=== alu_pipe ===
alu_pipe/detail.png
Scale bar: 5 microns. Window x 98 to 118, y 81 to 101 microns. Cells in grey, sequential cells in the stronger grey; small squares are vias.
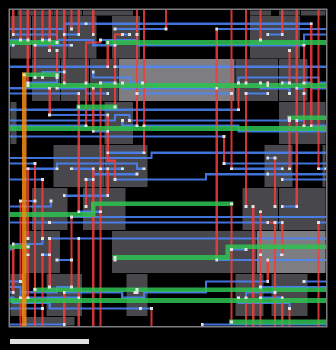

File: src/rtl/alu_pipe.sv
// Single-issue ALU with a registered result stage and an optional shift-add multiplier.
// Define ALU_PIPE_MUL_EN to build the multiplier (MUL/MULHU); otherwise those ops act as reserved.
//
// state | meaning
// IDLE  | no result pending, ready for an op
// HOLD  | result held on y/taken with out_valid high until out_ready
// MUL   | multiplier iterating, one multiplier bit per cycle (ALU_PIPE_MUL_EN only)
module alu_pipe #(
    parameter int XLEN = 32,
    parameter int SHW  = $clog2(XLEN)
) (
    input  logic            clk,
    input  logic            reset,
    input  logic            in_valid,
    output logic            in_ready,
    input  logic [4:0]      op,
    input  logic [XLEN-1:0] a,
    input  logic [XLEN-1:0] b,
    input  logic [XLEN-1:0] pc,
    input  logic [XLEN-1:0] imm,
    output logic            out_valid,
    input  logic            out_ready,
    output logic [XLEN-1:0] y,
    output logic            taken,
    output logic            busy
);

    localparam logic [4:0] OP_ADD   = 5'd0;
    localparam logic [4:0] OP_SUB   = 5'd1;
    localparam logic [4:0] OP_SLL   = 5'd2;
    localparam logic [4:0] OP_SLT   = 5'd3;
    localparam logic [4:0] OP_SLTU  = 5'd4;
    localparam logic [4:0] OP_XOR   = 5'd5;
    localparam logic [4:0] OP_SRL   = 5'd6;
    localparam logic [4:0] OP_SRA   = 5'd7;
    localparam logic [4:0] OP_OR    = 5'd8;
    localparam logic [4:0] OP_AND   = 5'd9;
    localparam logic [4:0] OP_BEQ   = 5'd10;
    localparam logic [4:0] OP_BNE   = 5'd11;
    localparam logic [4:0] OP_BLT   = 5'd12;
    localparam logic [4:0] OP_BGE   = 5'd13;
    localparam logic [4:0] OP_BLTU  = 5'd14;
    localparam logic [4:0] OP_BGEU  = 5'd15;
`ifdef ALU_PIPE_MUL_EN
    localparam logic [4:0] OP_MUL   = 5'd16;
    localparam logic [4:0] OP_MULHU = 5'd17;
`endif

`ifdef ALU_PIPE_MUL_EN
    typedef enum logic [1:0] {S_IDLE, S_HOLD, S_MUL} state_t;
`else
    typedef enum logic [1:0] {S_IDLE, S_HOLD} state_t;
`endif

    state_t            state_q, state_d;
    logic              out_valid_q, out_valid_d;
    logic [XLEN-1:0]   y_q, y_d;
    logic              taken_q, taken_d;

    logic [XLEN-1:0]   alu_y;
    logic              alu_taken;
    logic              is_branch;
    logic              br_cond;
    logic [SHW-1:0]    shamt;
    logic              accept;

`ifdef ALU_PIPE_MUL_EN
    logic [2*XLEN-1:0] acc_q, acc_d;
    logic [XLEN-1:0]   mcand_q, mcand_d;
    logic [SHW-1:0]    cnt_q, cnt_d;
    logic              mul_hi_q, mul_hi_d;
    logic [XLEN:0]     partial;
    logic [2*XLEN-1:0] acc_nxt;
    logic              is_mul_op;
`endif

    assign shamt = b[SHW-1:0];

    always_comb begin
        alu_y     = '0;
        alu_taken = 1'b0;
        is_branch = 1'b0;
        br_cond   = 1'b0;
        case (op)
            OP_ADD:  alu_y = a + b;
            OP_SUB:  alu_y = a - b;
            OP_SLL:  alu_y = a << shamt;
            OP_SLT:  alu_y = {{(XLEN-1){1'b0}}, ($signed(a) < $signed(b))};
            OP_SLTU: alu_y = {{(XLEN-1){1'b0}}, (a < b)};
            OP_XOR:  alu_y = a ^ b;
            OP_SRL:  alu_y = a >> shamt;
            OP_SRA:  alu_y = $signed(a) >>> shamt;
            OP_OR:   alu_y = a | b;
            OP_AND:  alu_y = a & b;
            OP_BEQ:  begin is_branch = 1'b1; br_cond = (a == b); end
            OP_BNE:  begin is_branch = 1'b1; br_cond = (a != b); end
            OP_BLT:  begin is_branch = 1'b1; br_cond = ($signed(a) < $signed(b)); end
            OP_BGE:  begin is_branch = 1'b1; br_cond = ($signed(a) >= $signed(b)); end
            OP_BLTU: begin is_branch = 1'b1; br_cond = (a < b); end
            OP_BGEU: begin is_branch = 1'b1; br_cond = (a >= b); end
            default: ;
        endcase
        if (is_branch) begin
            alu_taken = br_cond;
            alu_y     = br_cond ? (pc + imm) : (pc + XLEN'(4));
        end
    end

    assign in_ready = reset && ((state_q == S_IDLE) || ((state_q == S_HOLD) && out_ready));
    assign accept   = in_valid && in_ready;

`ifdef ALU_PIPE_MUL_EN
    assign is_mul_op = (op == OP_MUL) || (op == OP_MULHU);
    // Add the multiplicand into the high half when the current multiplier bit is set, then shift right.
    assign partial   = {1'b0, acc_q[2*XLEN-1:XLEN]} + {1'b0, (acc_q[0] ? mcand_q : {XLEN{1'b0}})};
    assign acc_nxt   = {partial, acc_q[XLEN-1:1]};
`endif

    always_comb begin
        state_d     = state_q;
        out_valid_d = out_valid_q;
        y_d         = y_q;
        taken_d     = taken_q;
`ifdef ALU_PIPE_MUL_EN
        acc_d       = acc_q;
        mcand_d     = mcand_q;
        cnt_d       = cnt_q;
        mul_hi_d    = mul_hi_q;
`endif
        case (state_q)
            S_IDLE, S_HOLD: begin
                if ((state_q == S_HOLD) && out_ready) begin
                    state_d     = S_IDLE;
                    out_valid_d = 1'b0;
                end
                if (accept) begin
                    state_d     = S_HOLD;
                    out_valid_d = 1'b1;
                    y_d         = alu_y;
                    taken_d     = alu_taken;
`ifdef ALU_PIPE_MUL_EN
                    if (is_mul_op) begin
                        state_d     = S_MUL;
                        out_valid_d = 1'b0;
                        y_d         = y_q;
                        taken_d     = 1'b0;
                        acc_d       = {{XLEN{1'b0}}, b};
                        mcand_d     = a;
                        cnt_d       = SHW'(XLEN - 1);
                        mul_hi_d    = (op == OP_MULHU);
                    end
`endif
                end
            end
`ifdef ALU_PIPE_MUL_EN
            S_MUL: begin
                acc_d = acc_nxt;
                cnt_d = cnt_q - SHW'(1);
                if (cnt_q == '0) begin
                    state_d     = S_HOLD;
                    out_valid_d = 1'b1;
                    taken_d     = 1'b0;
                    y_d         = mul_hi_q ? acc_nxt[2*XLEN-1:XLEN] : acc_nxt[XLEN-1:0];
                end
            end
`endif
            default: begin
                state_d     = S_IDLE;
                out_valid_d = 1'b0;
            end
        endcase
    end

    always_ff @(posedge clk) begin
        if (!reset) begin
            state_q     <= S_IDLE;
            out_valid_q <= 1'b0;
            y_q         <= '0;
            taken_q     <= 1'b0;
`ifdef ALU_PIPE_MUL_EN
            acc_q       <= '0;
            mcand_q     <= '0;
            cnt_q       <= '0;
            mul_hi_q    <= 1'b0;
`endif
        end else begin
            state_q     <= state_d;
            out_valid_q <= out_valid_d;
            y_q         <= y_d;
            taken_q     <= taken_d;
`ifdef ALU_PIPE_MUL_EN
            acc_q       <= acc_d;
            mcand_q     <= mcand_d;
            cnt_q       <= cnt_d;
            mul_hi_q    <= mul_hi_d;
`endif
        end
    end

    assign out_valid = out_valid_q;
    assign y         = y_q;
    assign taken     = taken_q;
`ifdef ALU_PIPE_MUL_EN
    assign busy      = (state_q == S_MUL);
`else
    assign busy      = 1'b0;
`endif

endmodule

File: config.mk
export PLATFORM = sky130hd
export DESIGN_NAME = alu_pipe
export DESIGN_NICKNAME = d
export VERILOG_FILES = /design/src/rtl/alu_pipe.sv
export SDC_FILE = /design/constraint.sdc
export NUM_CORES = 1
export LEC_CHECK = 0
export CAP_MARGIN = 10
export CORE_ASPECT_RATIO = 0.6
export CORE_UTILIZATION = 45
export DETAILED_ROUTE_END_ITERATION = 10
export GPL_ROUTABILITY_DRIVEN = 1
export PLACE_DENSITY_LB_ADDON = 0.15
export RECOVER_POWER = 50
export SETUP_SLACK_MARGIN = 0.15
export SLEW_MARGIN = 20
export SYNTH_ARGS = -nofsm -noshare
export SYNTH_HDL_FRONTEND = slang
export SYNTH_SLANG_ARGS = --single-unit
File: constraint.sdc
create_clock -name clk -period 6.4 [get_ports clk]
set_input_delay 1.28 -clock clk [delete_from_list [all_inputs] [get_ports clk]]
set_output_delay 1.28 -clock clk [all_outputs]
set_load 0.005 [all_outputs]
=== muldiv_sequencer ===
<file path="config.mk">
export PLATFORM = sky130hd
export DESIGN_NAME = muldiv_sequencer
export DESIGN_NICKNAME = d
export VERILOG_FILES = /design/src/rtl/muldiv_pkg.sv /design/src/rtl/muldiv_div_core.sv /design/src/rtl/muldiv_sequencer.sv
export SDC_FILE = /design/constraint.sdc
export NUM_CORES = 2
export LEC_CHECK = 0
export ABC_AREA = 1
export CAP_MARGIN = 20
export CELL_PAD_IN_SITES_DETAIL_PLACEMENT = 0
export CELL_PAD_IN_SITES_GLOBAL_PLACEMENT = 2
export CORE_MARGIN = 2
export CORE_UTILIZATION = 30
export DETAILED_ROUTE_END_ITERATION = 6
export PLACE_DENSITY_LB_ADDON = 0.1
export SLEW_MARGIN = 10
export SYNTH_ARGS = -nofsm -noshare
export SYNTH_HDL_FRONTEND = slang
export SYNTH_SLANG_ARGS = --single-unit
</file>
<file path="constraint.sdc">
create_clock -name i_clk -period 15 [get_ports i_clk]
set_clock_uncertainty 0.1 [all_clocks]
set_input_delay 3.75 -clock i_clk [delete_from_list [all_inputs] [get_ports i_clk]]
set_output_delay 3.75 -clock i_clk [all_outputs]
set_load 0.005 [all_outputs]
</file>
<file path="src/rtl/muldiv_pkg.sv">
// Shared encodings for the multiply/divide sequencer and its divider core.
package muldiv_pkg;

  localparam logic [2:0] OP_MULT  = 3'b000;
  localparam logic [2:0] OP_MULTU = 3'b001;
  localparam logic [2:0] OP_DIV   = 3'b010;
  localparam logic [2:0] OP_DIVU  = 3'b011;
  localparam logic [2:0] OP_MADD  = 3'b100;
  localparam logic [2:0] OP_MSUB  = 3'b101;
  localparam logic [2:0] OP_MTHI  = 3'b110;
  localparam logic [2:0] OP_MTLO  = 3'b111;

  localparam int DIV_STEPS = 32;

  typedef enum logic [2:0] {
    S_IDLE = 3'd0,
    S_MUL  = 3'd1,
    S_DIV  = 3'd2,
    S_FIX  = 3'd3,
    S_WB   = 3'd4
  } state_t;

  // Ops whose operands are interpreted as two's complement.
  function automatic logic is_signed_op(input logic [2:0] op);
    return (op == OP_MULT) || (op == OP_DIV) || (op == OP_MADD) || (op == OP_MSUB);
  endfunction

  function automatic logic is_div_op(input logic [2:0] op);
    return (op == OP_DIV) || (op == OP_DIVU);
  endfunction

  function automatic logic is_mul_op(input logic [2:0] op);
    return (op == OP_MULT) || (op == OP_MULTU) || (op == OP_MADD) || (op == OP_MSUB);
  endfunction

endpackage

</file>
<file path="src/rtl/muldiv_div_core.sv">
// Restoring divider, one quotient bit per step. Operands are unsigned
// magnitudes; sign handling is done by the parent.
module muldiv_div_core
  import muldiv_pkg::*;
#(
  parameter int W     = 32,
  parameter int STEPS = DIV_STEPS
) (
  input  logic         i_clk,
  input  logic         i_rst,
  input  logic         i_load,
  input  logic         i_step,
  input  logic [W-1:0] i_dividend,
  input  logic [W-1:0] i_divisor,
  output logic [W-1:0] o_quo,
  output logic [W-1:0] o_rem,
  output logic         o_done
);

  localparam int CW = $clog2(STEPS + 1);

  logic [W-1:0]  r_rem;
  logic [W-1:0]  r_quo;
  logic [W-1:0]  r_div;
  logic [CW-1:0] r_cnt;
  logic [W:0]    w_trial;
  logic          w_ge;

  // Shift next dividend bit into the partial remainder and try the subtract.
  // Since rem < divisor, the shifted value is < 2*divisor, so the top bit of
  // the W+1-bit difference is a clean "borrow" flag.
  always_comb begin
    w_trial = {r_rem, r_quo[W-1]} - {1'b0, r_div};
    w_ge    = ~w_trial[W];
  end

  // o_done flags the step that produces the final quotient bit, so the
  // parent can leave DIV without an extra idle cycle.
  assign o_done = i_step && (r_cnt == CW'(STEPS - 1));
  assign o_quo  = r_quo;
  assign o_rem  = r_rem;

  // Load clears the remainder and parks the dividend in the quotient shifter.
  always_ff @(posedge i_clk or posedge i_rst) begin
    if (i_rst) begin
      r_rem <= '0;
      r_quo <= '0;
      r_div <= '0;
      r_cnt <= '0;
    end else if (i_load) begin
      r_rem <= '0;
      r_quo <= i_dividend;
      r_div <= i_divisor;
      r_cnt <= '0;
    end else if (i_step) begin
      if (w_ge) begin
        r_rem <= w_trial[W-1:0];
        r_quo <= {r_quo[W-2:0], 1'b1};
      end else begin
        r_rem <= {r_rem[W-2:0], r_quo[W-1]};
        r_quo <= {r_quo[W-2:0], 1'b0};
      end
      r_cnt <= r_cnt + 1'b1;
    end
  end

endmodule

</file>
<file path="src/rtl/muldiv_sequencer.sv">
// EX-stage multiply/divide controller. Owns every HiLo write: sequences the
// registered multiplier and the restoring divider, and stalls HiLo-dependent
// instructions until the write has landed.
module muldiv_sequencer
  import muldiv_pkg::*;
#(
  parameter int DATA_W  = 32,
  parameter int MUL_LAT = 4
) (
  input  logic                  i_clk,
  input  logic                  i_rst,
  input  logic                  i_start,
  input  logic [2:0]            i_op,
  input  logic [DATA_W-1:0]     i_a,
  input  logic [DATA_W-1:0]     i_b,
  input  logic                  i_read_req,
  input  logic                  i_flush,
  input  logic [2*DATA_W-1:0]   i_hilo_read,
  output logic                  o_hilo_en,
  output logic [2*DATA_W-1:0]   o_hilo_write,
  output logic                  o_busy,
  output logic                  o_stall
);

  localparam int CNT_W = 8;

  state_t              r_state;
  state_t              w_next;
  logic [2:0]          r_op;
  logic [DATA_W-1:0]   r_a;
  logic [DATA_W-1:0]   r_b;
  logic [2*DATA_W-1:0] r_prod;
  logic [CNT_W-1:0]    r_cnt;
  logic [DATA_W-1:0]   r_quo;
  logic [DATA_W-1:0]   r_rem;
  logic [2*DATA_W-1:0] r_hold;

  logic                w_accept;
  logic                w_b_zero;
  logic                w_in_sgn;
  logic                w_op_sgn;
  logic [DATA_W-1:0]   w_dvd_mag;
  logic [DATA_W-1:0]   w_dvs_mag;
  logic                w_div_load;
  logic                w_div_step;
  logic                w_div_done;
  logic [DATA_W-1:0]   w_div_quo;
  logic [DATA_W-1:0]   w_div_rem;
  logic [2*DATA_W-1:0] w_ma;
  logic [2*DATA_W-1:0] w_mb;
  logic [2*DATA_W-1:0] w_prod;
  logic [2*DATA_W-1:0] w_wb_data;

  assign w_accept = (r_state == S_IDLE) && i_start && !i_flush;
  assign w_b_zero = (i_b == '0);
  assign w_in_sgn = is_signed_op(i_op);
  assign w_op_sgn = is_signed_op(r_op);

  // Divider works on magnitudes; signs are reapplied in FIX.
  always_comb begin
    w_dvd_mag = (w_in_sgn && i_a[DATA_W-1]) ? (DATA_W'(0) - i_a) : i_a;
    w_dvs_mag = (w_in_sgn && i_b[DATA_W-1]) ? (DATA_W'(0) - i_b) : i_b;
  end

  assign w_div_load = w_accept && is_div_op(i_op) && !w_b_zero;
  assign w_div_step = (r_state == S_DIV);

  muldiv_div_core #(
    .W     (DATA_W),
    .STEPS (DIV_STEPS)
  ) u_div (
    .i_clk      (i_clk),
    .i_rst      (i_rst),
    .i_load     (w_div_load),
    .i_step     (w_div_step),
    .i_dividend (w_dvd_mag),
    .i_divisor  (w_dvs_mag),
    .o_quo      (w_div_quo),
    .o_rem      (w_div_rem),
    .o_done     (w_div_done)
  );

  // Extend operands to 2*DATA_W; the low half of the wide product is the
  // exact signed or unsigned product, so no wider multiplier is needed.
  always_comb begin
    w_ma   = {{DATA_W{w_op_sgn & r_a[DATA_W-1]}}, r_a};
    w_mb   = {{DATA_W{w_op_sgn & r_b[DATA_W-1]}}, r_b};
    w_prod = w_ma * w_mb;
  end

  // Next-state logic; flush aborts anything not yet committed to WB.
  always_comb begin
    w_next = r_state;
    case (r_state)
      S_IDLE: begin
        if (w_accept) begin
          if (is_mul_op(i_op))      w_next = S_MUL;
          else if (is_div_op(i_op)) w_next = w_b_zero ? S_WB : S_DIV;
          else                      w_next = S_WB;
        end
      end
      S_MUL:   if (r_cnt == '0) w_next = S_WB;
      S_DIV:   if (w_div_done)  w_next = S_FIX;
      S_FIX:   w_next = S_WB;
      S_WB:    w_next = S_IDLE;
      default: w_next = S_IDLE;
    endcase
    if (i_flush && (r_state != S_IDLE) && (r_state != S_WB))
      w_next = S_IDLE;
  end

  // State register.
  always_ff @(posedge i_clk or posedge i_rst) begin
    if (i_rst) r_state <= S_IDLE;
    else       r_state <= w_next;
  end

  // Operand capture, multiplier pipeline, divide result fix-up and
  // write-data hold register.
  always_ff @(posedge i_clk or posedge i_rst) begin
    if (i_rst) begin
      r_op   <= '0;
      r_a    <= '0;
      r_b    <= '0;
      r_prod <= '0;
      r_cnt  <= '0;
      r_quo  <= '0;
      r_rem  <= '0;
      r_hold <= '0;
    end else begin
      if (w_accept) begin
        r_op  <= i_op;
        r_a   <= i_a;
        r_b   <= i_b;
        r_cnt <= CNT_W'(MUL_LAT - 1);
        if (is_div_op(i_op) && w_b_zero) begin
          r_quo <= '1;
          r_rem <= i_a;
        end
      end
      if (r_state == S_MUL) begin
        r_prod <= w_prod;
        if (r_cnt != '0) r_cnt <= r_cnt - 1'b1;
      end
      // MIN_INT / -1 wraps naturally: magnitude quotient 0x80000000 negates
      // to itself.
      if (r_state == S_FIX) begin
        r_quo <= (w_op_sgn && (r_a[DATA_W-1] ^ r_b[DATA_W-1])) ?
                 (DATA_W'(0) - w_div_quo) : w_div_quo;
        r_rem <= (w_op_sgn && r_a[DATA_W-1]) ? (DATA_W'(0) - w_div_rem) : w_div_rem;
      end
      if (r_state == S_WB) r_hold <= w_wb_data;
    end
  end

  // Write-back data mux by captured op.
  always_comb begin
    w_wb_data = r_prod;
    case (r_op)
      OP_MULT, OP_MULTU: w_wb_data = r_prod;
      OP_MADD:           w_wb_data = i_hilo_read + r_prod;
      OP_MSUB:           w_wb_data = i_hilo_read - r_prod;
      OP_DIV, OP_DIVU:   w_wb_data = {r_rem, r_quo};
      OP_MTHI:           w_wb_data = {r_a, i_hilo_read[DATA_W-1:0]};
      OP_MTLO:           w_wb_data = {i_hilo_read[2*DATA_W-1:DATA_W], r_a};
      default:           w_wb_data = r_prod;
    endcase
  end

  assign o_hilo_en    = (r_state == S_WB);
  assign o_hilo_write = o_hilo_en ? w_wb_data : r_hold;
  assign o_busy       = (r_state != S_IDLE);
  assign o_stall      = o_busy && (i_start || i_read_req);

endmodule

</file>
=== control_unit ===
<file path="src/rtl/control_unit.sv">
// control_unit: multicycle control FSM for the RV64 datapath (add/sub/and/or, addi, ld, sd, beq).
// Optional: define BREAK_HALT_EN so that ebreak parks the FSM in HALT until reset.
module control_unit #(
    parameter int FETCH_WAIT = 0,
    parameter int ALUOP_W    = 4
) (
    input  logic               clk,
    input  logic               reset,
    input  logic [31:0]        instruction,
    output logic               PCWrite,
    output logic               PCWriteCond,
    output logic               PCSource,
    output logic               ALUSrcA,
    output logic [1:0]         ALUSrcB,
    output logic [ALUOP_W-1:0] ALUOp,
    output logic               LoadAOut,
    output logic               RegWrite,
    output logic               LoadRegA,
    output logic               LoadRegB,
    output logic               MemToReg,
    output logic               DMemOp,
    output logic               LoadMDR,
    output logic               IMemRead,
    output logic               IRWrite,
    output logic               illegal,
    output logic               halted,
    output logic [3:0]         state
);

    typedef enum logic [3:0] {
        S_FETCH    = 4'd0,
        S_DECODE   = 4'd1,
        S_EXEC_R   = 4'd2,
        S_WB_ALU   = 4'd3,
        S_EXEC_I   = 4'd4,
        S_MEM_ADDR = 4'd5,
        S_MEM_RD   = 4'd6,
        S_WB_MEM   = 4'd7,
        S_MEM_WR   = 4'd8,
        S_BRANCH   = 4'd9,
        S_HALT     = 4'd10
    } state_t;

    typedef struct packed {
        logic               pc_write;
        logic               pc_write_cond;
        logic               pc_source;
        logic               alu_src_a;
        logic [1:0]         alu_src_b;
        logic [ALUOP_W-1:0] alu_op;
        logic               load_aout;
        logic               reg_write;
        logic               load_reg_a;
        logic               load_reg_b;
        logic               mem_to_reg;
        logic               dmem_op;
        logic               load_mdr;
        logic               imem_read;
        logic               ir_write;
        logic               halted;
    } ctl_t;

    localparam logic [ALUOP_W-1:0] OP_ADD = ALUOP_W'(0);
    localparam logic [ALUOP_W-1:0] OP_SUB = ALUOP_W'(1);
    localparam logic [ALUOP_W-1:0] OP_AND = ALUOP_W'(2);
    localparam logic [ALUOP_W-1:0] OP_OR  = ALUOP_W'(3);

    localparam logic [6:0] OPC_R  = 7'b0110011;
    localparam logic [6:0] OPC_I  = 7'b0010011;
    localparam logic [6:0] OPC_LD = 7'b0000011;
    localparam logic [6:0] OPC_SD = 7'b0100011;
    localparam logic [6:0] OPC_BR = 7'b1100011;

    state_t             r_state;
    logic [3:0]         r_wait;
    ctl_t               r_ctl;

    state_t             w_next_state;
    logic [3:0]         w_next_wait;
    state_t             w_ctl_state;
    logic [3:0]         w_ctl_wait;
    ctl_t               w_ctl;

    logic [6:0]         w_opcode;
    logic [2:0]         w_funct3;
    logic [6:0]         w_funct7;
    logic               w_is_r;
    logic               w_is_i;
    logic               w_is_ld;
    logic               w_is_sd;
    logic               w_is_beq;
    logic               w_is_brk;
    logic               w_legal;
    logic [ALUOP_W-1:0] w_r_op;
    logic               w_run;
    logic               w_unused;

    assign w_opcode = instruction[6:0];
    assign w_funct3 = instruction[14:12];
    assign w_funct7 = instruction[31:25];

    assign w_is_r = (w_opcode == OPC_R) &&
                    (((w_funct7 == 7'h00) &&
                      ((w_funct3 == 3'b000) ||
                       (w_funct3 == 3'b111) ||
                       (w_funct3 == 3'b110))) ||
                     ((w_funct7 == 7'h20) && (w_funct3 == 3'b000)));
    assign w_is_i   = (w_opcode == OPC_I)  && (w_funct3 == 3'b000);
    assign w_is_ld  = (w_opcode == OPC_LD) && (w_funct3 == 3'b011);
    assign w_is_sd  = (w_opcode == OPC_SD) && (w_funct3 == 3'b011);
    assign w_is_beq = (w_opcode == OPC_BR) && (w_funct3 == 3'b000);

`ifdef BREAK_HALT_EN
    assign w_is_brk = (instruction == 32'h0010_0073);
`else
    assign w_is_brk = 1'b0;
`endif

    assign w_legal = w_is_r | w_is_i | w_is_ld | w_is_sd | w_is_beq | w_is_brk;

    // R-type ALU function from {funct7[5], funct3}
    always_comb begin
        w_r_op = OP_ADD;
        unique case ({w_funct7[5], w_funct3})
            4'b1000: w_r_op = OP_SUB;
            4'b0111: w_r_op = OP_AND;
            4'b0110: w_r_op = OP_OR;
            default: w_r_op = OP_ADD;
        endcase
    end

    // Next state and fetch stall counter
    always_comb begin
        w_next_state = r_state;
        w_next_wait  = 4'd0;
        unique case (r_state)
            S_FETCH: begin
                if (r_wait == 4'(FETCH_WAIT)) begin
                    w_next_state = S_DECODE;
                end else begin
                    w_next_wait = r_wait + 4'd1;
                end
            end
            S_DECODE: begin
                unique case (1'b1)
                    w_is_r:            w_next_state = S_EXEC_R;
                    w_is_i:            w_next_state = S_EXEC_I;
                    w_is_ld, w_is_sd:  w_next_state = S_MEM_ADDR;
                    w_is_beq:          w_next_state = S_BRANCH;
                    w_is_brk:          w_next_state = S_HALT;
                    default:           w_next_state = S_FETCH;
                endcase
            end
            S_EXEC_R:   w_next_state = S_WB_ALU;
            S_EXEC_I:   w_next_state = S_WB_ALU;
            S_WB_ALU:   w_next_state = S_FETCH;
            S_MEM_ADDR: w_next_state = w_is_sd ? S_MEM_WR : S_MEM_RD;
            S_MEM_RD:   w_next_state = S_WB_MEM;
            S_WB_MEM:   w_next_state = S_FETCH;
            S_MEM_WR:   w_next_state = S_FETCH;
            S_BRANCH:   w_next_state = S_FETCH;
            S_HALT:     w_next_state = S_HALT;
            default:    w_next_state = S_FETCH;
        endcase
    end

    // Reset lands in the first FETCH cycle, so its controls are preloaded too
    assign w_ctl_state = reset ? S_FETCH : w_next_state;
    assign w_ctl_wait  = reset ? 4'd0 : w_next_wait;

    // Control word for the state being entered
    always_comb begin
        w_ctl = '0;
        unique case (w_ctl_state)
            S_FETCH: begin
                w_ctl.imem_read = 1'b1;
                if (w_ctl_wait == 4'(FETCH_WAIT)) begin
                    w_ctl.ir_write  = 1'b1;
                    w_ctl.pc_write  = 1'b1;
                    w_ctl.alu_src_b = 2'b01;
                    w_ctl.alu_op    = OP_ADD;
                end
            end
            S_DECODE: begin
                w_ctl.load_reg_a = 1'b1;
                w_ctl.load_reg_b = 1'b1;
                w_ctl.alu_src_b  = 2'b11;
                w_ctl.alu_op     = OP_ADD;
                w_ctl.load_aout  = 1'b1;
            end
            S_EXEC_R: begin
                w_ctl.alu_src_a = 1'b1;
                w_ctl.alu_op    = w_r_op;
                w_ctl.load_aout = 1'b1;
            end
            S_EXEC_I, S_MEM_ADDR: begin
                w_ctl.alu_src_a = 1'b1;
                w_ctl.alu_src_b = 2'b10;
                w_ctl.load_aout = 1'b1;
            end
            S_WB_ALU: begin
                w_ctl.reg_write = 1'b1;
                w_ctl.alu_src_a = 1'b1;
                if (w_opcode == OPC_R) begin
                    w_ctl.alu_op = w_r_op;
                end else begin
                    w_ctl.alu_src_b = 2'b10;
                end
            end
            S_MEM_RD: begin
                w_ctl.alu_src_a = 1'b1;
                w_ctl.alu_src_b = 2'b10;
                w_ctl.load_mdr  = 1'b1;
            end
            S_WB_MEM: begin
                w_ctl.reg_write  = 1'b1;
                w_ctl.mem_to_reg = 1'b1;
            end
            S_MEM_WR: begin
                w_ctl.alu_src_a = 1'b1;
                w_ctl.alu_src_b = 2'b10;
                w_ctl.dmem_op   = 1'b1;
            end
            S_BRANCH: begin
                w_ctl.alu_src_a     = 1'b1;
                w_ctl.alu_op        = OP_SUB;
                w_ctl.pc_write_cond = 1'b1;
                w_ctl.pc_source     = 1'b1;
            end
            S_HALT: w_ctl.halted = 1'b1;
            default: w_ctl = '0;
        endcase
    end

    // State, stall counter and registered control word
    always_ff @(posedge clk) begin
        r_ctl <= w_ctl;
        if (reset) begin
            r_state <= S_FETCH;
            r_wait  <= 4'd0;
        end else begin
            r_state <= w_next_state;
            r_wait  <= w_next_wait;
        end
    end

    // Everything is quiet while reset is held, even mid-instruction
    assign w_run = ~reset;

    assign PCWrite     = r_ctl.pc_write & w_run;
    assign PCWriteCond = r_ctl.pc_write_cond & w_run;
    assign PCSource    = r_ctl.pc_source & w_run;
    assign ALUSrcA     = r_ctl.alu_src_a & w_run;
    assign ALUSrcB     = r_ctl.alu_src_b & {2{w_run}};
    assign ALUOp       = r_ctl.alu_op & {ALUOP_W{w_run}};
    assign LoadAOut    = r_ctl.load_aout & w_run;
    assign RegWrite    = r_ctl.reg_write & w_run;
    assign LoadRegA    = r_ctl.load_reg_a & w_run;
    assign LoadRegB    = r_ctl.load_reg_b & w_run;
    assign MemToReg    = r_ctl.mem_to_reg & w_run;
    assign DMemOp      = r_ctl.dmem_op & w_run;
    assign LoadMDR     = r_ctl.load_mdr & w_run;
    assign IMemRead    = r_ctl.imem_read & w_run;
    assign IRWrite     = r_ctl.ir_write & w_run;
    assign illegal     = (r_state == S_DECODE) & ~w_legal & w_run;
    assign state       = w_run ? r_state : 4'd0;

`ifdef BREAK_HALT_EN
    assign halted = r_ctl.halted & w_run;
`else
    assign halted = 1'b0;
`endif

    assign w_unused = &{1'b0, instruction[24:15], instruction[11:7],
                        r_ctl.halted};

endmodule

</file>
<file path="config.mk">
export PLATFORM = sky130hd
export DESIGN_NAME = control_unit
export DESIGN_NICKNAME = d
export VERILOG_FILES = /design/src/rtl/control_unit.sv
export SDC_FILE = /design/constraint.sdc
export NUM_CORES = 1
export LEC_CHECK = 0
export ABC_AREA = 1
export CAP_MARGIN = 30
export CORE_ASPECT_RATIO = 0.8
export CORE_MARGIN = 3
export CORE_UTILIZATION = 41
export DETAILED_ROUTE_END_ITERATION = 16
export PLACE_DENSITY = 0.8
export RECOVER_POWER = 25
export SYNTH_ARGS = -nofsm -noshare
export SYNTH_HDL_FRONTEND = slang
export SYNTH_SLANG_ARGS = --single-unit
</file>
<file path="constraint.sdc">
create_clock -name clk -period 2.1 [get_ports clk]
set_clock_uncertainty 0.15 [all_clocks]
set_input_delay 0.42 -clock clk [delete_from_list [all_inputs] [get_ports clk]]
set_output_delay 0.42 -clock clk [all_outputs]
set_load 0.01 [all_outputs]
</file>
=== hazard_unit ===
[src/rtl/hazard_unit_pkg.sv]
// Shared types and constants for the MISC-V hazard/bypass unit.
package hazard_unit_pkg;

  localparam int unsigned REG_W = 2;

  typedef logic [REG_W-1:0] reg_idx_t;
  typedef logic [1:0]       fwd_sel_t;

  localparam reg_idx_t REG_ZERO  = REG_W'(0);
  localparam reg_idx_t FLUSH_REG = REG_W'(3);

  localparam fwd_sel_t FWD_NONE = 2'b00;
  localparam fwd_sel_t FWD_MEM  = 2'b01;
  localparam fwd_sel_t FWD_WB   = 2'b10;

endpackage

[src/rtl/hazard_unit_sat_counter.sv]
// Saturating up-counter with synchronous reset and count enable.
module sat_counter #(
  parameter int unsigned CNT_W = 16
) (
  input  logic             clk,
  input  logic             reset,
  input  logic             en,
  output logic [CNT_W-1:0] count
);

  // Reset overrides increment; hold once all-ones is reached.
  always_ff @(posedge clk) begin
    if (reset) begin
      count <= '0;
    end else if (en && (count != '1)) begin
      count <= count + CNT_W'(1);
    end
  end

endmodule

[src/rtl/hazard_unit.sv]
// Decode-stage stall/flush detection and operand bypass select, with
// saturating event counters for stall and flush cycles.
module hazard_unit
  import hazard_unit_pkg::*;
#(
  parameter int unsigned CNT_W = 16
) (
  input  logic             clk,
  input  logic             reset,
  input  logic [REG_W-1:0] rs1,
  input  logic [REG_W-1:0] rs2,
  input  logic [REG_W-1:0] rdEX,
  input  logic [REG_W-1:0] rdMEM,
  input  logic [REG_W-1:0] rdWB,
  input  logic             mem_read,
  input  logic             mem_write,
  input  logic             write_enable_ex,
  input  logic             write_enable_mem,
  output logic             stall,
  output logic             flush,
  output logic [1:0]       fwd_a,
  output logic [1:0]       fwd_b,
  output logic [CNT_W-1:0] stall_count,
  output logic [CNT_W-1:0] flush_count
);

  logic ex_wr;
  logic load_use;
  logic redirect;

  // MEM result is newer than WB, so it wins when both match.
  function automatic fwd_sel_t bypass_sel(input reg_idx_t rs,
                                          input reg_idx_t rd_mem,
                                          input logic     we_mem,
                                          input reg_idx_t rd_wb);
    fwd_sel_t sel;
    sel = FWD_NONE;
    if (we_mem && (rd_mem != REG_ZERO) && (rd_mem == rs)) begin
      sel = FWD_MEM;
    end else if ((rd_wb != REG_ZERO) && (rd_wb == rs)) begin
      sel = FWD_WB;
    end
    return sel;
  endfunction

  // A store in EX has no destination, so it never hazards or redirects.
  always_comb begin
    ex_wr    = write_enable_ex & ~mem_write;
    load_use = mem_read & ex_wr & (rdEX != REG_ZERO) &
               ((rdEX == rs1) | (rdEX == rs2));
    redirect = ex_wr & (rdEX == FLUSH_REG);
    flush    = redirect;
    stall    = load_use & ~redirect;
  end

  always_comb begin
    fwd_a = bypass_sel(rs1, rdMEM, write_enable_mem, rdWB);
    fwd_b = bypass_sel(rs2, rdMEM, write_enable_mem, rdWB);
  end

  sat_counter #(.CNT_W(CNT_W)) u_stall_cnt (
    .clk   (clk),
    .reset (reset),
    .en    (stall),
    .count (stall_count)
  );

  sat_counter #(.CNT_W(CNT_W)) u_flush_cnt (
    .clk   (clk),
    .reset (reset),
    .en    (flush),
    .count (flush_count)
  );

endmodule

[config.mk]
export PLATFORM = sky130hd
export DESIGN_NAME = hazard_unit
export DESIGN_NICKNAME = d
export VERILOG_FILES = /design/src/rtl/hazard_unit_pkg.sv /design/src/rtl/hazard_unit_sat_counter.sv /design/src/rtl/hazard_unit.sv
export SDC_FILE = /design/constraint.sdc
export NUM_CORES = 1
export LEC_CHECK = 0
export CAP_MARGIN = 20
export CORE_MARGIN = 1.5
export CORE_UTILIZATION = 42
export DETAILED_ROUTE_END_ITERATION = 7
export MAX_ROUTING_LAYER = met4
export PLACE_DENSITY = 0.75
export SLEW_MARGIN = 25
export SYNTH_ARGS = -nofsm -noshare
export SYNTH_HDL_FRONTEND = slang
export SYNTH_SLANG_ARGS = --single-unit
export TNS_END_PERCENT = 10
[constraint.sdc]
create_clock -name clk -period 1.9 [get_ports clk]
set_input_delay 0.57 -clock clk [delete_from_list [all_inputs] [get_ports clk]]
set_output_delay 0.57 -clock clk [all_outputs]
set_load 0.005 [all_outputs]

## Gallery

Layout detail.
picture 1
Scale bar: 5 microns. Window x 233 to 253, y 330 to 350 microns. Cells in grey, sequential cells in the stronger grey; small squares are vias.
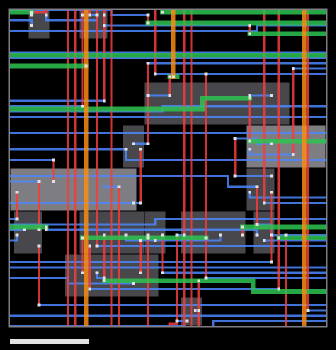
picture 2
Scale bar: 5 microns. Window x 24 to 44, y 38 to 58 microns. Cells in grey, sequential cells in the stronger grey; small squares are vias.
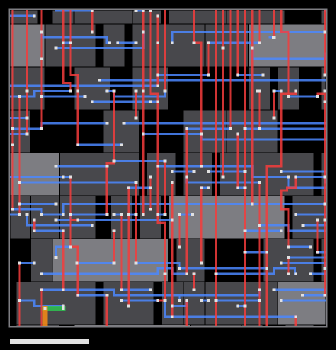
picture 3
Scale bar: 5 microns. Window x 25 to 45, y 30 to 50 microns. Cells in grey, sequential cells in the stronger grey; small squares are vias.
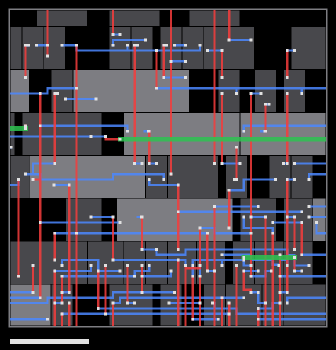
The one with the smallest die is picture 3.
The one with the largest die is picture 1.
muldiv_sequencer: picture 1
control_unit: picture 3
hazard_unit: picture 2

Key to picture 1:
colour	layer
green	metal 3
blue	metal 1
red	metal 2
orange	metal 4
cells with their middle in the window	14
sequential cells in the window	2
netlist names of flops here include	r_quo (1), r_rem (1)

control_unit/io_placement.png
Scale bar: 20 microns. Pins as bars across the die edge, other pins in grey.
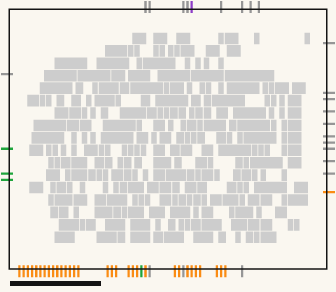
colour	port	pins	direction	edge
purple	PCWrite	1	output	top
green	state	4	output	3 left, 1 bottom
orange	instruction	32	input	31 bottom, 1 right
chip width: 69.2 microns
overall die height: 56.6 microns
quantity of I/O buffers inserted on ports: 40

==> run summary, control_unit <==
The implementation run finished. The final layout report lists a non-clock inverter count of about 44. Signal routing reaches up to met3. Timing analysis after detailed placement gives a worst setup slack of -0.583 ns. Placed cell area landed at 0.00190 sq mm.

In the detailed route, the total length drawn on met2 is 1420 microns. The routed design could run at a clock period as short as between 2 and 2.5 ns. The tool warning count for the run is 43.

The worst hold path terminates at r_wait[0]$_DFF_P_. After layout the clock buffers and inverters come to ~3.6% of cell area. In the placement report, post-DP HPWL is listed as roughly 2500 microns. The run finished with clean final reports. Once synthesis finished, the tally of register bits stood at 22.

Minimum setup slack among reg-to-reg paths landed at 0.15 ns.
-- control_unit: how the worst max path moves through the flow --
| stage | from | endpoint | slack [ns] | cells past startpoint |
|---|---|---|---|---|
| 5_1_grt | instruction[14] | illegal | 0.02 | 10 |
| 6_report | reset | IRWrite | 0.09 | 4 |
| 2_1_floorplan | reset | PCWriteCond | 0.26 | 4 |
| 4_1_cts | instruction[3] | illegal | -0.12 | 10 |
| 3_5_place_dp | instruction[13] | illegal | -0.58 | 10 |
| 3_3_place_gp | instruction[13] | illegal | -0.56 | 10 |
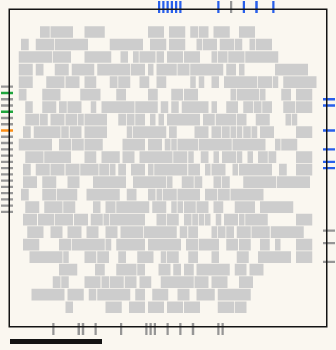
hazard_unit/io_placement.png
Scale bar: 20 microns. Pins as bars across the die edge, other pins in grey.
colour	port	pins	direction	edge
blue	flush_count	16	output	10 top, 6 right
orange	write_enable_mem	1	input	left
green	rdWB	2	input	left
quantity of I/O buffers inserted on ports: 53
chip width: 68.7 microns
overall die height: 68.7 microns

==> run summary, hazard_unit <==
The implementation run finished. Area of the chip landed at 0.00472 sq mm. The critical path in the final layout is reported with a setup slack of -0.0607 ns. CTS H-tree depth landed at 2.

Post-route setup TNS landed at -0.245 ns. The worst setup path is captured at an output pin. Wire length the detailed router placed on met1 landed at between 2000 and 2500 microns. Number of global-route vias before repair landed at approximately 1800.

CTS added clock buffers totalling 5. Final number of hold-violating endpoints landed at 0. Leaving out filler cells and counting taps, the final layout contains roughly 360. The checks that failed: negative setup slack. The run finished, with violations left. Post-detailed-route via-to-cell ratio landed at ~5.6.

Tally of nets with antenna violations remaining after routing landed at 0. Number of nets in the final layout landed at 325.

Final-report setup violation count landed at 6. Final core area utilization landed at roughly 70%. The first routing iteration left approximately 120 violations. The critical path maximum fanout is 2.

Counting instances in the post-synthesis netlist gives the leading cell types as 32 x sky130_fd_sc_hd__dfxtp_1, 27 x sky130_fd_sc_hd__nor2_1, 15 x sky130_fd_sc_hd__a21oi_1. The flow measured a signed area growth from synthesis to layout of 57.7%. Met3 wirelength from detailed routing landed at ~190 microns. Number of gates on the worst path with buffers counted landed at 6.
## hazard_unit: state kept, by name, indices dropped and copies added, names as in the netlist
signal             flops
u_stall_cnt.count     16
u_flush_cnt.count     16
## hazard_unit: final cells by class
| class | instances | area [sq um] |
|---|---|---|
| clock buffers | 8 | 90.1 |
| flip-flops and latches | 32 | 641 |
| well taps | 50 | 62.6 |
| fillers | 342 | 1230 |
| multi-input cells | 179 | 1270 |
| repair buffers | 82 | 769 |
| inverters | 7 | 26.3 |
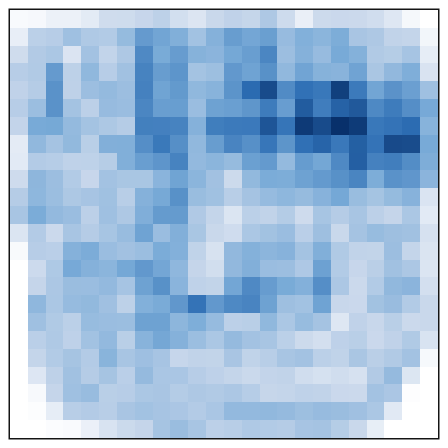
muldiv_sequencer/metal_density.png
24 x 24 tiles, from white (low) to dark blue (high), scaled to the fullest tile. Values are wire area over tile area, all layers added.
nearly empty tiles	3.8%
mean over tiles	0.21
fullest tile	0.53
tiles over half the peak	23%

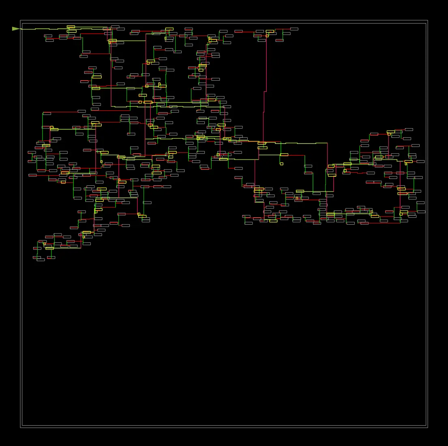
muldiv_sequencer/clocks.png
clock buffers: 52
total clock buffers created by CTS: 45

==> run summary, muldiv_sequencer <==
The implementation run finished. STA puts the critical path data required time at ~11 ns. Gate count after technology mapping landed at around 10000. Max-slew headroom at the worst pin landed at 12.3%. In the global route stage, met1 resource usage came out at roughly 38%.

Number of standard cells reported by yosys landed at approximately 9700. Number of gates given a new drive strength after cts landed at 0. 4 antenna diodes ended up in the layout. STA lists the startpoint of the worst register-to-register path as r_op[1]$_DFFE_PP0P_. After detailed routing, no signal wire sits above met5. The largest registers in the layout are r_hold x64, r_prod x64. Final number of hold-violating endpoints landed at 0. Data arrival time of the critical path landed at between 7 and 8 ns. The design has 372 sequential cells. For this block, wires on met1 add up to 147000 microns. The worst setup path is captured at an output pin. Final estimated routing congestion in global placement landed at 0.951. Per the log, the first TritonRoute iteration ended with a DRC count of roughly 4700. The biggest slice of the area belongs to logic gates. Among the stages of the critical path, the cell type that occurs most often is sky130_fd_sc_hd__nand2_1. Post-route setup TNS landed at 0 ns. The flow ran to the end, and the final reports show no timing, DRC or antenna violations. First-pass detailed-route iteration total landed at 6.

Delay of the slowest cell on the worst path landed at about 0.56 ns.
[muldiv_sequencer: through the flow]
step | util [%] | setup WS [ns]
3_5_place_dp | 32.4 | 3.68
3_3_place_gp | 32.4 | 3.62
4_1_cts | 33.1 | 3.66
6_report | 33.1 | 3.61
5_1_grt | 33.1 | 3.33
2_1_floorplan | - | 0.819
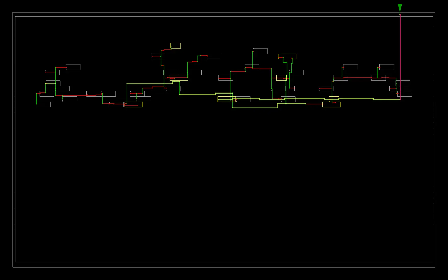
alu_pipe/clocks.png
Worst-Skew Late Latency: 0.29 ns
total clock buffers created by CTS: 5
number of flip-flops and latches: 34

Notes on alu_pipe/detail.png above:
colour	layer
blue	metal 1
orange	metal 4
green	metal 3
red	metal 2
netlist names of flops here include	y (2)
cells with their middle in the window	27
most frequent	a21oi_1 (6), o21ai_0 (2), dfxtp_1 (2)
sequential cells in the window	2

==> run summary, alu_pipe <==
The implementation run finished. Count of maximum capacitance violations landed at 1. On the critical path the largest part of the delay comes from AND-OR/OR-AND gates. The checks that failed: max-capacitance violations, max-slew violations. The run finished, with violations left.

Summed over all failing endpoints, the final setup total negative slack is 0 ns. As logged by OpenROAD, the buffers inserted on ports number approximately 170. According to the Yosys statistics, the synthesized design has a chip area of 0.0123 sq mm. Row generation in the floorplan step produced around 46 rows. The tree is rooted in a sky130_fd_sc_hd__clkbuf_16. Width of the die landed at between 200 and 250 microns. In the routed layout, each cell is associated on average with a via count of 6.77. The count of nets left with antenna violations once routing finished came out at 0. The highest layer touched by signal routing is met5. Looking at the critical path, the single cell with the biggest stage delay is sky130_fd_sc_hd__nor2_2. Among all cell types in the netlist, the one instantiated most often is sky130_fd_sc_hd__a21oi_1. By area the synthesized netlist is led by sky130_fd_sc_hd__ha_1 13%, sky130_fd_sc_hd__mux4_2 9.9%, sky130_fd_sc_hd__a21oi_1 7.8%, sky130_fd_sc_hd__nor2_1 5.8%, sky130_fd_sc_hd__dfxtp_1 5.6%.

Max-slew violation total from the final report landed at 37.
==> alu_pipe: stage by stage <==
stage	hold WS (ns)	setup slack (ns)	instance area (sq um)	util [%]
floorplan	0.451	1.22	12300	-
global placement	0.482	0.762	14300	53.9
detailed placement	0.492	0.618	14300	53.9
CTS	0.499	0.892	14500	54.5
global route	0.504	0.453	14500	54.5
finish	0.490	0.726	14500	54.5
==> alu_pipe: cell type report <==
cell class              instances  area (sq um)
diodes                          1          2.50
inverters                     109           409
well taps                     360           450
multi-input cells            1470         10700
repair buffers                224          2080
fillers                      2720         12100
flip-flops and latches         34           681
clock buffers                   8           166

=== wb_port_arbiter ===
wb_port_arbiter/clocks.png
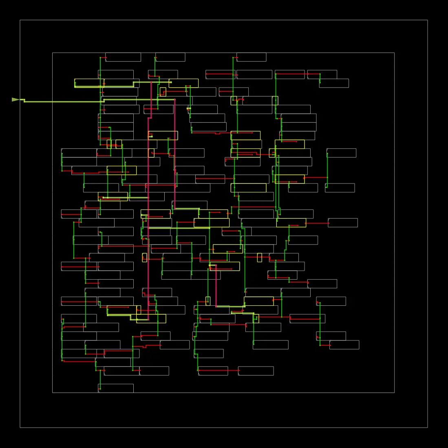

<file path="config.mk">
export PLATFORM = sky130hd
export DESIGN_NAME = wb_port_arbiter
export DESIGN_NICKNAME = d
export VERILOG_FILES = /design/src/rtl/wb_port_arbiter_pkg.sv /design/src/rtl/wb_aux_fifo.sv /design/src/rtl/wb_port_arbiter.sv
export SDC_FILE = /design/constraint.sdc
export NUM_CORES = 1
export LEC_CHECK = 0
export ABC_AREA = 1
export CORE_MARGIN = 10
export CORE_UTILIZATION = 47
export DETAILED_ROUTE_END_ITERATION = 6
export HOLD_SLACK_MARGIN = 0.15
export PLACE_DENSITY = 0.89
export SYNTH_ARGS = -nofsm -noshare
export SYNTH_HDL_FRONTEND = slang
export SYNTH_SLANG_ARGS = --single-unit
</file>
<file path="constraint.sdc">
create_clock -name clk -period 3.17 [get_ports clk]
set_input_delay 0.7925 -clock clk [delete_from_list [all_inputs] [get_ports clk]]
set_output_delay 0.7925 -clock clk [all_outputs]
set_load 0.01 [all_outputs]
</file>
<file path="src/rtl/wb_port_arbiter_pkg.sv">
// Shared types and widths for the register-file write-port arbiter.
// Holds the arbiter state encodings and the architectural widths used by every file.
package wb_port_arbiter_pkg;

  localparam int unsigned REG_ADDR_W = 5;
  localparam int unsigned XLEN       = 32;
  localparam int unsigned NUM_REGS   = 1 << REG_ADDR_W;

  typedef enum logic {
    WbArbNormal = 1'b0,
    WbArbForce  = 1'b1
  } wb_arb_state_e;

endpackage

</file>
<file path="src/rtl/wb_aux_fifo.sv">
// Synchronous FIFO holding queued aux results (destination + data).
// Pointers carry an extra wrap bit so a full FIFO is distinguishable from an empty one.
module wb_aux_fifo
  import wb_port_arbiter_pkg::*;
#(
  parameter int unsigned DEPTH = 2
) (
  input  logic                      clk,
  input  logic                      rst,
  input  logic                      push_i,
  input  logic [REG_ADDR_W-1:0]     push_addr_i,
  input  logic [XLEN-1:0]           push_data_i,
  input  logic                      pop_i,
  output logic [REG_ADDR_W-1:0]     head_addr_o,
  output logic [XLEN-1:0]           head_data_o,
  output logic [$clog2(DEPTH):0]    count_o,
  output logic                      full_o,
  output logic                      empty_o
);

  localparam int unsigned AW = $clog2(DEPTH);

  logic [AW:0]            wptr_q, wptr_d;
  logic [AW:0]            rptr_q, rptr_d;
  logic [REG_ADDR_W-1:0]  addr_mem_q [DEPTH];
  logic [XLEN-1:0]        data_mem_q [DEPTH];

  always_comb begin
    wptr_d = wptr_q + {{AW{1'b0}}, push_i};
    rptr_d = rptr_q + {{AW{1'b0}}, pop_i};
  end

  always_ff @(posedge clk or posedge rst) begin
    if (rst) begin
      wptr_q <= '0;
      rptr_q <= '0;
    end else begin
      wptr_q <= wptr_d;
      rptr_q <= rptr_d;
    end
  end

  // Storage needs no reset: entries are only visible between the pointers.
  always_ff @(posedge clk) begin
    if (push_i) begin
      addr_mem_q[wptr_q[AW-1:0]] <= push_addr_i;
      data_mem_q[wptr_q[AW-1:0]] <= push_data_i;
    end
  end

  assign head_addr_o = addr_mem_q[rptr_q[AW-1:0]];
  assign head_data_o = data_mem_q[rptr_q[AW-1:0]];
  assign count_o     = wptr_q - rptr_q;
  assign full_o      = (count_o == (AW + 1)'(DEPTH));
  assign empty_o     = (wptr_q == rptr_q);

endmodule

</file>
<file path="src/rtl/wb_port_arbiter.sv">
// Shares the register-file write port between the writeback pipe and a queued aux unit.
// Optional pending-destination bitmap is built when WB_SCOREBOARD_EN is defined.
module wb_port_arbiter
  import wb_port_arbiter_pkg::*;
#(
  parameter int unsigned AUX_DEPTH    = 2,
  parameter int unsigned STARVE_LIMIT = 4
) (
  input  logic                  clk,
  input  logic                  rst,
  input  logic                  pipe_wr_en_in,
  input  logic [REG_ADDR_W-1:0] pipe_rd_addr_in,
  input  logic [XLEN-1:0]       pipe_rd_value_in,
  output logic                  pipe_ready_out,
  input  logic                  aux_valid_in,
  input  logic [REG_ADDR_W-1:0] aux_rd_addr_in,
  input  logic [XLEN-1:0]       aux_rd_value_in,
  output logic                  aux_ready_out,
  output logic                  rf_wr_en_out,
  output logic [REG_ADDR_W-1:0] rf_rd_addr_out,
  output logic [XLEN-1:0]       rf_rd_value_out,
  output logic                  aux_pending_out,
  output logic                  aux_drop_out,
  output logic [NUM_REGS-1:0]   aux_busy_out
);

  localparam int unsigned CW        = $clog2(AUX_DEPTH) + 1;
  localparam logic [3:0]  StarveLim = 4'(STARVE_LIMIT);

  wb_arb_state_e         state_q, state_d;
  logic [3:0]            starve_q, starve_d;
  logic                  rf_wr_en_q, rf_wr_en_d;
  logic [REG_ADDR_W-1:0] rf_addr_q, rf_addr_d;
  logic [XLEN-1:0]       rf_value_q, rf_value_d;
  logic                  drop_q, drop_d;

  logic                  pipe_req, aux_req, push, pop, same_rd;
  logic [REG_ADDR_W-1:0] head_addr;
  logic [XLEN-1:0]       head_data;
  logic [CW-1:0]         fifo_count;
  logic                  fifo_full, fifo_empty;

  assign pipe_req = pipe_wr_en_in && (pipe_rd_addr_in != '0);
  assign aux_req  = !fifo_empty;
  assign same_rd  = (pipe_rd_addr_in == head_addr);
  // rd==0 results are accepted but never stored.
  assign push     = aux_valid_in && aux_ready_out && (aux_rd_addr_in != '0);

  wb_aux_fifo #(
    .DEPTH (AUX_DEPTH)
  ) u_fifo (
    .clk         (clk),
    .rst         (rst),
    .push_i      (push),
    .push_addr_i (aux_rd_addr_in),
    .push_data_i (aux_rd_value_in),
    .pop_i       (pop),
    .head_addr_o (head_addr),
    .head_data_o (head_data),
    .count_o     (fifo_count),
    .full_o      (fifo_full),
    .empty_o     (fifo_empty)
  );

  always_comb begin
    state_d    = state_q;
    starve_d   = starve_q;
    pop        = 1'b0;
    drop_d     = 1'b0;
    rf_wr_en_d = 1'b0;
    rf_addr_d  = rf_addr_q;
    rf_value_d = rf_value_q;
    case (state_q)
      WbArbNormal: begin
        if (pipe_req) begin
          rf_wr_en_d = 1'b1;
          rf_addr_d  = pipe_rd_addr_in;
          rf_value_d = pipe_rd_value_in;
          if (aux_req && same_rd) begin
            // Younger pipe write to the same rd makes the queued result stale.
            pop      = 1'b1;
            drop_d   = 1'b1;
            starve_d = '0;
          end else if (aux_req) begin
            starve_d = starve_q + 4'd1;
            if (starve_d >= StarveLim) state_d = WbArbForce;
          end else begin
            starve_d = '0;
          end
        end else if (aux_req) begin
          rf_wr_en_d = 1'b1;
          rf_addr_d  = head_addr;
          rf_value_d = head_data;
          pop        = 1'b1;
          starve_d   = '0;
        end else begin
          starve_d = '0;
        end
      end
      WbArbForce: begin
        if (aux_req) begin
          rf_wr_en_d = 1'b1;
          rf_addr_d  = head_addr;
          rf_value_d = head_data;
          pop        = 1'b1;
        end
        starve_d = '0;
        state_d  = WbArbNormal;
      end
      default: state_d = WbArbNormal;
    endcase
  end

  always_ff @(posedge clk or posedge rst) begin
    if (rst) begin
      state_q    <= WbArbNormal;
      starve_q   <= '0;
      rf_wr_en_q <= 1'b0;
      rf_addr_q  <= '0;
      rf_value_q <= '0;
      drop_q     <= 1'b0;
    end else begin
      state_q    <= state_d;
      starve_q   <= starve_d;
      rf_wr_en_q <= rf_wr_en_d;
      rf_addr_q  <= rf_addr_d;
      rf_value_q <= rf_value_d;
      drop_q     <= drop_d;
    end
  end

  assign pipe_ready_out  = (state_q == WbArbNormal);
  assign aux_ready_out   = !fifo_full;
  assign aux_pending_out = (fifo_count != '0);
  assign rf_wr_en_out    = rf_wr_en_q;
  assign rf_rd_addr_out  = rf_addr_q;
  assign rf_rd_value_out = rf_value_q;
  assign aux_drop_out    = drop_q;

`ifdef WB_SCOREBOARD_EN
  logic [NUM_REGS-1:0] busy_q, busy_d;

  // Set is applied after clear so a same-cycle push of the popped rd stays busy.
  always_comb begin
    busy_d = busy_q;
    if (pop)  busy_d[head_addr]      = 1'b0;
    if (push) busy_d[aux_rd_addr_in] = 1'b1;
    busy_d[0] = 1'b0;
  end

  always_ff @(posedge clk or posedge rst) begin
    if (rst) busy_q <= '0;
    else     busy_q <= busy_d;
  end

  assign aux_busy_out = busy_q;
`else
  assign aux_busy_out = '0;
`endif

endmodule

</file>
=== jtag_ram_bridge ===
--- src/rtl/jtag_ram_pkg.sv ---
`default_nettype none
//==============================================================================
// Module   : jtag_ram_pkg
// Brief    : Shared opcode/state types and command/response field positions
//            for the JTAG-to-RAM bridge.
// Revision : 1.0 - initial release
//==============================================================================
package jtag_ram_pkg;

    typedef enum logic [1:0] {
        OP_NOP       = 2'b00,
        OP_WRITE     = 2'b01,
        OP_READ      = 2'b10,
        OP_WRITE_INC = 2'b11
    } op_e;

    typedef enum logic [1:0] {
        ST_IDLE = 2'd0,
        ST_EXEC = 2'd1,
        ST_WAIT = 2'd2,
        ST_DONE = 2'd3
    } state_e;

    localparam int c_CMD_OP_MSB    = 15;
    localparam int c_CMD_OP_LSB    = 14;
    localparam int c_CMD_ADDR_MSB  = 13;
    localparam int c_CMD_ADDR_LSB  = 8;
    localparam int c_CMD_DATA_MSB  = 7;
    localparam int c_CMD_DATA_LSB  = 0;

    localparam int c_RSP_OVR_BIT   = 15;
    localparam int c_RSP_ERR_BIT   = 14;
    localparam int c_RSP_ADDR_MSB  = 13;
    localparam int c_RSP_ADDR_LSB  = 8;
    localparam int c_RSP_DATA_MSB  = 7;
    localparam int c_RSP_DATA_LSB  = 0;

    function automatic op_e cmd_op(input logic [15:0] word);
        return op_e'(word[c_CMD_OP_MSB:c_CMD_OP_LSB]);
    endfunction

endpackage
`default_nettype wire

--- src/rtl/jtag_ram_bridge_toggle_sync.sv ---
`default_nettype none
//==============================================================================
// Module   : toggle_sync
// Brief    : Level-toggle synchroniser with reference flop; emits a one-cycle
//            pulse per toggle, suppressed while arming after reset.
// Revision : 1.0 - initial release
//==============================================================================
module toggle_sync #(
    parameter int SYNC_STAGES = 2
) (
    input  logic clk,
    input  logic resetn,
    input  logic toggle_in,
    output logic evt_pulse
);

    localparam int                 c_ARM_W    = $clog2(SYNC_STAGES + 2);
    localparam logic [c_ARM_W-1:0] c_ARM_DONE = c_ARM_W'(SYNC_STAGES + 1);

    logic [SYNC_STAGES-1:0] r_sync;
    logic                   r_ref;
    logic [c_ARM_W-1:0]     r_arm_cnt;
    logic                   w_armed;

    assign w_armed   = (r_arm_cnt == c_ARM_DONE);
    assign evt_pulse = w_armed & (r_sync[SYNC_STAGES-1] ^ r_ref);

    // The reference flop tracks the synchroniser every cycle, so a level that
    // is already set at reset release is absorbed during arming.
    always_ff @(posedge clk or negedge resetn) begin
        if (!resetn) begin
            r_sync    <= '0;
            r_ref     <= 1'b0;
            r_arm_cnt <= '0;
        end else begin
            r_sync <= {r_sync[SYNC_STAGES-2:0], toggle_in};
            r_ref  <= r_sync[SYNC_STAGES-1];
            if (!w_armed) begin
                r_arm_cnt <= r_arm_cnt + 1'b1;
            end
        end
    end

endmodule
`default_nettype wire

--- src/rtl/jtag_ram_bridge.sv ---
`default_nettype none
//==============================================================================
// Module   : jtag_ram_bridge
// Brief    : Executes JTAG-loaded commands against a single-port RAM and
//            publishes a capture-safe response word. Optional auto-increment
//            pointer for WRITE_INC enabled by `define JTAG_RAM_AUTOINC_EN.
// Revision : 1.0 - initial release
//==============================================================================
module jtag_ram_bridge
    import jtag_ram_pkg::*;
#(
    parameter int AW          = 6,
    parameter int RW          = 8,
    parameter int SYNC_STAGES = 2
) (
    input  logic          clk,
    input  logic          resetn,
    input  logic [15:0]   cmd_word,
    input  logic          cmd_toggle,
    output logic [AW-1:0] ram_addr,
    output logic [RW-1:0] ram_data,
    output logic          ram_wren,
    output logic          ram_rden,
    input  logic [RW-1:0] ram_q,
    output logic [15:0]   rsp_word,
    output logic          busy,
    output logic [15:0]   cmd_count
);

    state_e        r_state;
    state_e        w_next;
    logic [15:0]   r_cmd;
    logic [RW-1:0] r_rd_data;
    logic          r_ovr_pend;
    logic          w_event;
    logic          w_capture;
    logic          w_drop;
    logic          w_ovr;
    op_e           w_cap_op;
    op_e           w_cmd_op;

    toggle_sync #(
        .SYNC_STAGES (SYNC_STAGES)
    ) u_toggle_sync (
        .clk       (clk),
        .resetn    (resetn),
        .toggle_in (cmd_toggle),
        .evt_pulse (w_event)
    );

    assign w_cap_op  = cmd_op(cmd_word);
    assign w_cmd_op  = cmd_op(r_cmd);
    assign busy      = (r_state != ST_IDLE);
    assign w_capture = w_event && (r_state == ST_IDLE);
    assign w_drop    = w_event && (r_state != ST_IDLE);
    assign w_ovr     = r_ovr_pend | w_drop;

    always_ff @(posedge clk or negedge resetn) begin
        if (!resetn) begin
            r_state <= ST_IDLE;
        end else begin
            r_state <= w_next;
        end
    end

    always_comb begin
        w_next = r_state;
        case (r_state)
            ST_IDLE: if (w_event) w_next = ST_EXEC;
            ST_EXEC: w_next = (w_cmd_op == OP_READ) ? ST_WAIT : ST_DONE;
            ST_WAIT: w_next = ST_DONE;
            ST_DONE: w_next = ST_IDLE;
            default: w_next = ST_IDLE;
        endcase
    end

`ifdef JTAG_RAM_AUTOINC_EN
    logic [AW-1:0] r_ptr;

    always_ff @(posedge clk or negedge resetn) begin
        if (!resetn) begin
            r_ptr <= '0;
        end else if (w_capture && (w_cap_op == OP_WRITE || w_cap_op == OP_READ)) begin
            r_ptr <= AW'(cmd_word[c_CMD_ADDR_MSB:c_CMD_ADDR_LSB]);
        end else if (r_state == ST_EXEC && w_cmd_op == OP_WRITE_INC) begin
            r_ptr <= r_ptr + 1'b1;
        end
    end
`endif

    // Strobes are loaded on the capture edge and cleared on the next one, so
    // they are high for exactly the EXEC cycle.
    always_ff @(posedge clk or negedge resetn) begin
        if (!resetn) begin
            r_cmd    <= '0;
            ram_addr <= '0;
            ram_data <= '0;
            ram_wren <= 1'b0;
            ram_rden <= 1'b0;
        end else if (w_capture) begin
            r_cmd <= cmd_word;
            case (w_cap_op)
                OP_WRITE: begin
                    ram_addr <= AW'(cmd_word[c_CMD_ADDR_MSB:c_CMD_ADDR_LSB]);
                    ram_data <= RW'(cmd_word[c_CMD_DATA_MSB:c_CMD_DATA_LSB]);
                    ram_wren <= 1'b1;
                end
                OP_READ: begin
                    ram_addr <= AW'(cmd_word[c_CMD_ADDR_MSB:c_CMD_ADDR_LSB]);
                    ram_rden <= 1'b1;
                end
`ifdef JTAG_RAM_AUTOINC_EN
                OP_WRITE_INC: begin
                    ram_addr <= r_ptr;
                    ram_data <= RW'(cmd_word[c_CMD_DATA_MSB:c_CMD_DATA_LSB]);
                    ram_wren <= 1'b1;
                end
`endif
                default: ;
            endcase
        end else begin
            ram_wren <= 1'b0;
            ram_rden <= 1'b0;
        end
    end

    always_ff @(posedge clk or negedge resetn) begin
        if (!resetn) begin
            r_rd_data <= '0;
        end else if (r_state == ST_WAIT) begin
            r_rd_data <= ram_q;
        end
    end

    // Overruns seen mid-command are parked and folded in at DONE so that the
    // response word only ever moves as a complete update.
    always_ff @(posedge clk or negedge resetn) begin
        if (!resetn) begin
            rsp_word   <= '0;
            cmd_count  <= '0;
            r_ovr_pend <= 1'b0;
        end else if (r_state == ST_DONE) begin
            cmd_count  <= cmd_count + 16'd1;
            r_ovr_pend <= 1'b0;
            case (w_cmd_op)
                OP_NOP: begin
                    rsp_word[c_RSP_OVR_BIT] <= w_ovr;
                    rsp_word[c_RSP_ERR_BIT] <= 1'b0;
                end
                OP_WRITE: begin
                    rsp_word[c_RSP_OVR_BIT] <= rsp_word[c_RSP_OVR_BIT] | w_ovr;
                    rsp_word[c_RSP_ADDR_MSB:c_RSP_ADDR_LSB] <= 6'(ram_addr);
                    rsp_word[c_RSP_DATA_MSB:c_RSP_DATA_LSB] <= r_cmd[c_CMD_DATA_MSB:c_CMD_DATA_LSB];
                end
                OP_READ: begin
                    rsp_word[c_RSP_OVR_BIT] <= rsp_word[c_RSP_OVR_BIT] | w_ovr;
                    rsp_word[c_RSP_ADDR_MSB:c_RSP_ADDR_LSB] <= r_cmd[c_CMD_ADDR_MSB:c_CMD_ADDR_LSB];
                    rsp_word[c_RSP_DATA_MSB:c_RSP_DATA_LSB] <= 8'(r_rd_data);
                end
                default: begin
                    rsp_word[c_RSP_OVR_BIT] <= rsp_word[c_RSP_OVR_BIT] | w_ovr;
`ifdef JTAG_RAM_AUTOINC_EN
                    rsp_word[c_RSP_ADDR_MSB:c_RSP_ADDR_LSB] <= 6'(ram_addr);
                    rsp_word[c_RSP_DATA_MSB:c_RSP_DATA_LSB] <= r_cmd[c_CMD_DATA_MSB:c_CMD_DATA_LSB];
`else
                    rsp_word[c_RSP_ERR_BIT] <= 1'b1;
`endif
                end
            endcase
        end else if (w_drop) begin
            r_ovr_pend <= 1'b1;
        end
    end

endmodule
`default_nettype wire

--- config.mk ---
export PLATFORM = sky130hd
export DESIGN_NAME = jtag_ram_bridge
export DESIGN_NICKNAME = d
export VERILOG_FILES = /design/src/rtl/jtag_ram_pkg.sv /design/src/rtl/jtag_ram_bridge_toggle_sync.sv /design/src/rtl/jtag_ram_bridge.sv
export SDC_FILE = /design/constraint.sdc
export NUM_CORES = 1
export LEC_CHECK = 0
export ABC_AREA = 1
export CORE_MARGIN = 2
export CORE_UTILIZATION = 25
export DETAILED_ROUTE_END_ITERATION = 7
export SKIP_LAST_GASP = 1
export SLEW_MARGIN = 25
export SYNTH_ARGS = -nofsm -noshare
export SYNTH_HDL_FRONTEND = slang
export SYNTH_SLANG_ARGS = --single-unit
--- constraint.sdc ---
create_clock -name clk -period 2.16 [get_ports clk]
set_clock_uncertainty 0.1 [all_clocks]
set_input_delay 0.324 -clock clk [delete_from_list [all_inputs] [get_ports clk]]
set_output_delay 0.324 -clock clk [all_outputs]
set_load 0.05 [all_outputs]
=== gbsha_ttfir_host ===
--- src/rtl/gbsha_ttfir_host.sv ---
// Host driver for the TinyTapeout FIR pins: IDLE -> FRST (fir_reset) -> CFG -> LOAD (coefs) -> RUN.
// In RUN it issues samples and rebuilds signed results from the FIR's MSB (and optional LSB) bytes.
module gbsha_ttfir_host #(
    parameter int N_TAPS     = 4,
    parameter int BW_in      = 6,
    parameter int BW_sum     = 13,
    parameter int BW_out     = 8,
    parameter int RST_CYCLES = 2,
    parameter int AW         = (N_TAPS > 1) ? $clog2(N_TAPS) : 1
) (
    input  logic                     clk,
    input  logic                     reset_n,
    input  logic                     coef_we,
    input  logic [AW-1:0]            coef_addr,
    input  logic signed [BW_in-1:0]  coef_data,
    input  logic                     lsb_mode,
    input  logic                     start,
    input  logic                     in_valid,
    input  logic signed [BW_in-1:0]  in_data,
    output logic                     in_ready,
    output logic                     result_valid,
    output logic signed [BW_sum-1:0] result_data,
    output logic                     running,
    output logic [7:0]               fir_io_in,
    input  logic [7:0]               fir_io_out
);
    localparam int LOW  = BW_sum - BW_out;
    localparam int CMAX = (RST_CYCLES > N_TAPS) ? RST_CYCLES : N_TAPS;
    localparam int CW   = $clog2(CMAX + 1);

    typedef enum logic [2:0] {IDLE, FRST, CFG, LOAD, RUN} state_t;

    state_t                  state;
    logic [CW-1:0]           cnt;
    logic                    lsb;
    logic                    fir_reset;
    logic [BW_in-1:0]        fir_x;
    logic [2:0]              tag;
    logic [BW_out-1:0]       m_hold;
    logic signed [BW_in-1:0] coef_file [N_TAPS];
    logic signed [BW_in-1:0] coef_act  [N_TAPS];
    logic [AW-1:0]           load_idx;
    logic                    issue;

    assign fir_io_in = {fir_x, fir_reset, 1'b0};
    assign running   = (state == RUN);
    assign load_idx  = AW'(cnt - CW'(1));
    assign issue     = in_ready && in_valid;

    always_ff @(posedge clk or negedge reset_n) begin
        if (!reset_n) begin
            for (int i = 0; i < N_TAPS; i++) coef_file[i] <= '0;
        end else if (coef_we) begin
            coef_file[coef_addr] <= coef_data;
        end
    end

    always_ff @(posedge clk or negedge reset_n) begin
        if (!reset_n) begin
            state        <= IDLE;
            cnt          <= '0;
            lsb          <= 1'b0;
            fir_reset    <= 1'b1;
            fir_x        <= '0;
            in_ready     <= 1'b0;
            result_valid <= 1'b0;
            result_data  <= '0;
            tag          <= '0;
            m_hold       <= '0;
            for (int i = 0; i < N_TAPS; i++) coef_act[i] <= '0;
        end else begin
            result_valid <= 1'b0;
            // A restart from RUN clears the tags so in-flight samples never report.
            if (start && (state == IDLE || state == RUN)) begin
                state     <= FRST;
                cnt       <= CW'(RST_CYCLES - 1);
                lsb       <= lsb_mode;
                fir_reset <= 1'b1;
                fir_x     <= '0;
                in_ready  <= 1'b0;
                tag       <= '0;
                coef_act  <= coef_file;
            end else begin
                case (state)
                    IDLE: begin
                        fir_reset <= 1'b1;
                        fir_x     <= '0;
                    end
                    FRST: begin
                        if (cnt == '0) begin
                            state     <= CFG;
                            fir_reset <= 1'b0;
                            fir_x     <= {{(BW_in-1){1'b0}}, lsb};
                        end else begin
                            cnt <= cnt - CW'(1);
                        end
                    end
                    CFG: begin
                        state <= LOAD;
                        cnt   <= CW'(N_TAPS - 1);
                        fir_x <= coef_act[N_TAPS-1];
                    end
                    LOAD: begin
                        if (cnt == '0) begin
                            state    <= RUN;
                            fir_x    <= '0;
                            in_ready <= 1'b1;
                            tag      <= '0;
                        end else begin
                            cnt   <= cnt - CW'(1);
                            fir_x <= coef_act[load_idx];
                        end
                    end
                    RUN: begin
                        in_ready <= lsb ? ~in_ready : 1'b1;
                        fir_x    <= issue ? in_data : '0;
                        tag      <= {tag[1:0], issue};
                        if (!lsb) begin
                            if (tag[1]) begin
                                result_valid <= 1'b1;
                                result_data  <= {fir_io_out, {LOW{1'b0}}};
                            end
                        end else begin
                            if (tag[1]) m_hold <= fir_io_out;
                            if (tag[2]) begin
                                result_valid <= 1'b1;
                                result_data  <= {m_hold, fir_io_out[LOW-1:0]};
                            end
                        end
                    end
                    default: state <= IDLE;
                endcase
            end
        end
    end
endmodule

--- config.mk ---
export PLATFORM = sky130hd
export DESIGN_NAME = gbsha_ttfir_host
export DESIGN_NICKNAME = d
export VERILOG_FILES = /design/src/rtl/gbsha_ttfir_host.sv
export SDC_FILE = /design/constraint.sdc
export NUM_CORES = 1
export LEC_CHECK = 0
export CAP_MARGIN = 20
export CELL_PAD_IN_SITES_DETAIL_PLACEMENT = 1
export CELL_PAD_IN_SITES_GLOBAL_PLACEMENT = 2
export CORE_MARGIN = 3
export CORE_UTILIZATION = 40
export CTS_BUF_LIST = sky130_fd_sc_hd__clkbuf_8
export DETAILED_ROUTE_END_ITERATION = 7
export HOLD_SLACK_MARGIN = 0.08
export PLACE_DENSITY = 0.92
export SLEW_MARGIN = 20
export SYNTH_ARGS = -nofsm -noshare
export SYNTH_HDL_FRONTEND = slang
export SYNTH_SLANG_ARGS = --single-unit
--- constraint.sdc ---
create_clock -name clk -period 4 [get_ports clk]
set_clock_uncertainty 0.2 [all_clocks]
set_input_delay 0.6 -clock clk [delete_from_list [all_inputs] [get_ports clk]]
set_output_delay 0.6 -clock clk [all_outputs]
set_load 0.005 [all_outputs]
jtag_ram_bridge/io_placement.png
Scale bar: 20 microns. Pins as bars across the die edge, other pins in grey.
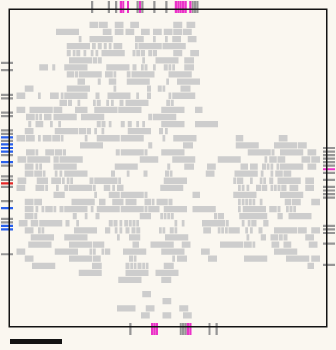
colour	port	pins	direction	edge
magenta	rsp_word	16	output	10 top, 5 bottom, 1 right
red	ram_wren	1	output	left
blue	ram_data	8	output	left
chip width: 121 microns
overall die height: 121 microns
quantity of I/O buffers inserted on ports: 75

==> run summary, jtag_ram_bridge <==
The implementation run finished. Placed cell area landed at between 0.004 and 0.005 sq mm. Non-clock buffer contribution to total cell area landed at 17.5%. Number of global-route vias before repair landed at roughly 2500.

The endpoint identified for the worst register-to-register timing path is cmd_count[10]$_DFFE_PN0P_. Number of synthesized flops with an enable pin landed at 0. In this run the number of cells on the critical path is 1. The report gives the cell count of the worst hold path as 0. TritonCTS built the clock tree. Number of diodes landed at 0. Yosys reported a register bit count of about 80. Required time of the critical path landed at roughly 1.7 ns. In the synthesized netlist the dominant register cell turns out to be sky130_fd_sc_hd__dfrtp_1.

Entering global routing, the biggest net connects 36 pins. Average cell area after synthesis landed at around 9.9 sq um. Initial antenna violation count landed at 0. STA classifies the critical path startpoint as a flip-flop. The report lists the number of standard-cell rows as around 42. The post-route netlist has 12.6% of its cells at a drive strength greater than 1. In this run the worst hold path is classified as reg2reg. The flow reports an fmax of 493 MHz. For reference, the most critical setup path is categorized as reg2out. Hold analysis lists the worst path endpoint as u_toggle_sync.r_sync[1]$_DFF_PN0_.

Counting only logic cells after layout, the most numerous master is sky130_fd_sc_hd__dfrtp_1. After routing, the total negative slack on setup checks comes to 0 ns. The run finished with clean final reports. The report shows a maximum critical-path fanout of 5.

Flip-flop and latch count landed at about 80.
[jtag_ram_bridge: synth_stat cells, drive strengths merged (3+ instances only)]
master  count
nand3       6
o21ai      33
mux2        9
clkbuf      6
ha         11
xnor2       6
nor2       36
nand2      79
nand4       3
a21oi      30
inv        36
buf         5
dfrtp      80
xor2        7
[jtag_ram_bridge: per-layer routing]
layer,wire length [microns],GRT usage [%],share of wire (%)
met4,91,2.80,1.2
met5,0,0,0
met1,3690,14.9,47
met3,415,4.14,5.3
met2,3630,18.2,46
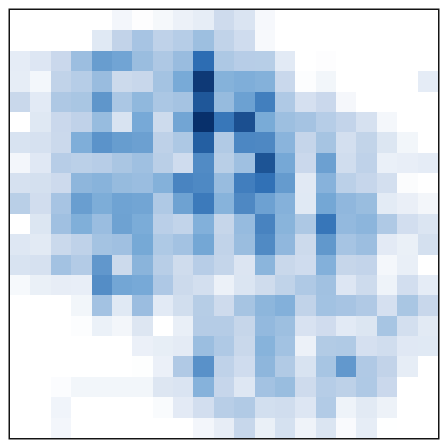
gbsha_ttfir_host/metal_density.png
21 x 21 tiles, from white (low) to dark blue (high), scaled to the fullest tile. Values are wire area over tile area, all layers added.
nearly empty tiles	22%
mean over tiles	0.12
emptiest ninth of the die	bottom left
fullest tile	0.48
tiles over half the peak	11%

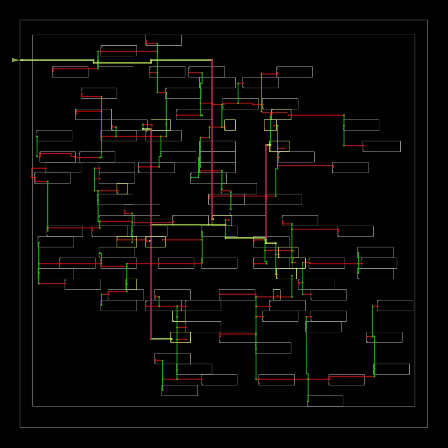
gbsha_ttfir_host/clocks.png
number of flip-flops and latches: 88
Worst-Skew Late Latency: 0.35 ns
number of sinks handled by clock tree synthesis: 88
power in the clock group: 560 uW
total clock buffers created by CTS: 9

==> run summary, gbsha_ttfir_host <==
The implementation run finished. The synthesis report gives the async set-or-reset register share as 100%. The sequential cells in the finished layout cover a total of roughly 0.0022 sq mm. The first routing iteration left 126 violations.

The capture point of the worst register-to-register path is recorded as fir_x[4]$_DFFE_PN0P_. For the worst reg-to-reg path, the startpoint reported by OpenROAD is cnt[0]$_DFFE_PN0P_. The stat command in Yosys gives a chip area of between 0.003 and 0.004 sq mm.

Per STA, the worst path is made up of nor2_1 -> and2_1 -> clkdlybuf4s50_1. Of the total standard cell area in the layout, the sequential portion is 47.6%. Area of the chip landed at around 0.011 sq mm. Net count after synthesis landed at between 300 and 400. First-pass detailed-route iteration total landed at 4. The synthesis run shows the most used standard cells to be 87 x sky130_fd_sc_hd__dfrtp_1, 57 x sky130_fd_sc_hd__mux2_1, 19 x sky130_fd_sc_hd__nor2_1. Row count landed at 35. In this run the number of H-tree levels came out at 3. Multiplexer fraction of the synthesized cell area landed at approximately 22%. Delay of the slowest cell on the worst path landed at a little over 0.6 ns. Combinational group share of total power landed at between 20 and 30%. Detailed placement finished with a half-perimeter wire length of roughly 5600 microns. Number of inserted filler cells in the final layout landed at between 900 and 1000. The biggest slice of the area belongs to sequential cells. Sorting the Yosys area breakdown by cell type puts at the top sky130_fd_sc_hd__dfrtp_1. Non-filler instance count after layout landed at 465. In this run, the synthesized area fraction spent on adder and majority cells is recorded as 0.645%. The run finished with clean final reports.
==> gbsha_ttfir_host: worst max-delay path: cells and delay by family, from the launching register on <==
kind	cells	cell delay (ns)
buffers and inverters	1	0.50
flip-flops	1	0.61
AND/OR/NAND/NOR	2	0.42
==> gbsha_ttfir_host: sequential cells by signal (all words and copies together), names as in the netlist <==
register / count
coef_act: 24
coef_file: 24
result_data: 13
m_hold: 8
fir_x: 6
cnt: 3
state: 3
tag: 3
fir_reset: 1
in_ready: 1
lsb: 1
result_valid: 1
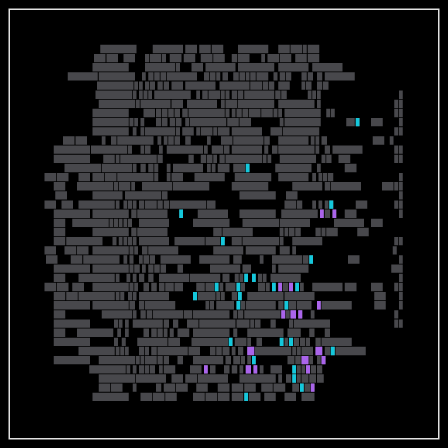
wb_port_arbiter/logic_types.png
colour	family	cells	most used
cyan	inverters	25	inv_1
purple	NOR gates	17	nor2_1
Finished Layout Cells: 803
share of cell area taken by multi-input logic gates: 22.5%

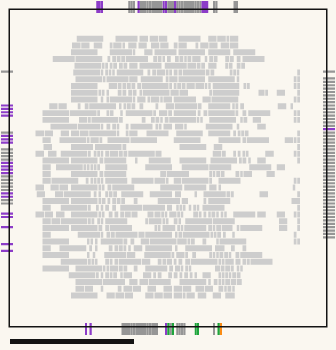
wb_port_arbiter/io_placement.png
Scale bar: 50 microns. Pins as bars across the die edge, other pins in grey.
colour	port	pins	direction	edge
purple	aux_rd_value_in	32	input	18 left, 10 top, 3 bottom, 1 right
orange	aux_ready_out	1	output	bottom
green	pipe_rd_addr_in	5	input	bottom
overall die height: 127 microns
chip width: 127 microns
quantity of I/O buffers inserted on ports: 119

About wb_port_arbiter/clocks.png:
Worst-Skew Late Latency: 0.40 ns
clock buffers: 18
number of flip-flops and latches: 122
total clock buffers created by CTS: 17

==> run summary, wb_port_arbiter <==
The implementation run finished. Per the cell usage report, the commonest logic cells after layout are 163 x sky130_fd_sc_hd__nand2_1, 119 x sky130_fd_sc_hd__clkdlybuf4s50_1, 116 x sky130_fd_sc_hd__nand3_1. Number of placed instances with taps included landed at between 700 and 800. Total half-perimeter wirelength after legalization and detailed placement landed at just under 10000 microns. Row count landed at 39. TritonCTS built the clock tree. In this design, the stage delay of the slowest critical-path cell is 0.62 ns. In the per-layer breakdown of the detailed-route log, met1 shows roughly 5000 microns.

Placeable core region landed at between 0.01 and 0.015 sq mm. In this design, the largest share of critical-path delay is due to buffers and inverters. Registers take ~0.0034 sq mm.

sky130_fd_sc_hd__edfxtp_1 takes more of the synthesized area than any other cell. Synthesis produced a netlist whose cell count is between 500 and 600. Worst IR drop on VDD landed at ~500 uV.

In the final layout, excluding clock buffers the buffer count is 129. Power consumption landed at 6680 uW. Final number of hold-violating endpoints landed at 0. The run finished with clean final reports. Per STA, the startpoint of the critical path is u_fifo.rptr_q[0]$_DFF_PP0_. Setup slack at placement landed at between 0.3 and 0.4 ns. Worst hold margin landed at a little over 0.5 ns. Initial antenna violation count landed at 0.

The flow inserted ~140 tap cells. In the final design, more cell area goes to sequential cells than to any other class. The launch point of the worst register-to-register path is recorded as u_fifo.rptr_q[0]$_DFF_PP0_. Per the synth log, the flip-flop and latch total comes to about 120. Highest achievable clock rate landed at approximately 370 MHz.
-- wb_port_arbiter: routing by layer --
layer | global-route usage (%) | vias to the layer above
li1 | - | 1940
met1 | 17.5 | 1928
met2 | 28.3 | 211
met3 | 7.49 | 42
met4 | 8.84 | 0
met5 | 0 | -
-- wb_port_arbiter: power by group through the flow --
stage          registers, uW  clock network, uW  logic (uW)
6_report                2540               1760        2390
5_1_grt                 2590               1870        2630
4_1_cts                 2540               1780        2410
3_5_place_dp            2570                  0        2390
3_3_place_gp            2540                  0        2310
2_1_floorplan           2620                  0        1340

==> notes/layouts.md <==
Pictures saved along the way, in no particular order.

Layout detail.
image #1
Scale bar: 5 microns. Window x 51 to 71, y 75 to 95 microns. Cells in grey, sequential cells in the stronger grey; small squares are vias.
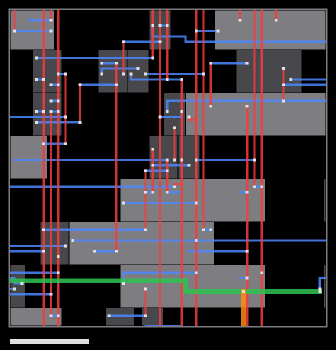
image #2
Scale bar: 5 microns. Window x 42 to 62, y 63 to 83 microns. Cells in grey, sequential cells in the stronger grey; small squares are vias.
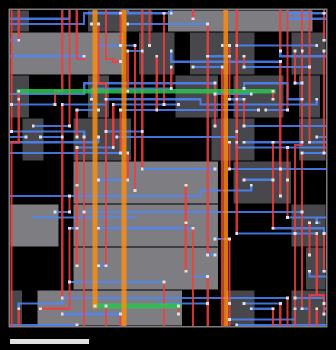
image #3
Scale bar: 5 microns. Window x 54 to 74, y 79 to 99 microns. Cells in grey, sequential cells in the stronger grey; small squares are vias.
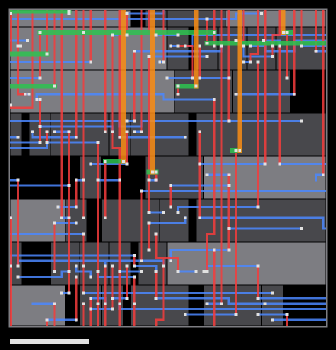
Image #1 comes from jtag_ram_bridge.
Image #3 comes from wb_port_arbiter.
Image #2 comes from gbsha_ttfir_host.
Of these, smallest die: image #2

Key to image #1:
colour	layer
blue	metal 1
green	metal 3
red	metal 2
orange	metal 4
cells with their middle in the window	16
most frequent	a21oi_1 (5), dfrtp_1 (5), nand2_1 (3)
sequential cells in the window	5
netlist names of flops here include	rsp_word (3), r_rd_data (2)


=== inst_predecode_queue ===
inst_predecode_queue/metal_density.png
22 x 22 tiles, from white (low) to dark blue (high), scaled to the fullest tile. Values are wire area over tile area, all layers added.
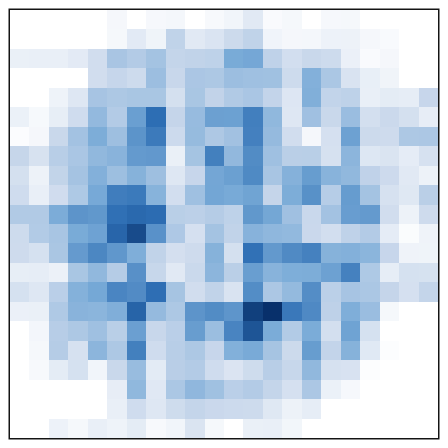

## src/rtl/inst_predecode_queue.sv

```systemverilog
// Circular word queue with head-instruction predecode and decoder stage sequencing.
// Latency: pushed word visible the cycle after push; in_ready drops only on full, and there is no push-when-full even while popping.
module inst_predecode_queue #(
    parameter int         WORD_BITS  = 16,
    parameter int         DEPTH      = 4,
    parameter logic [3:0] CC_CALL    = 4'd15,
    parameter int         STAGE_BITS = 2
) (
    input  logic                    clk,
    input  logic                    rst_n,
    input  logic                    flush,
    input  logic                    in_valid,
    input  logic [WORD_BITS-1:0]    in_word,
    output logic                    in_ready,
    output logic                    out_valid,
    output logic [WORD_BITS-1:0]    out_inst,
    output logic [WORD_BITS-1:0]    out_imm,
    output logic                    out_long,
    output logic [STAGE_BITS-1:0]   out_stages,
    output logic [STAGE_BITS-1:0]   out_stage,
    output logic                    out_pre_stage,
    input  logic                    stage_done,
    output logic                    inst_done,
    output logic [$clog2(DEPTH):0]  count
);

    localparam int PW = $clog2(DEPTH);
    localparam int CW = PW + 1;
    localparam logic [CW-1:0] DEPTH_C = CW'(DEPTH);

    typedef struct packed {
        logic                  branch;
        logic                  call;
        logic                  is_long;
        logic [STAGE_BITS-1:0] stages;
    } pdec_t;

    logic [DEPTH-1:0][WORD_BITS-1:0] mem_q, mem_d;
    logic [PW-1:0]                   rd_q, rd_d;
    logic [PW-1:0]                   wr_q, wr_d;
    logic [CW-1:0]                   count_q, count_d;
    logic [STAGE_BITS-1:0]           stage_q, stage_d;

    logic [WORD_BITS-1:0]  head;
    logic [PW-1:0]         rd_nxt1;
    pdec_t                 pdec;
    logic                  head_valid;
    logic                  last_stage;
    logic                  stage_adv;
    logic                  done;
    logic                  push;
    logic [CW-1:0]         pop_n;

    // Predecode of the head word; all fields come from storage, not from in_word.
    always_comb begin
        head    = mem_q[rd_q];
        rd_nxt1 = rd_q + PW'(1);

        pdec         = '0;
        pdec.branch  = (head[15:12] == 4'd0);
        pdec.call    = (pdec.branch && (head[11:8] == CC_CALL)) ||
                       (head[15:6] == 10'b0010000001);
        pdec.is_long = !pdec.branch && (head[5:2] == 4'd0) && head[0];
        pdec.stages  = pdec.call ? STAGE_BITS'(2) : STAGE_BITS'(1);
    end

    always_comb begin
        head_valid = (count_q != '0) && (!pdec.is_long || (count_q >= CW'(2)));
        last_stage = (stage_q == (pdec.stages - STAGE_BITS'(1)));
        done       = head_valid && stage_done && last_stage && !flush;
        stage_adv  = head_valid && stage_done && !last_stage && !flush;
        push       = in_valid && (count_q < DEPTH_C) && !flush;
        pop_n      = '0;
        if (done) begin
            pop_n = pdec.is_long ? CW'(2) : CW'(1);
        end
    end

    // Flush wins over everything; storage contents are left stale since pointers reset.
    always_comb begin
        mem_d   = mem_q;
        rd_d    = rd_q;
        wr_d    = wr_q;
        count_d = count_q;
        stage_d = stage_q;
        if (flush) begin
            rd_d    = '0;
            wr_d    = '0;
            count_d = '0;
            stage_d = '0;
        end else begin
            if (push) begin
                mem_d[wr_q] = in_word;
                wr_d        = wr_q + PW'(1);
            end
            rd_d    = rd_q + PW'(pop_n);
            count_d = count_q + CW'(push) - pop_n;
            if (done) begin
                stage_d = '0;
            end else if (stage_adv) begin
                stage_d = stage_q + STAGE_BITS'(1);
            end
        end
    end

    always_ff @(posedge clk or negedge rst_n) begin
        if (!rst_n) begin
            mem_q   <= '0;
            rd_q    <= '0;
            wr_q    <= '0;
            count_q <= '0;
            stage_q <= '0;
        end else begin
            mem_q   <= mem_d;
            rd_q    <= rd_d;
            wr_q    <= wr_d;
            count_q <= count_d;
            stage_q <= stage_d;
        end
    end

    always_comb begin
        in_ready      = (count_q < DEPTH_C);
        out_valid     = head_valid;
        out_inst      = head;
        out_long      = pdec.is_long;
        out_imm       = pdec.is_long ? mem_q[rd_nxt1] : '0;
        out_stages    = pdec.stages;
        out_stage     = stage_q;
        out_pre_stage = head_valid && (pdec.stages == STAGE_BITS'(2)) && (stage_q == '0);
        inst_done     = done;
        count         = count_q;
    end

endmodule

```

## config.mk

```make
export PLATFORM = sky130hd
export DESIGN_NAME = inst_predecode_queue
export DESIGN_NICKNAME = d
export VERILOG_FILES = /design/src/rtl/inst_predecode_queue.sv
export SDC_FILE = /design/constraint.sdc
export NUM_CORES = 1
export LEC_CHECK = 0
export ABC_AREA = 1
export CAP_MARGIN = 15
export CORE_UTILIZATION = 36
export CTS_CLUSTER_SIZE = 25
export DETAILED_ROUTE_END_ITERATION = 12
export SYNTH_ARGS = -nofsm -noshare
export SYNTH_HDL_FRONTEND = slang
export SYNTH_SLANG_ARGS = --single-unit
```

## constraint.sdc

```tcl
create_clock -name clk -period 3.1 [get_ports clk]
set_input_delay 0.62 -clock clk [delete_from_list [all_inputs] [get_ports clk]]
set_output_delay 0.62 -clock clk [all_outputs]
set_load 0.05 [all_outputs]
```

=== keypad_scanner_flat ===
--- config.mk ---
export PLATFORM = sky130hd
export DESIGN_NAME = keypad_scanner_flat
export DESIGN_NICKNAME = d
export VERILOG_FILES = /design/src/rtl/keypad_scanner_if.sv /design/src/rtl/keypad_scanner.sv /design/src/flat_wrapper.sv
export SDC_FILE = /design/constraint.sdc
export NUM_CORES = 1
export LEC_CHECK = 0
export CORE_MARGIN = 2
export CORE_UTILIZATION = 57
export DETAILED_ROUTE_END_ITERATION = 7
export GPL_TIMING_DRIVEN = 0
export HOLD_SLACK_MARGIN = 0.15
export PLACE_DENSITY = 0.8
export SLEW_MARGIN = 20
export SYNTH_ARGS = -nofsm -noshare
export SYNTH_HDL_FRONTEND = slang
export SYNTH_SLANG_ARGS = --single-unit
--- constraint.sdc ---
create_clock -name clk -period 7.41 [get_ports clk]
set_input_delay 0.741 -clock clk [delete_from_list [all_inputs] [get_ports clk]]
set_output_delay 0.741 -clock clk [all_outputs]
set_load 0.02 [all_outputs]
--- src/rtl/keypad_scanner_if.sv ---
// Key interface between the keypad front end (master) and its consumers
// (slave): keypad matrix wires, the controller's one-hot digit bus, the
// start/clear buttons, and the binary key code and press event.
interface keypad_scanner_if;
  logic [2:0] col_n;      // column returns, active-low, bit 0 = left column
  logic [3:0] row_n;      // row drives, active-low, bit 0 = top row
  logic [9:0] keyboard;   // one-hot digit lines
  logic       startn;     // low while '#' is held
  logic       clearn;     // low while '*' is held
  logic       key_valid;  // a single key is debounced-held
  logic [3:0] key_code;   // 0-9, A='*', B='#', F=none
  logic       key_event;  // one-cycle pulse on a newly accepted key

  modport master (
    input  col_n,
    output row_n, keyboard, startn, clearn, key_valid, key_code, key_event
  );

  modport slave (
    output col_n,
    input  row_n, keyboard, startn, clearn, key_valid, key_code, key_event
  );
endinterface

--- src/rtl/keypad_scanner.sv ---
// keypad_scanner: scans a 4x3 telephone keypad one row at a time, collects a
// full 12-key frame, rejects multi-key frames, debounces across frames and
// presents the held key on the controller bus with registered outputs.
module keypad_scanner #(
  parameter int SCAN_DIV = 4,   // clocks each row stays driven (>= 3)
  parameter int DEBOUNCE = 3    // identical frames needed to change key (>= 1)
) (
  input  logic                clk,
  input  logic                reset,
  keypad_scanner_if.master    kp
);

  localparam int SLOT_W = (SCAN_DIV > 1) ? $clog2(SCAN_DIV) : 1;
  localparam int STAB_W = $clog2(DEBOUNCE + 1);

  localparam logic [SLOT_W-1:0] SLOT_ZERO = SLOT_W'(0);
  localparam logic [SLOT_W-1:0] SLOT_ONE  = SLOT_W'(1);
  localparam logic [SLOT_W-1:0] SLOT_LAST = SLOT_W'(SCAN_DIV - 1);
  localparam logic [STAB_W-1:0] STAB_ZERO = STAB_W'(0);
  localparam logic [STAB_W-1:0] STAB_ONE  = STAB_W'(1);
  localparam logic [STAB_W-1:0] STAB_MAX  = STAB_W'(DEBOUNCE);

  localparam logic [3:0] KEY_NONE = 4'hF;
  localparam logic [3:0] KEY_STAR = 4'hA;
  localparam logic [3:0] KEY_HASH = 4'hB;

  typedef enum logic [0:0] {
    ST_IDLE = 1'b0,
    ST_HELD = 1'b1
  } state_t;

  // Key code for a snapshot bit position (row*3+col).
  function automatic logic [3:0] pos_code(input logic [3:0] pos);
    logic [3:0] code;
    case (pos)
      4'd0:    code = 4'd1;
      4'd1:    code = 4'd2;
      4'd2:    code = 4'd3;
      4'd3:    code = 4'd4;
      4'd4:    code = 4'd5;
      4'd5:    code = 4'd6;
      4'd6:    code = 4'd7;
      4'd7:    code = 4'd8;
      4'd8:    code = 4'd9;
      4'd9:    code = KEY_STAR;
      4'd10:   code = 4'd0;
      4'd11:   code = KEY_HASH;
      default: code = KEY_NONE;
    endcase
    return code;
  endfunction

  // Exactly one pressed key yields its code; none or several (ghosting) yield NONE.
  function automatic logic [3:0] frame_code(input logic [11:0] frame);
    logic [3:0] cnt;
    logic [3:0] idx;
    cnt = 4'd0;
    idx = 4'd0;
    for (int i = 0; i < 12; i++) begin
      cnt = cnt + {3'd0, frame[i]};
      idx = frame[i] ? 4'(i) : idx;
    end
    return (cnt == 4'd1) ? pos_code(idx) : KEY_NONE;
  endfunction

  // One-hot digit line for a key code; non-digits drive nothing.
  function automatic logic [9:0] digit_onehot(input logic [3:0] code);
    logic [9:0] lines;
    if (code <= 4'd9) begin
      lines = 10'd1 << code;
    end else begin
      lines = 10'd0;
    end
    return lines;
  endfunction

  // Registers
  logic [2:0]        r_col_s1;
  logic [2:0]        r_col_s2;
  logic [SLOT_W-1:0] r_slot;
  logic [1:0]        r_row;
  logic [11:0]       r_snap;
  logic [3:0]        r_prev;
  logic [STAB_W-1:0] r_stab;
  state_t            r_state;
  logic [3:0]        r_key;
  logic [3:0]        r_row_n;
  logic [9:0]        r_keyboard;
  logic              r_startn;
  logic              r_clearn;
  logic              r_key_valid;
  logic [3:0]        r_key_code;
  logic              r_key_event;

  // Combinational next-state values
  logic              w_sample;
  logic              w_frame_end;
  logic [SLOT_W-1:0] w_slot_nxt;
  logic [1:0]        w_row_nxt;
  logic [2:0]        w_row_hits;
  logic [11:0]       w_snap_nxt;
  logic [3:0]        w_cand;
  logic [STAB_W-1:0] w_stab_nxt;
  logic [3:0]        w_prev_nxt;
  logic              w_accept;
  state_t            w_state_nxt;
  logic [3:0]        w_key_nxt;
  logic              w_event_nxt;

  assign w_sample    = (r_slot == SLOT_LAST);
  assign w_frame_end = w_sample && (r_row == 2'd3);
  assign w_row_hits  = ~r_col_s2;
  assign w_cand      = frame_code(w_snap_nxt);

  // Two-flop synchronizer for the asynchronous column returns.
  always_ff @(posedge clk) begin
    if (reset) begin
      r_col_s1 <= 3'b111;
      r_col_s2 <= 3'b111;
    end else begin
      r_col_s1 <= kp.col_n;
      r_col_s2 <= r_col_s1;
    end
  end

  // Next slot/row: the row advances when the slot wraps, row 3 wraps to 0.
  always_comb begin
    w_slot_nxt = r_slot + SLOT_ONE;
    w_row_nxt  = r_row;
    if (w_sample) begin
      w_slot_nxt = SLOT_ZERO;
      w_row_nxt  = r_row + 2'd1;
    end else begin
      w_row_nxt  = r_row;
    end
  end

  // Scan counters and the registered one-cold row drive.
  always_ff @(posedge clk) begin
    if (reset) begin
      r_slot  <= SLOT_ZERO;
      r_row   <= 2'd0;
      r_row_n <= 4'b1110;
    end else begin
      r_slot  <= w_slot_nxt;
      r_row   <= w_row_nxt;
      r_row_n <= ~(4'b0001 << w_row_nxt);
    end
  end

  // Snapshot with the current row's sample merged in, so frame end sees row 3.
  always_comb begin
    w_snap_nxt = r_snap;
    case (r_row)
      2'd0:    w_snap_nxt[2:0]  = w_row_hits;
      2'd1:    w_snap_nxt[5:3]  = w_row_hits;
      2'd2:    w_snap_nxt[8:6]  = w_row_hits;
      2'd3:    w_snap_nxt[11:9] = w_row_hits;
      default: w_snap_nxt       = r_snap;
    endcase
  end

  // Store the driven row's columns on its last slot cycle.
  always_ff @(posedge clk) begin
    if (reset) begin
      r_snap <= 12'd0;
    end else if (w_sample) begin
      r_snap <= w_snap_nxt;
    end else begin
      r_snap <= r_snap;
    end
  end

  // Frame-to-frame stability count and acceptance decision.
  always_comb begin
    w_stab_nxt = r_stab;
    w_prev_nxt = r_prev;
    w_accept   = 1'b0;
    if (w_frame_end) begin
      if (w_cand == r_prev) begin
        w_stab_nxt = (r_stab == STAB_MAX) ? r_stab : (r_stab + STAB_ONE);
      end else begin
        w_stab_nxt = STAB_ONE;
        w_prev_nxt = w_cand;
      end
      w_accept = (w_stab_nxt == STAB_MAX) && (w_cand != r_key);
    end else begin
      w_accept = 1'b0;
    end
  end

  // Debounce counter and previous-frame candidate.
  always_ff @(posedge clk) begin
    if (reset) begin
      r_stab <= STAB_ZERO;
      r_prev <= KEY_NONE;
    end else begin
      r_stab <= w_stab_nxt;
      r_prev <= w_prev_nxt;
    end
  end

  // Debounced-key FSM: idle, or holding a key; direct key-to-key moves allowed.
  always_comb begin
    w_state_nxt = r_state;
    w_key_nxt   = r_key;
    w_event_nxt = 1'b0;
    case (r_state)
      ST_IDLE: begin
        if (w_accept && (w_cand != KEY_NONE)) begin
          w_state_nxt = ST_HELD;
          w_key_nxt   = w_cand;
          w_event_nxt = 1'b1;
        end else begin
          w_state_nxt = ST_IDLE;
        end
      end
      ST_HELD: begin
        if (w_accept && (w_cand == KEY_NONE)) begin
          w_state_nxt = ST_IDLE;
          w_key_nxt   = KEY_NONE;
        end else if (w_accept) begin
          w_key_nxt   = w_cand;
          w_event_nxt = 1'b1;
        end else begin
          w_state_nxt = ST_HELD;
        end
      end
      default: begin
        w_state_nxt = ST_IDLE;
        w_key_nxt   = KEY_NONE;
      end
    endcase
  end

  // FSM state and debounced key.
  always_ff @(posedge clk) begin
    if (reset) begin
      r_state <= ST_IDLE;
      r_key   <= KEY_NONE;
    end else begin
      r_state <= w_state_nxt;
      r_key   <= w_key_nxt;
    end
  end

  // Registered output decode, updated on the same edge as the key itself.
  always_ff @(posedge clk) begin
    if (reset) begin
      r_keyboard  <= 10'd0;
      r_startn    <= 1'b1;
      r_clearn    <= 1'b1;
      r_key_valid <= 1'b0;
      r_key_code  <= KEY_NONE;
      r_key_event <= 1'b0;
    end else begin
      r_keyboard  <= digit_onehot(w_key_nxt);
      r_startn    <= (w_key_nxt != KEY_HASH);
      r_clearn    <= (w_key_nxt != KEY_STAR);
      r_key_valid <= (w_key_nxt != KEY_NONE);
      r_key_code  <= w_key_nxt;
      r_key_event <= w_event_nxt;
    end
  end

  assign kp.row_n     = r_row_n;
  assign kp.keyboard  = r_keyboard;
  assign kp.startn    = r_startn;
  assign kp.clearn    = r_clearn;
  assign kp.key_valid = r_key_valid;
  assign kp.key_code  = r_key_code;
  assign kp.key_event = r_key_event;

endmodule

--- src/flat_wrapper.sv ---
// flat-port wrapper written by rule: the top's interface ports become plain ports
module keypad_scanner_flat 
#(
  parameter int SCAN_DIV = 4,                                         
  parameter int DEBOUNCE = 3                                                   
)
  (clk, reset, kp_col_n, kp_row_n, kp_keyboard, kp_startn, kp_clearn, kp_key_valid, kp_key_code, kp_key_event);
  keypad_scanner_if kp_i ();
  input  logic clk;
  input  logic reset;
  input wire logic [$bits(kp_i.col_n)-1:0] kp_col_n;
  output wire logic [$bits(kp_i.row_n)-1:0] kp_row_n;
  output wire logic [$bits(kp_i.keyboard)-1:0] kp_keyboard;
  output wire logic [$bits(kp_i.startn)-1:0] kp_startn;
  output wire logic [$bits(kp_i.clearn)-1:0] kp_clearn;
  output wire logic [$bits(kp_i.key_valid)-1:0] kp_key_valid;
  output wire logic [$bits(kp_i.key_code)-1:0] kp_key_code;
  output wire logic [$bits(kp_i.key_event)-1:0] kp_key_event;
  assign kp_i.col_n = kp_col_n;
  assign kp_row_n = kp_i.row_n;
  assign kp_keyboard = kp_i.keyboard;
  assign kp_startn = kp_i.startn;
  assign kp_clearn = kp_i.clearn;
  assign kp_key_valid = kp_i.key_valid;
  assign kp_key_code = kp_i.key_code;
  assign kp_key_event = kp_i.key_event;
  keypad_scanner #(.SCAN_DIV(SCAN_DIV), .DEBOUNCE(DEBOUNCE)) u_core (.clk(clk), .reset(reset), .kp(kp_i));
endmodule

## Gallery

Layout detail.
shot_01.png
Scale bar: 5 microns. Window x 44 to 64, y 66 to 86 microns. Cells in grey, sequential cells in the stronger grey; small squares are vias.
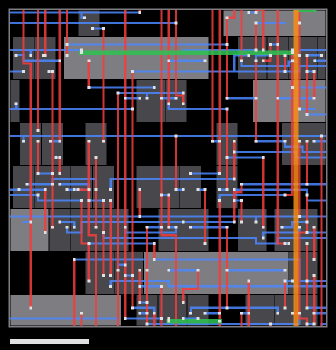
shot_02.png
Scale bar: 5 microns. Window x 27 to 47, y 42 to 62 microns. Cells in grey, sequential cells in the stronger grey; small squares are vias.
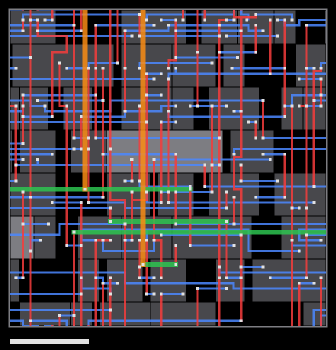
keypad_scanner_flat is shot_02.png.
inst_predecode_queue is shot_01.png.

inst_predecode_queue/logic_types.png
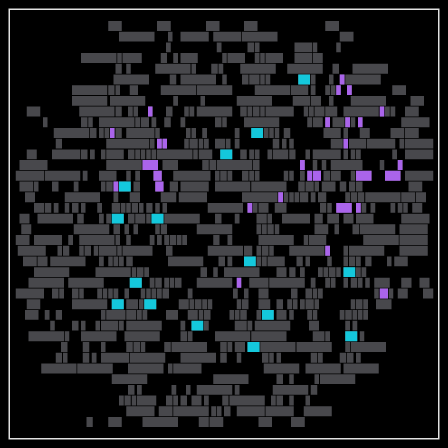
colour	family	cells	most used
cyan	AND-OR and OR-AND gates	15	a22o_1
purple	NOR gates	29	nor2_1

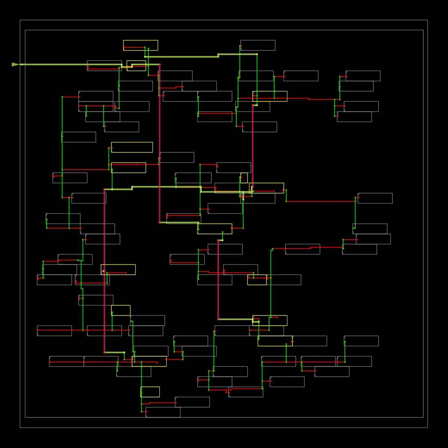
inst_predecode_queue/clocks.png
number of flip-flops and latches: 73
number of sinks handled by clock tree synthesis: 73
power in the clock group: 1090 uW

## Picture notes: inst_predecode_queue/metal_density.png
fullest tile	0.59
mean over tiles	0.16
tiles over half the peak	14%

==> run summary, inst_predecode_queue <==
The implementation run finished. The repair_antennas step left the layout with diodes totalling 0. Delay of the slowest cell on the worst path landed at 0.44 ns. In this run switching power makes up 44.7% of total power. Met2 layer usage reported by global route landed at 36.0%. After its last routability iteration, the placer logged a weighted congestion of slightly above 0.8. Final cycle utilization of the critical path landed at just under 100%. Buffer and inverter count on the worst path landed at 4.

Number of inserted filler cells in the final layout landed at between 1000 and 1500. Largest fanout of any net on the critical path landed at 18. After synthesis the cells add up to about 0.004 sq mm. Final-layout clock-cell area share landed at ~5.5%. Post-detailed-route via-to-cell ratio landed at 5.10. Count of unresolved DRC violations after routing landed at 0. The worst setup path is launched from a flip-flop. Number of OpenROAD warnings landed at 29. The run finished with clean final reports. The initial antenna violation count was 0.
==> inst_predecode_queue: through the flow <==
stage	cell area, sq um	std cells
5_1_grt	5720	777
3_5_place_dp	5240	759
6_report	5720	777
3_3_place_gp	5240	759
2_1_floorplan	4210	567
4_1_cts	5590	774
==> inst_predecode_queue: cell families (layout without fill, tap and decap cells) <==
logic type / Yosys count / after routing
simple gates: 286 / 286
compound gates: 110 / 110
flops: 73 / 73
fa+ha+maj: 8 / 8
buf+inv: 87 / 157
xor+xnor: 3 / 3
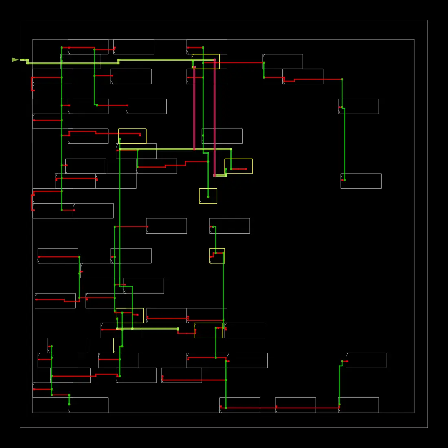
keypad_scanner_flat/clocks.png
Worst-Skew Late Latency: 0.30 ns
total clock buffers created by CTS: 5
number of flip-flops and latches: 51

==> run summary, keypad_scanner_flat <==
The implementation run finished. The critical path is of the reg2reg type. STA lists the startpoint of the worst hold path as u_core.r_col_s1[2]$_SDFF_PP1_. The report counts max-capacitance violations totalling 0. For this design, the CTS-stage hold fixing added 0 buffers.

The worst path needs a little under 7 ns of the cycle, external delays included. Via total after detailed routing landed at around 2300. For met1 alone, demand over resource in global routing was 32.7%. In this run the top signal layer used is met4. The flow ran to the end, and the final reports show no timing, DRC or antenna violations. Combinational power for this build is about 190 uW. After layout, the worst path uses 92.8% of the clock period. First-pass detailed-route iteration total landed at 4. Counting stages on the worst path, the most repeated cell is sky130_fd_sc_hd__fa_1. Routability-driven placement finished with a final weighted congestion of slightly above 0.8. Cell area power density landed at about 190 mW/mm^2.

Number of gates given a new drive strength after cts landed at 0. Gate count after technology mapping landed at approximately 310. Number of synthesized flops with an enable pin landed at 0. Combinational group share of total power landed at between 20 and 30%. Met3 demand-to-capacity share in global routing landed at under 10%. Wire length the detailed router placed on met1 landed at 2850 microns.
==> keypad_scanner_flat: area by class of cell <==
type                       count  area (sq um)  share of cell area, %
tap                           67          83.8                   2.58
clock buffer                   6          72.6                   2.24
timing repair buffer          26           260                   8.02
multi-input combinational    231          1630                   50.2
clock inverter                 2          16.3                  0.502
inverter                      18          67.6                   2.08
buffer                        14          95.1                   2.93
sequential                    51          1020                   31.5
==> keypad_scanner_flat: through the flow <==
stage	setup WS [ns]	hold WS [ns]
floorplan	1.19	0.389
global placement	0.828	0.391
detailed placement	0.585	0.398
CTS	0.527	0.420
global route	0.0932	0.433
finish	0.534	0.420

=== estop_conditioner_flat ===
## src/rtl/estop_conditioner_if.sv

```systemverilog
// estop_conditioner_if: raw safety pins in, conditioned SoC conduit signals out.
interface estop_conditioner_if;
  logic       estop_raw_n;
  logic       power_sense_raw_n;
  logic       rearm;
  logic       emergency_off;
  logic       power_sense_n;
  logic       tripped_led;
  logic [7:0] trip_count;
  modport slave (
    input  estop_raw_n, power_sense_raw_n, rearm,
    output emergency_off, power_sense_n, tripped_led, trip_count
  );
  modport master (
    output estop_raw_n, power_sense_raw_n, rearm,
    input  emergency_off, power_sense_n, tripped_led, trip_count
  );
endinterface

```

## src/rtl/estop_conditioner.sv

```systemverilog
// estop_conditioner: sync/debounce of estop, power sense and rearm with latched trip/re-arm FSM.
// ESTOP_AUTO_REARM_EN: re-arm automatically after a second release debounce instead of a rearm edge.
module estop_conditioner #(
  parameter int DEBOUNCE_CYCLES = 500000,
  parameter int CNT_W           = 20
) (
  input logic                clk,
  input logic                reset_n,
  estop_conditioner_if.slave io
);
  typedef enum logic [1:0] {RUN, TRIP, RELEASED} state_e;
`ifdef ESTOP_AUTO_REARM_EN
  localparam bit AUTO_REARM = 1'b1;
`else
  localparam bit AUTO_REARM = 1'b0;
`endif
  localparam logic [CNT_W-1:0] LAST = CNT_W'(DEBOUNCE_CYCLES - 1);
  state_e           state_q, state_d;
  logic [1:0]       estop_sync_q, ps_sync_q, rearm_sync_q;
  logic             rearm_prev_q;
  logic [CNT_W-1:0] rel_cnt_q, rel_cnt_d, ps_cnt_q, ps_cnt_d;
  logic             ps_n_q, ps_n_d, eoff_q;
  logic [7:0]       trip_cnt_q, trip_cnt_d;
  logic             estop_rel, rearm_pulse, rel_counting, rel_done, ps_diff, ps_done, go_run;
  assign estop_rel   = estop_sync_q[1];
  assign rearm_pulse = rearm_sync_q[1] & ~rearm_prev_q;
`ifdef ESTOP_AUTO_REARM_EN
  assign go_run = rel_done;
`else
  assign go_run = rearm_pulse;
`endif
  always_comb begin
    rel_counting = estop_rel && (state_q == TRIP || (AUTO_REARM && state_q == RELEASED));
    rel_done     = rel_counting && rel_cnt_q == LAST;
    rel_cnt_d    = (rel_counting && !rel_done) ? rel_cnt_q + 1'b1 : '0;
    ps_diff      = ps_sync_q[1] != ps_n_q;
    ps_done      = ps_diff && ps_cnt_q == LAST;
    ps_cnt_d     = (ps_diff && !ps_done) ? ps_cnt_q + 1'b1 : '0;
    ps_n_d       = ps_done ? ~ps_n_q : ps_n_q;
    state_d      = state_q;
    trip_cnt_d   = trip_cnt_q;
    // a pressed button wins over any release or re-arm event in every state
    if (!estop_rel) begin
      state_d    = TRIP;
      trip_cnt_d = (state_q == RUN && trip_cnt_q != 8'hFF) ? trip_cnt_q + 8'd1 : trip_cnt_q;
    end else if (state_q == TRIP && rel_done)
      state_d = RELEASED;
    else if (state_q == RELEASED && go_run)
      state_d = RUN;
  end
  always_ff @(posedge clk or negedge reset_n) begin
    if (!reset_n) begin
      estop_sync_q <= 2'b00;
      ps_sync_q    <= 2'b11;
      rearm_sync_q <= 2'b00;
      rearm_prev_q <= 1'b0;
      state_q      <= TRIP;
      rel_cnt_q    <= '0;
      ps_cnt_q     <= '0;
      ps_n_q       <= 1'b1;
      eoff_q       <= 1'b1;
      trip_cnt_q   <= 8'd0;
    end else begin
      estop_sync_q <= {estop_sync_q[0], io.estop_raw_n};
      ps_sync_q    <= {ps_sync_q[0], io.power_sense_raw_n};
      rearm_sync_q <= {rearm_sync_q[0], io.rearm};
      rearm_prev_q <= rearm_sync_q[1];
      state_q      <= state_d;
      rel_cnt_q    <= rel_cnt_d;
      ps_cnt_q     <= ps_cnt_d;
      ps_n_q       <= ps_n_d;
      eoff_q       <= state_d != RUN;
      trip_cnt_q   <= trip_cnt_d;
    end
  end
  assign io.emergency_off = eoff_q;
  assign io.tripped_led   = eoff_q;
  assign io.power_sense_n = ps_n_q;
  assign io.trip_count    = trip_cnt_q;
endmodule

```

## src/flat_wrapper.sv

```systemverilog
// flat-port wrapper written by rule: the top's interface ports become plain ports
module estop_conditioner_flat 
#(
  parameter int DEBOUNCE_CYCLES = 500000,
  parameter int CNT_W           = 20
)
  (clk, reset_n, io_estop_raw_n, io_power_sense_raw_n, io_rearm, io_emergency_off, io_power_sense_n, io_tripped_led, io_trip_count);
  estop_conditioner_if io_i ();
  input logic clk;
  input logic reset_n;
  input wire logic [$bits(io_i.estop_raw_n)-1:0] io_estop_raw_n;
  input wire logic [$bits(io_i.power_sense_raw_n)-1:0] io_power_sense_raw_n;
  input wire logic [$bits(io_i.rearm)-1:0] io_rearm;
  output wire logic [$bits(io_i.emergency_off)-1:0] io_emergency_off;
  output wire logic [$bits(io_i.power_sense_n)-1:0] io_power_sense_n;
  output wire logic [$bits(io_i.tripped_led)-1:0] io_tripped_led;
  output wire logic [$bits(io_i.trip_count)-1:0] io_trip_count;
  assign io_i.estop_raw_n = io_estop_raw_n;
  assign io_i.power_sense_raw_n = io_power_sense_raw_n;
  assign io_i.rearm = io_rearm;
  assign io_emergency_off = io_i.emergency_off;
  assign io_power_sense_n = io_i.power_sense_n;
  assign io_tripped_led = io_i.tripped_led;
  assign io_trip_count = io_i.trip_count;
  estop_conditioner #(.DEBOUNCE_CYCLES(DEBOUNCE_CYCLES), .CNT_W(CNT_W)) u_core (.clk(clk), .reset_n(reset_n), .io(io_i));
endmodule
```

## config.mk

```make
export PLATFORM = sky130hd
export DESIGN_NAME = estop_conditioner_flat
export DESIGN_NICKNAME = d
export VERILOG_FILES = /design/src/rtl/estop_conditioner_if.sv /design/src/rtl/estop_conditioner.sv /design/src/flat_wrapper.sv
export SDC_FILE = /design/constraint.sdc
export NUM_CORES = 1
export LEC_CHECK = 0
export CORE_ASPECT_RATIO = 0.6
export CORE_MARGIN = 4
export CORE_UTILIZATION = 47
export DETAILED_ROUTE_END_ITERATION = 12
export PLACE_DENSITY = 0.65
export SLEW_MARGIN = 20
export SYNTH_ARGS = -nofsm -noshare
export SYNTH_HDL_FRONTEND = slang
export SYNTH_SLANG_ARGS = --single-unit
export TNS_END_PERCENT = 10
```

## constraint.sdc

```tcl
create_clock -name clk -period 4 [get_ports clk]
set_clock_uncertainty 0.1 [all_clocks]
set_input_delay 0.6 -clock clk [delete_from_list [all_inputs] [get_ports clk]]
set_output_delay 0.6 -clock clk [all_outputs]
set_load 0.05 [all_outputs]
```

=== mul8u_rr_share_ctrl ===
### src/rtl/mul8u_rr_share_ctrl.sv
// mul8u_rr_share_ctrl
//   Shares one combinational 8x8 unsigned (approximate) multiplier core
//   among NREQ requesters. Round-robin arbitration, one operation in
//   flight, registered operands toward the core and a registered result
//   tagged with the ID of the requester that issued it.
//
// Ports
//   clk, rst             rising-edge clock, synchronous active-high reset
//   req_valid[NREQ]      requester i has an operation pending
//   req_ready[NREQ]      one-hot grant, only non-zero in IDLE
//   req_a/req_b          operands of requester i in bits [8i+7:8i]
//   mul_a/mul_b          registered operands to the multiplier core
//   mul_p                combinational product from the core
//   rsp_valid/rsp_ready  result handshake
//   rsp_id, rsp_p        owner and product of the current result
//   busy                 FSM is not in IDLE
//   op_count             completed responses, saturating at all-ones
module mul8u_rr_share_ctrl #(
    parameter int unsigned NREQ = 4,
    parameter int unsigned IDW  = 2,
    parameter int unsigned CNTW = 16
) (
    input  logic              clk,
    input  logic              rst,
    input  logic [NREQ-1:0]   req_valid,
    output logic [NREQ-1:0]   req_ready,
    input  logic [NREQ*8-1:0] req_a,
    input  logic [NREQ*8-1:0] req_b,
    output logic [7:0]        mul_a,
    output logic [7:0]        mul_b,
    input  logic [15:0]       mul_p,
    output logic              rsp_valid,
    input  logic              rsp_ready,
    output logic [IDW-1:0]    rsp_id,
    output logic [15:0]       rsp_p,
    output logic              busy,
    output logic [CNTW-1:0]   op_count
);

    localparam int unsigned SW = (NREQ > 1) ? $clog2(NREQ) : 1;

    typedef enum logic [1:0] {
        IDLE,
        CALC,
        RESP
    } state_t;

    state_t        state, state_d;
    logic [SW-1:0] last;
    logic [SW-1:0] id;
    logic [SW-1:0] gidx;
    logic          found;
    logic [7:0]    sel_a, sel_b;
    int unsigned   pos;

    // Round-robin search starting just after the last granted requester.
    // Depends only on req_valid and the pointer, never on operand values.
    always_comb begin
        found = 1'b0;
        gidx  = '0;
        pos   = 0;
        for (int unsigned k = 1; k <= NREQ; k++) begin
            pos = 32'(last) + k;
            if (pos >= NREQ) begin
                pos = pos - NREQ;
            end
            if (!found && req_valid[SW'(pos)]) begin
                found = 1'b1;
                gidx  = SW'(pos);
            end
        end
    end

    always_comb begin
        sel_a = '0;
        sel_b = '0;
        for (int unsigned i = 0; i < NREQ; i++) begin
            if (SW'(i) == gidx) begin
                sel_a = req_a[8*i +: 8];
                sel_b = req_b[8*i +: 8];
            end
        end
    end

    always_comb begin
        req_ready = '0;
        if (state == IDLE && found) begin
            req_ready[gidx] = 1'b1;
        end
    end

    always_comb begin
        state_d = state;
        case (state)
            IDLE:    if (found) state_d = CALC;
            CALC:    state_d = RESP;
            RESP:    if (rsp_ready) state_d = IDLE;
            default: state_d = IDLE;
        endcase
    end

    assign rsp_valid = (state == RESP);
    assign busy      = (state != IDLE);

    always_ff @(posedge clk) begin
        if (rst) begin
            state    <= IDLE;
            last     <= SW'(NREQ - 1);
            id       <= '0;
            mul_a    <= '0;
            mul_b    <= '0;
            rsp_p    <= '0;
            rsp_id   <= '0;
            op_count <= '0;
        end else begin
            state <= state_d;
            case (state)
                IDLE: begin
                    if (found) begin
                        mul_a <= sel_a;
                        mul_b <= sel_b;
                        id    <= gidx;
                        last  <= gidx;
                    end
                end
                CALC: begin
                    rsp_p  <= mul_p;
                    rsp_id <= IDW'(id);
                end
                RESP: begin
                    if (rsp_ready && (op_count != '1)) begin
                        op_count <= op_count + CNTW'(1);
                    end
                end
                default: ;
            endcase
        end
    end

endmodule

### config.mk
export PLATFORM = sky130hd
export DESIGN_NAME = mul8u_rr_share_ctrl
export DESIGN_NICKNAME = d
export VERILOG_FILES = /design/src/rtl/mul8u_rr_share_ctrl.sv
export SDC_FILE = /design/constraint.sdc
export NUM_CORES = 1
export LEC_CHECK = 0
export ABC_AREA = 1
export CAP_MARGIN = 20
export CORE_UTILIZATION = 47
export CTS_BUF_LIST = sky130_fd_sc_hd__clkbuf_4 sky130_fd_sc_hd__clkbuf_8 sky130_fd_sc_hd__clkbuf_16
export CTS_CLUSTER_SIZE = 30
export DETAILED_ROUTE_END_ITERATION = 6
export PLACE_DENSITY = 0.87
export SETUP_SLACK_MARGIN = 0.3
export SYNTH_ARGS = -nofsm -noshare
export SYNTH_HDL_FRONTEND = slang
export SYNTH_SLANG_ARGS = --single-unit
### constraint.sdc
create_clock -name clk -period 2.85 [get_ports clk]
set_input_delay 0.285 -clock clk [delete_from_list [all_inputs] [get_ports clk]]
set_output_delay 0.285 -clock clk [all_outputs]
set_load 0.005 [all_outputs]
mul8u_rr_share_ctrl/metal_density.png
18 x 18 tiles, from white (low) to dark blue (high), scaled to the fullest tile. Values are wire area over tile area, all layers added.
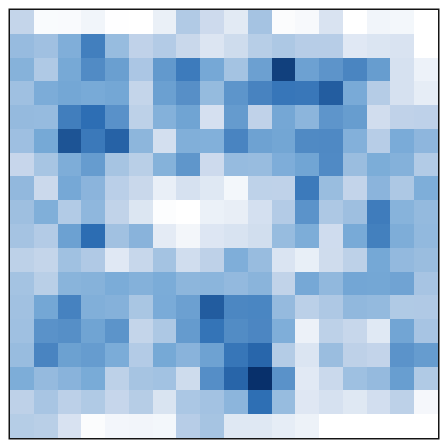
mean over tiles	0.20
densest ninth of the die	bottom middle
tiles over half the peak	26%
nearly empty tiles	4.0%
fullest tile	0.52

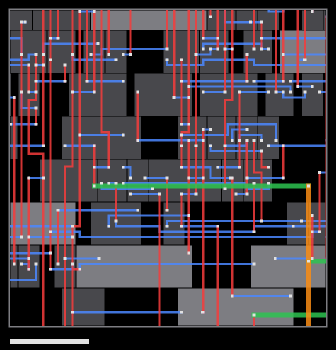
mul8u_rr_share_ctrl/detail.png
Scale bar: 5 microns. Window x 34 to 54, y 52 to 72 microns. Cells in grey, sequential cells in the stronger grey; small squares are vias.
colour	layer
red	metal 2
blue	metal 1
orange	metal 4
green	metal 3
cells with their middle in the window	35
netlist names of flops here include	op_count (3), mul_b (1)
most frequent	nand2_1 (6), clkdlybuf4s50_1 (4), dfxtp_1 (4)
sequential cells in the window	4

==> run summary, mul8u_rr_share_ctrl <==
The implementation run finished. Among all flip-flop cells after synthesis, the most frequent one is sky130_fd_sc_hd__dfxtp_1. Part of the power in the clock network landed at roughly a tenth. The run finished with clean final reports. The routed layout has 3667 vias. Number of placed instances with taps included landed at around 740. The count of cells in the finished layout, fillers not included, comes to between 700 and 800. The OpenROAD report gives the critical path a required time of around 2.6 ns. Per the synthesis report, the single largest cell type by area occupies 32.3% of cell area. Number of standard cells reported by yosys landed at between 500 and 600. After the last flow step, the layout net total stands at about 740.

Sorting the Yosys area breakdown by cell type puts at the top sky130_fd_sc_hd__dfxtp_1. Worst hold margin landed at approximately 0.48 ns. Summing the areas of all compound-gate instances in the mapped netlist gives about an eighth of the synthesized area.

Dividing the final minimum period by the clock period gives 88.1%. Met3 demand-to-capacity share in global routing landed at around 7.4%. In this run the most critical hold path is launched from mul_b[2]$_SDFFE_PP0N_. Max-slew headroom at the worst pin landed at between 40 and 50%. The signal on the critical path passes through buf_4 -> nand2_1 -> nand3_1 -> nand2_1 -> nand4_1 -> nand2_1 -> clkinv_1 -> nand2_4 -> buf_4 -> nor3_2 -> clkdlybuf4s50_1.
==> mul8u_rr_share_ctrl: cell type report <==
| class | instances | area, sq um |
|---|---|---|
| multi-input cells | 354 | 1920 |
| fillers | 552 | 1830 |
| repair buffers | 154 | 1530 |
| flip-flops and latches | 56 | 1130 |
| inverters | 83 | 324 |
| well taps | 96 | 120 |
| clock buffers | 7 | 90.1 |
| clock inverters | 1 | 7.51 |
==> mul8u_rr_share_ctrl: sequential cells by signal (all words and copies together) (netlist names) <==
register and cells:
mul_a 8, rsp_p 16, mul_b 8, last 2, state 2, rsp_id 2
op_count 16, id 2
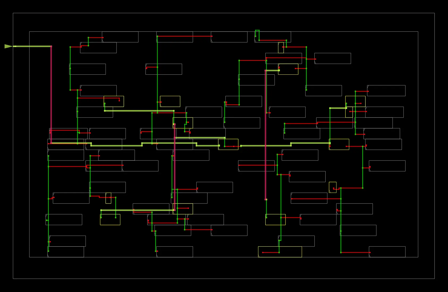
estop_conditioner_flat/clocks.png
total clock buffers created by CTS: 9
number of flip-flops and latches: 59
power in the clock group: 514 uW
number of sinks handled by clock tree synthesis: 59
clock buffers: 12

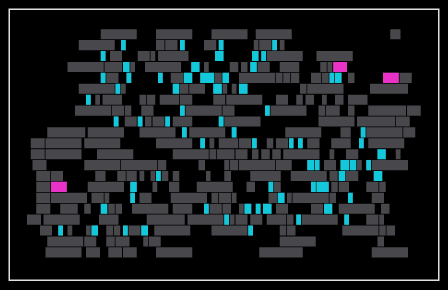
estop_conditioner_flat/logic_types.png
colour	family	cells	most used
magenta	multiplexers	3	mux2_2
cyan	NOR gates	68	nor2_1

==> run summary, estop_conditioner_flat <==
The implementation run finished. At the later pin of the worst-skew pair, clock insertion delay measures 0.33 ns. Net load switching power landed at roughly 250 uW. Cell area after technology mapping landed at 0.00275 sq mm. Looking at the global route congestion table, the highest-usage layer is met1. By area, the combinational part of the netlist is dominated by simple AND/OR/NAND/NOR gates. Setup total negative slack on the finished layout was measured at 0 ns.

Clock tree buffers and inverters occupy 5.85% of the routed design's cell area. After its last routability iteration, the placer logged a weighted congestion of ~0.82. Share of post-route cells with drive strength above 1 landed at between 10% and 20%.

Initial antenna violation count landed at 0. The synth_stat.txt file lists the number of cells as ~270. The dominant power group in this design is registers. For this run, the share of the core covered by cells in the final layout is 56.3%. Note that the worst hold path type here is in2async. Post-detailed-route via-to-cell ratio landed at approximately 5.2. Number of multi-input combinational cells landed at between 150 and 200.

Net switching is about a fifth of the power. Number of well-tap cells placed landed at 80. Count of distinct cell types in the synthesized netlist landed at 34. Row count landed at 21. The flow ran to the end, and the final reports show no timing, DRC or antenna violations.

Met1 usage in global routing landed at approximately 25%. Aggregate global-route resource usage landed at 16.9%. Summing the areas of all and, or, nand and nor instances in the mapped netlist gives approximately a quarter of the synthesized area. Number of buffers on the longest clock path landed at 2. Number of gates on the worst path with buffers counted landed at 1. The chip area line in the Yosys stat output reads 0.00275 sq mm. The most used flip-flop cell after synthesis is sky130_fd_sc_hd__dfrtp_1. In the final layout, the multi-input gates occupy 0.00120 sq mm.
## estop_conditioner_flat: sequential cells by signal (all words and copies together), names as in the netlist
register	flops
u_core.io.trip_count	8
u_core.ps_cnt_q	20
u_core.rel_cnt_q	20
u_core.state_q	2
u_core.ps_sync_q	2
u_core.io.power_sense_n	1
u_core.estop_sync_q	2
u_core.io.emergency_off	1
u_core.rearm_sync_q	2
u_core.rearm_prev_q	1
## estop_conditioner_flat: per-stage QoR
stage | instance area, sq um | cells
floorplan | 2750 | 270
global placement | 2980 | 360
detailed placement | 2980 | 360
CTS | 3160 | 375
global route | 3170 | 375
finish | 3170 | 375


==> layout pictures side by side <==
Selected gate families.
(a)
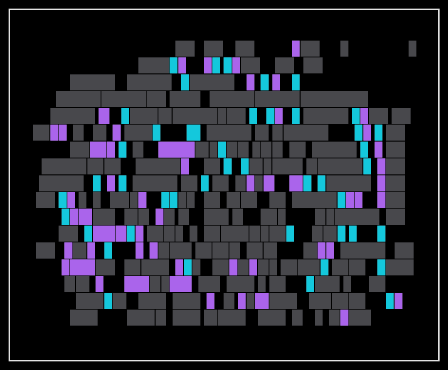
(b)
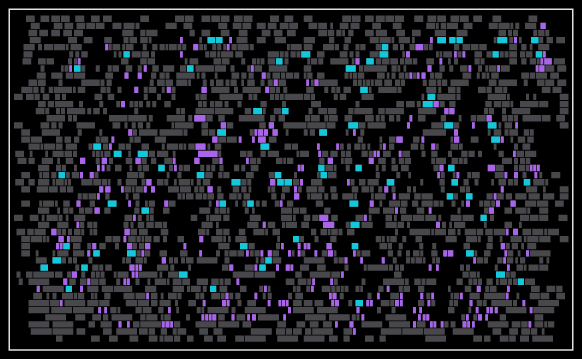
(c)
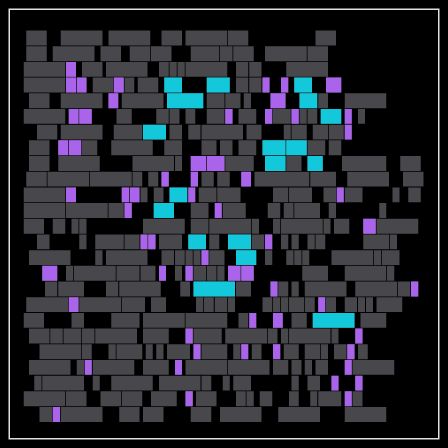
(d)
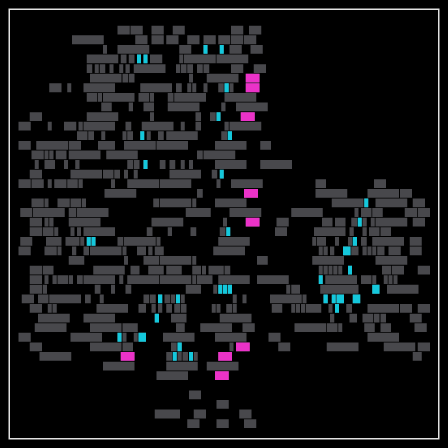
(e)
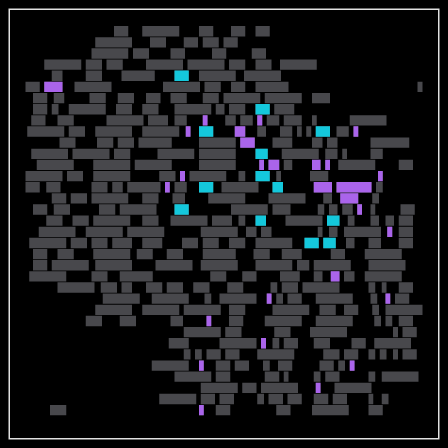
(f)
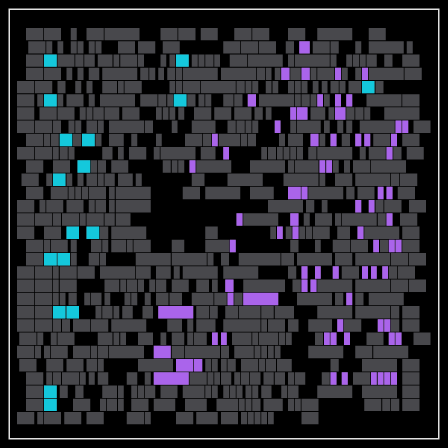
| picture | from |
|---|---|
| (b) | alu_pipe |
| (f) | mul8u_rr_share_ctrl |
| (d) | jtag_ram_bridge |
| (c) | keypad_scanner_flat |
| (e) | gbsha_ttfir_host |
| (a) | control_unit |


==> notes/layouts.md <==
Pictures saved along the way, in no particular order.

Clock nets.
panel A
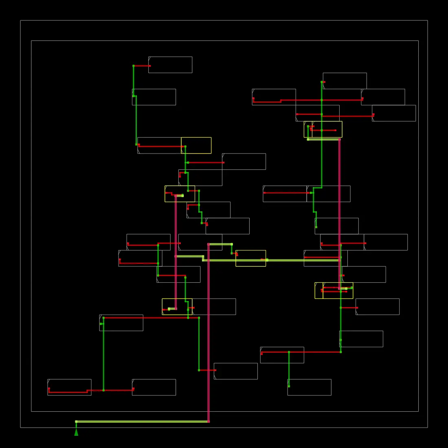
panel B
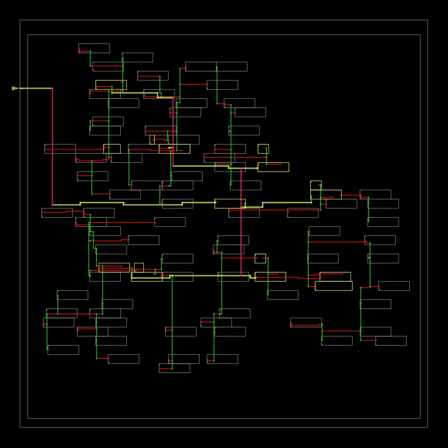
panel C
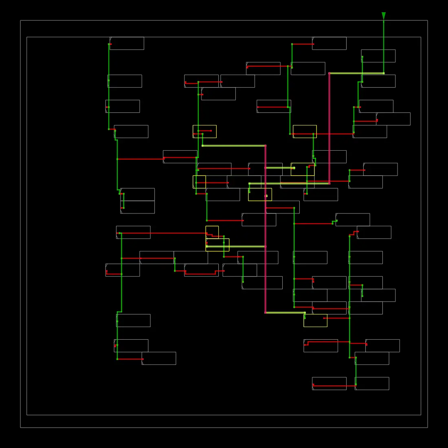
panel D
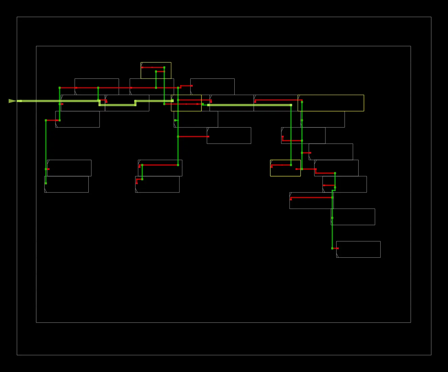
Panel D comes from control_unit.
Panel B comes from jtag_ram_bridge.
Panel C comes from mul8u_rr_share_ctrl.
Panel A comes from hazard_unit.
Of these, fewest sequential cells: panel D

Power is estimated from default activity; no workload was simulated.
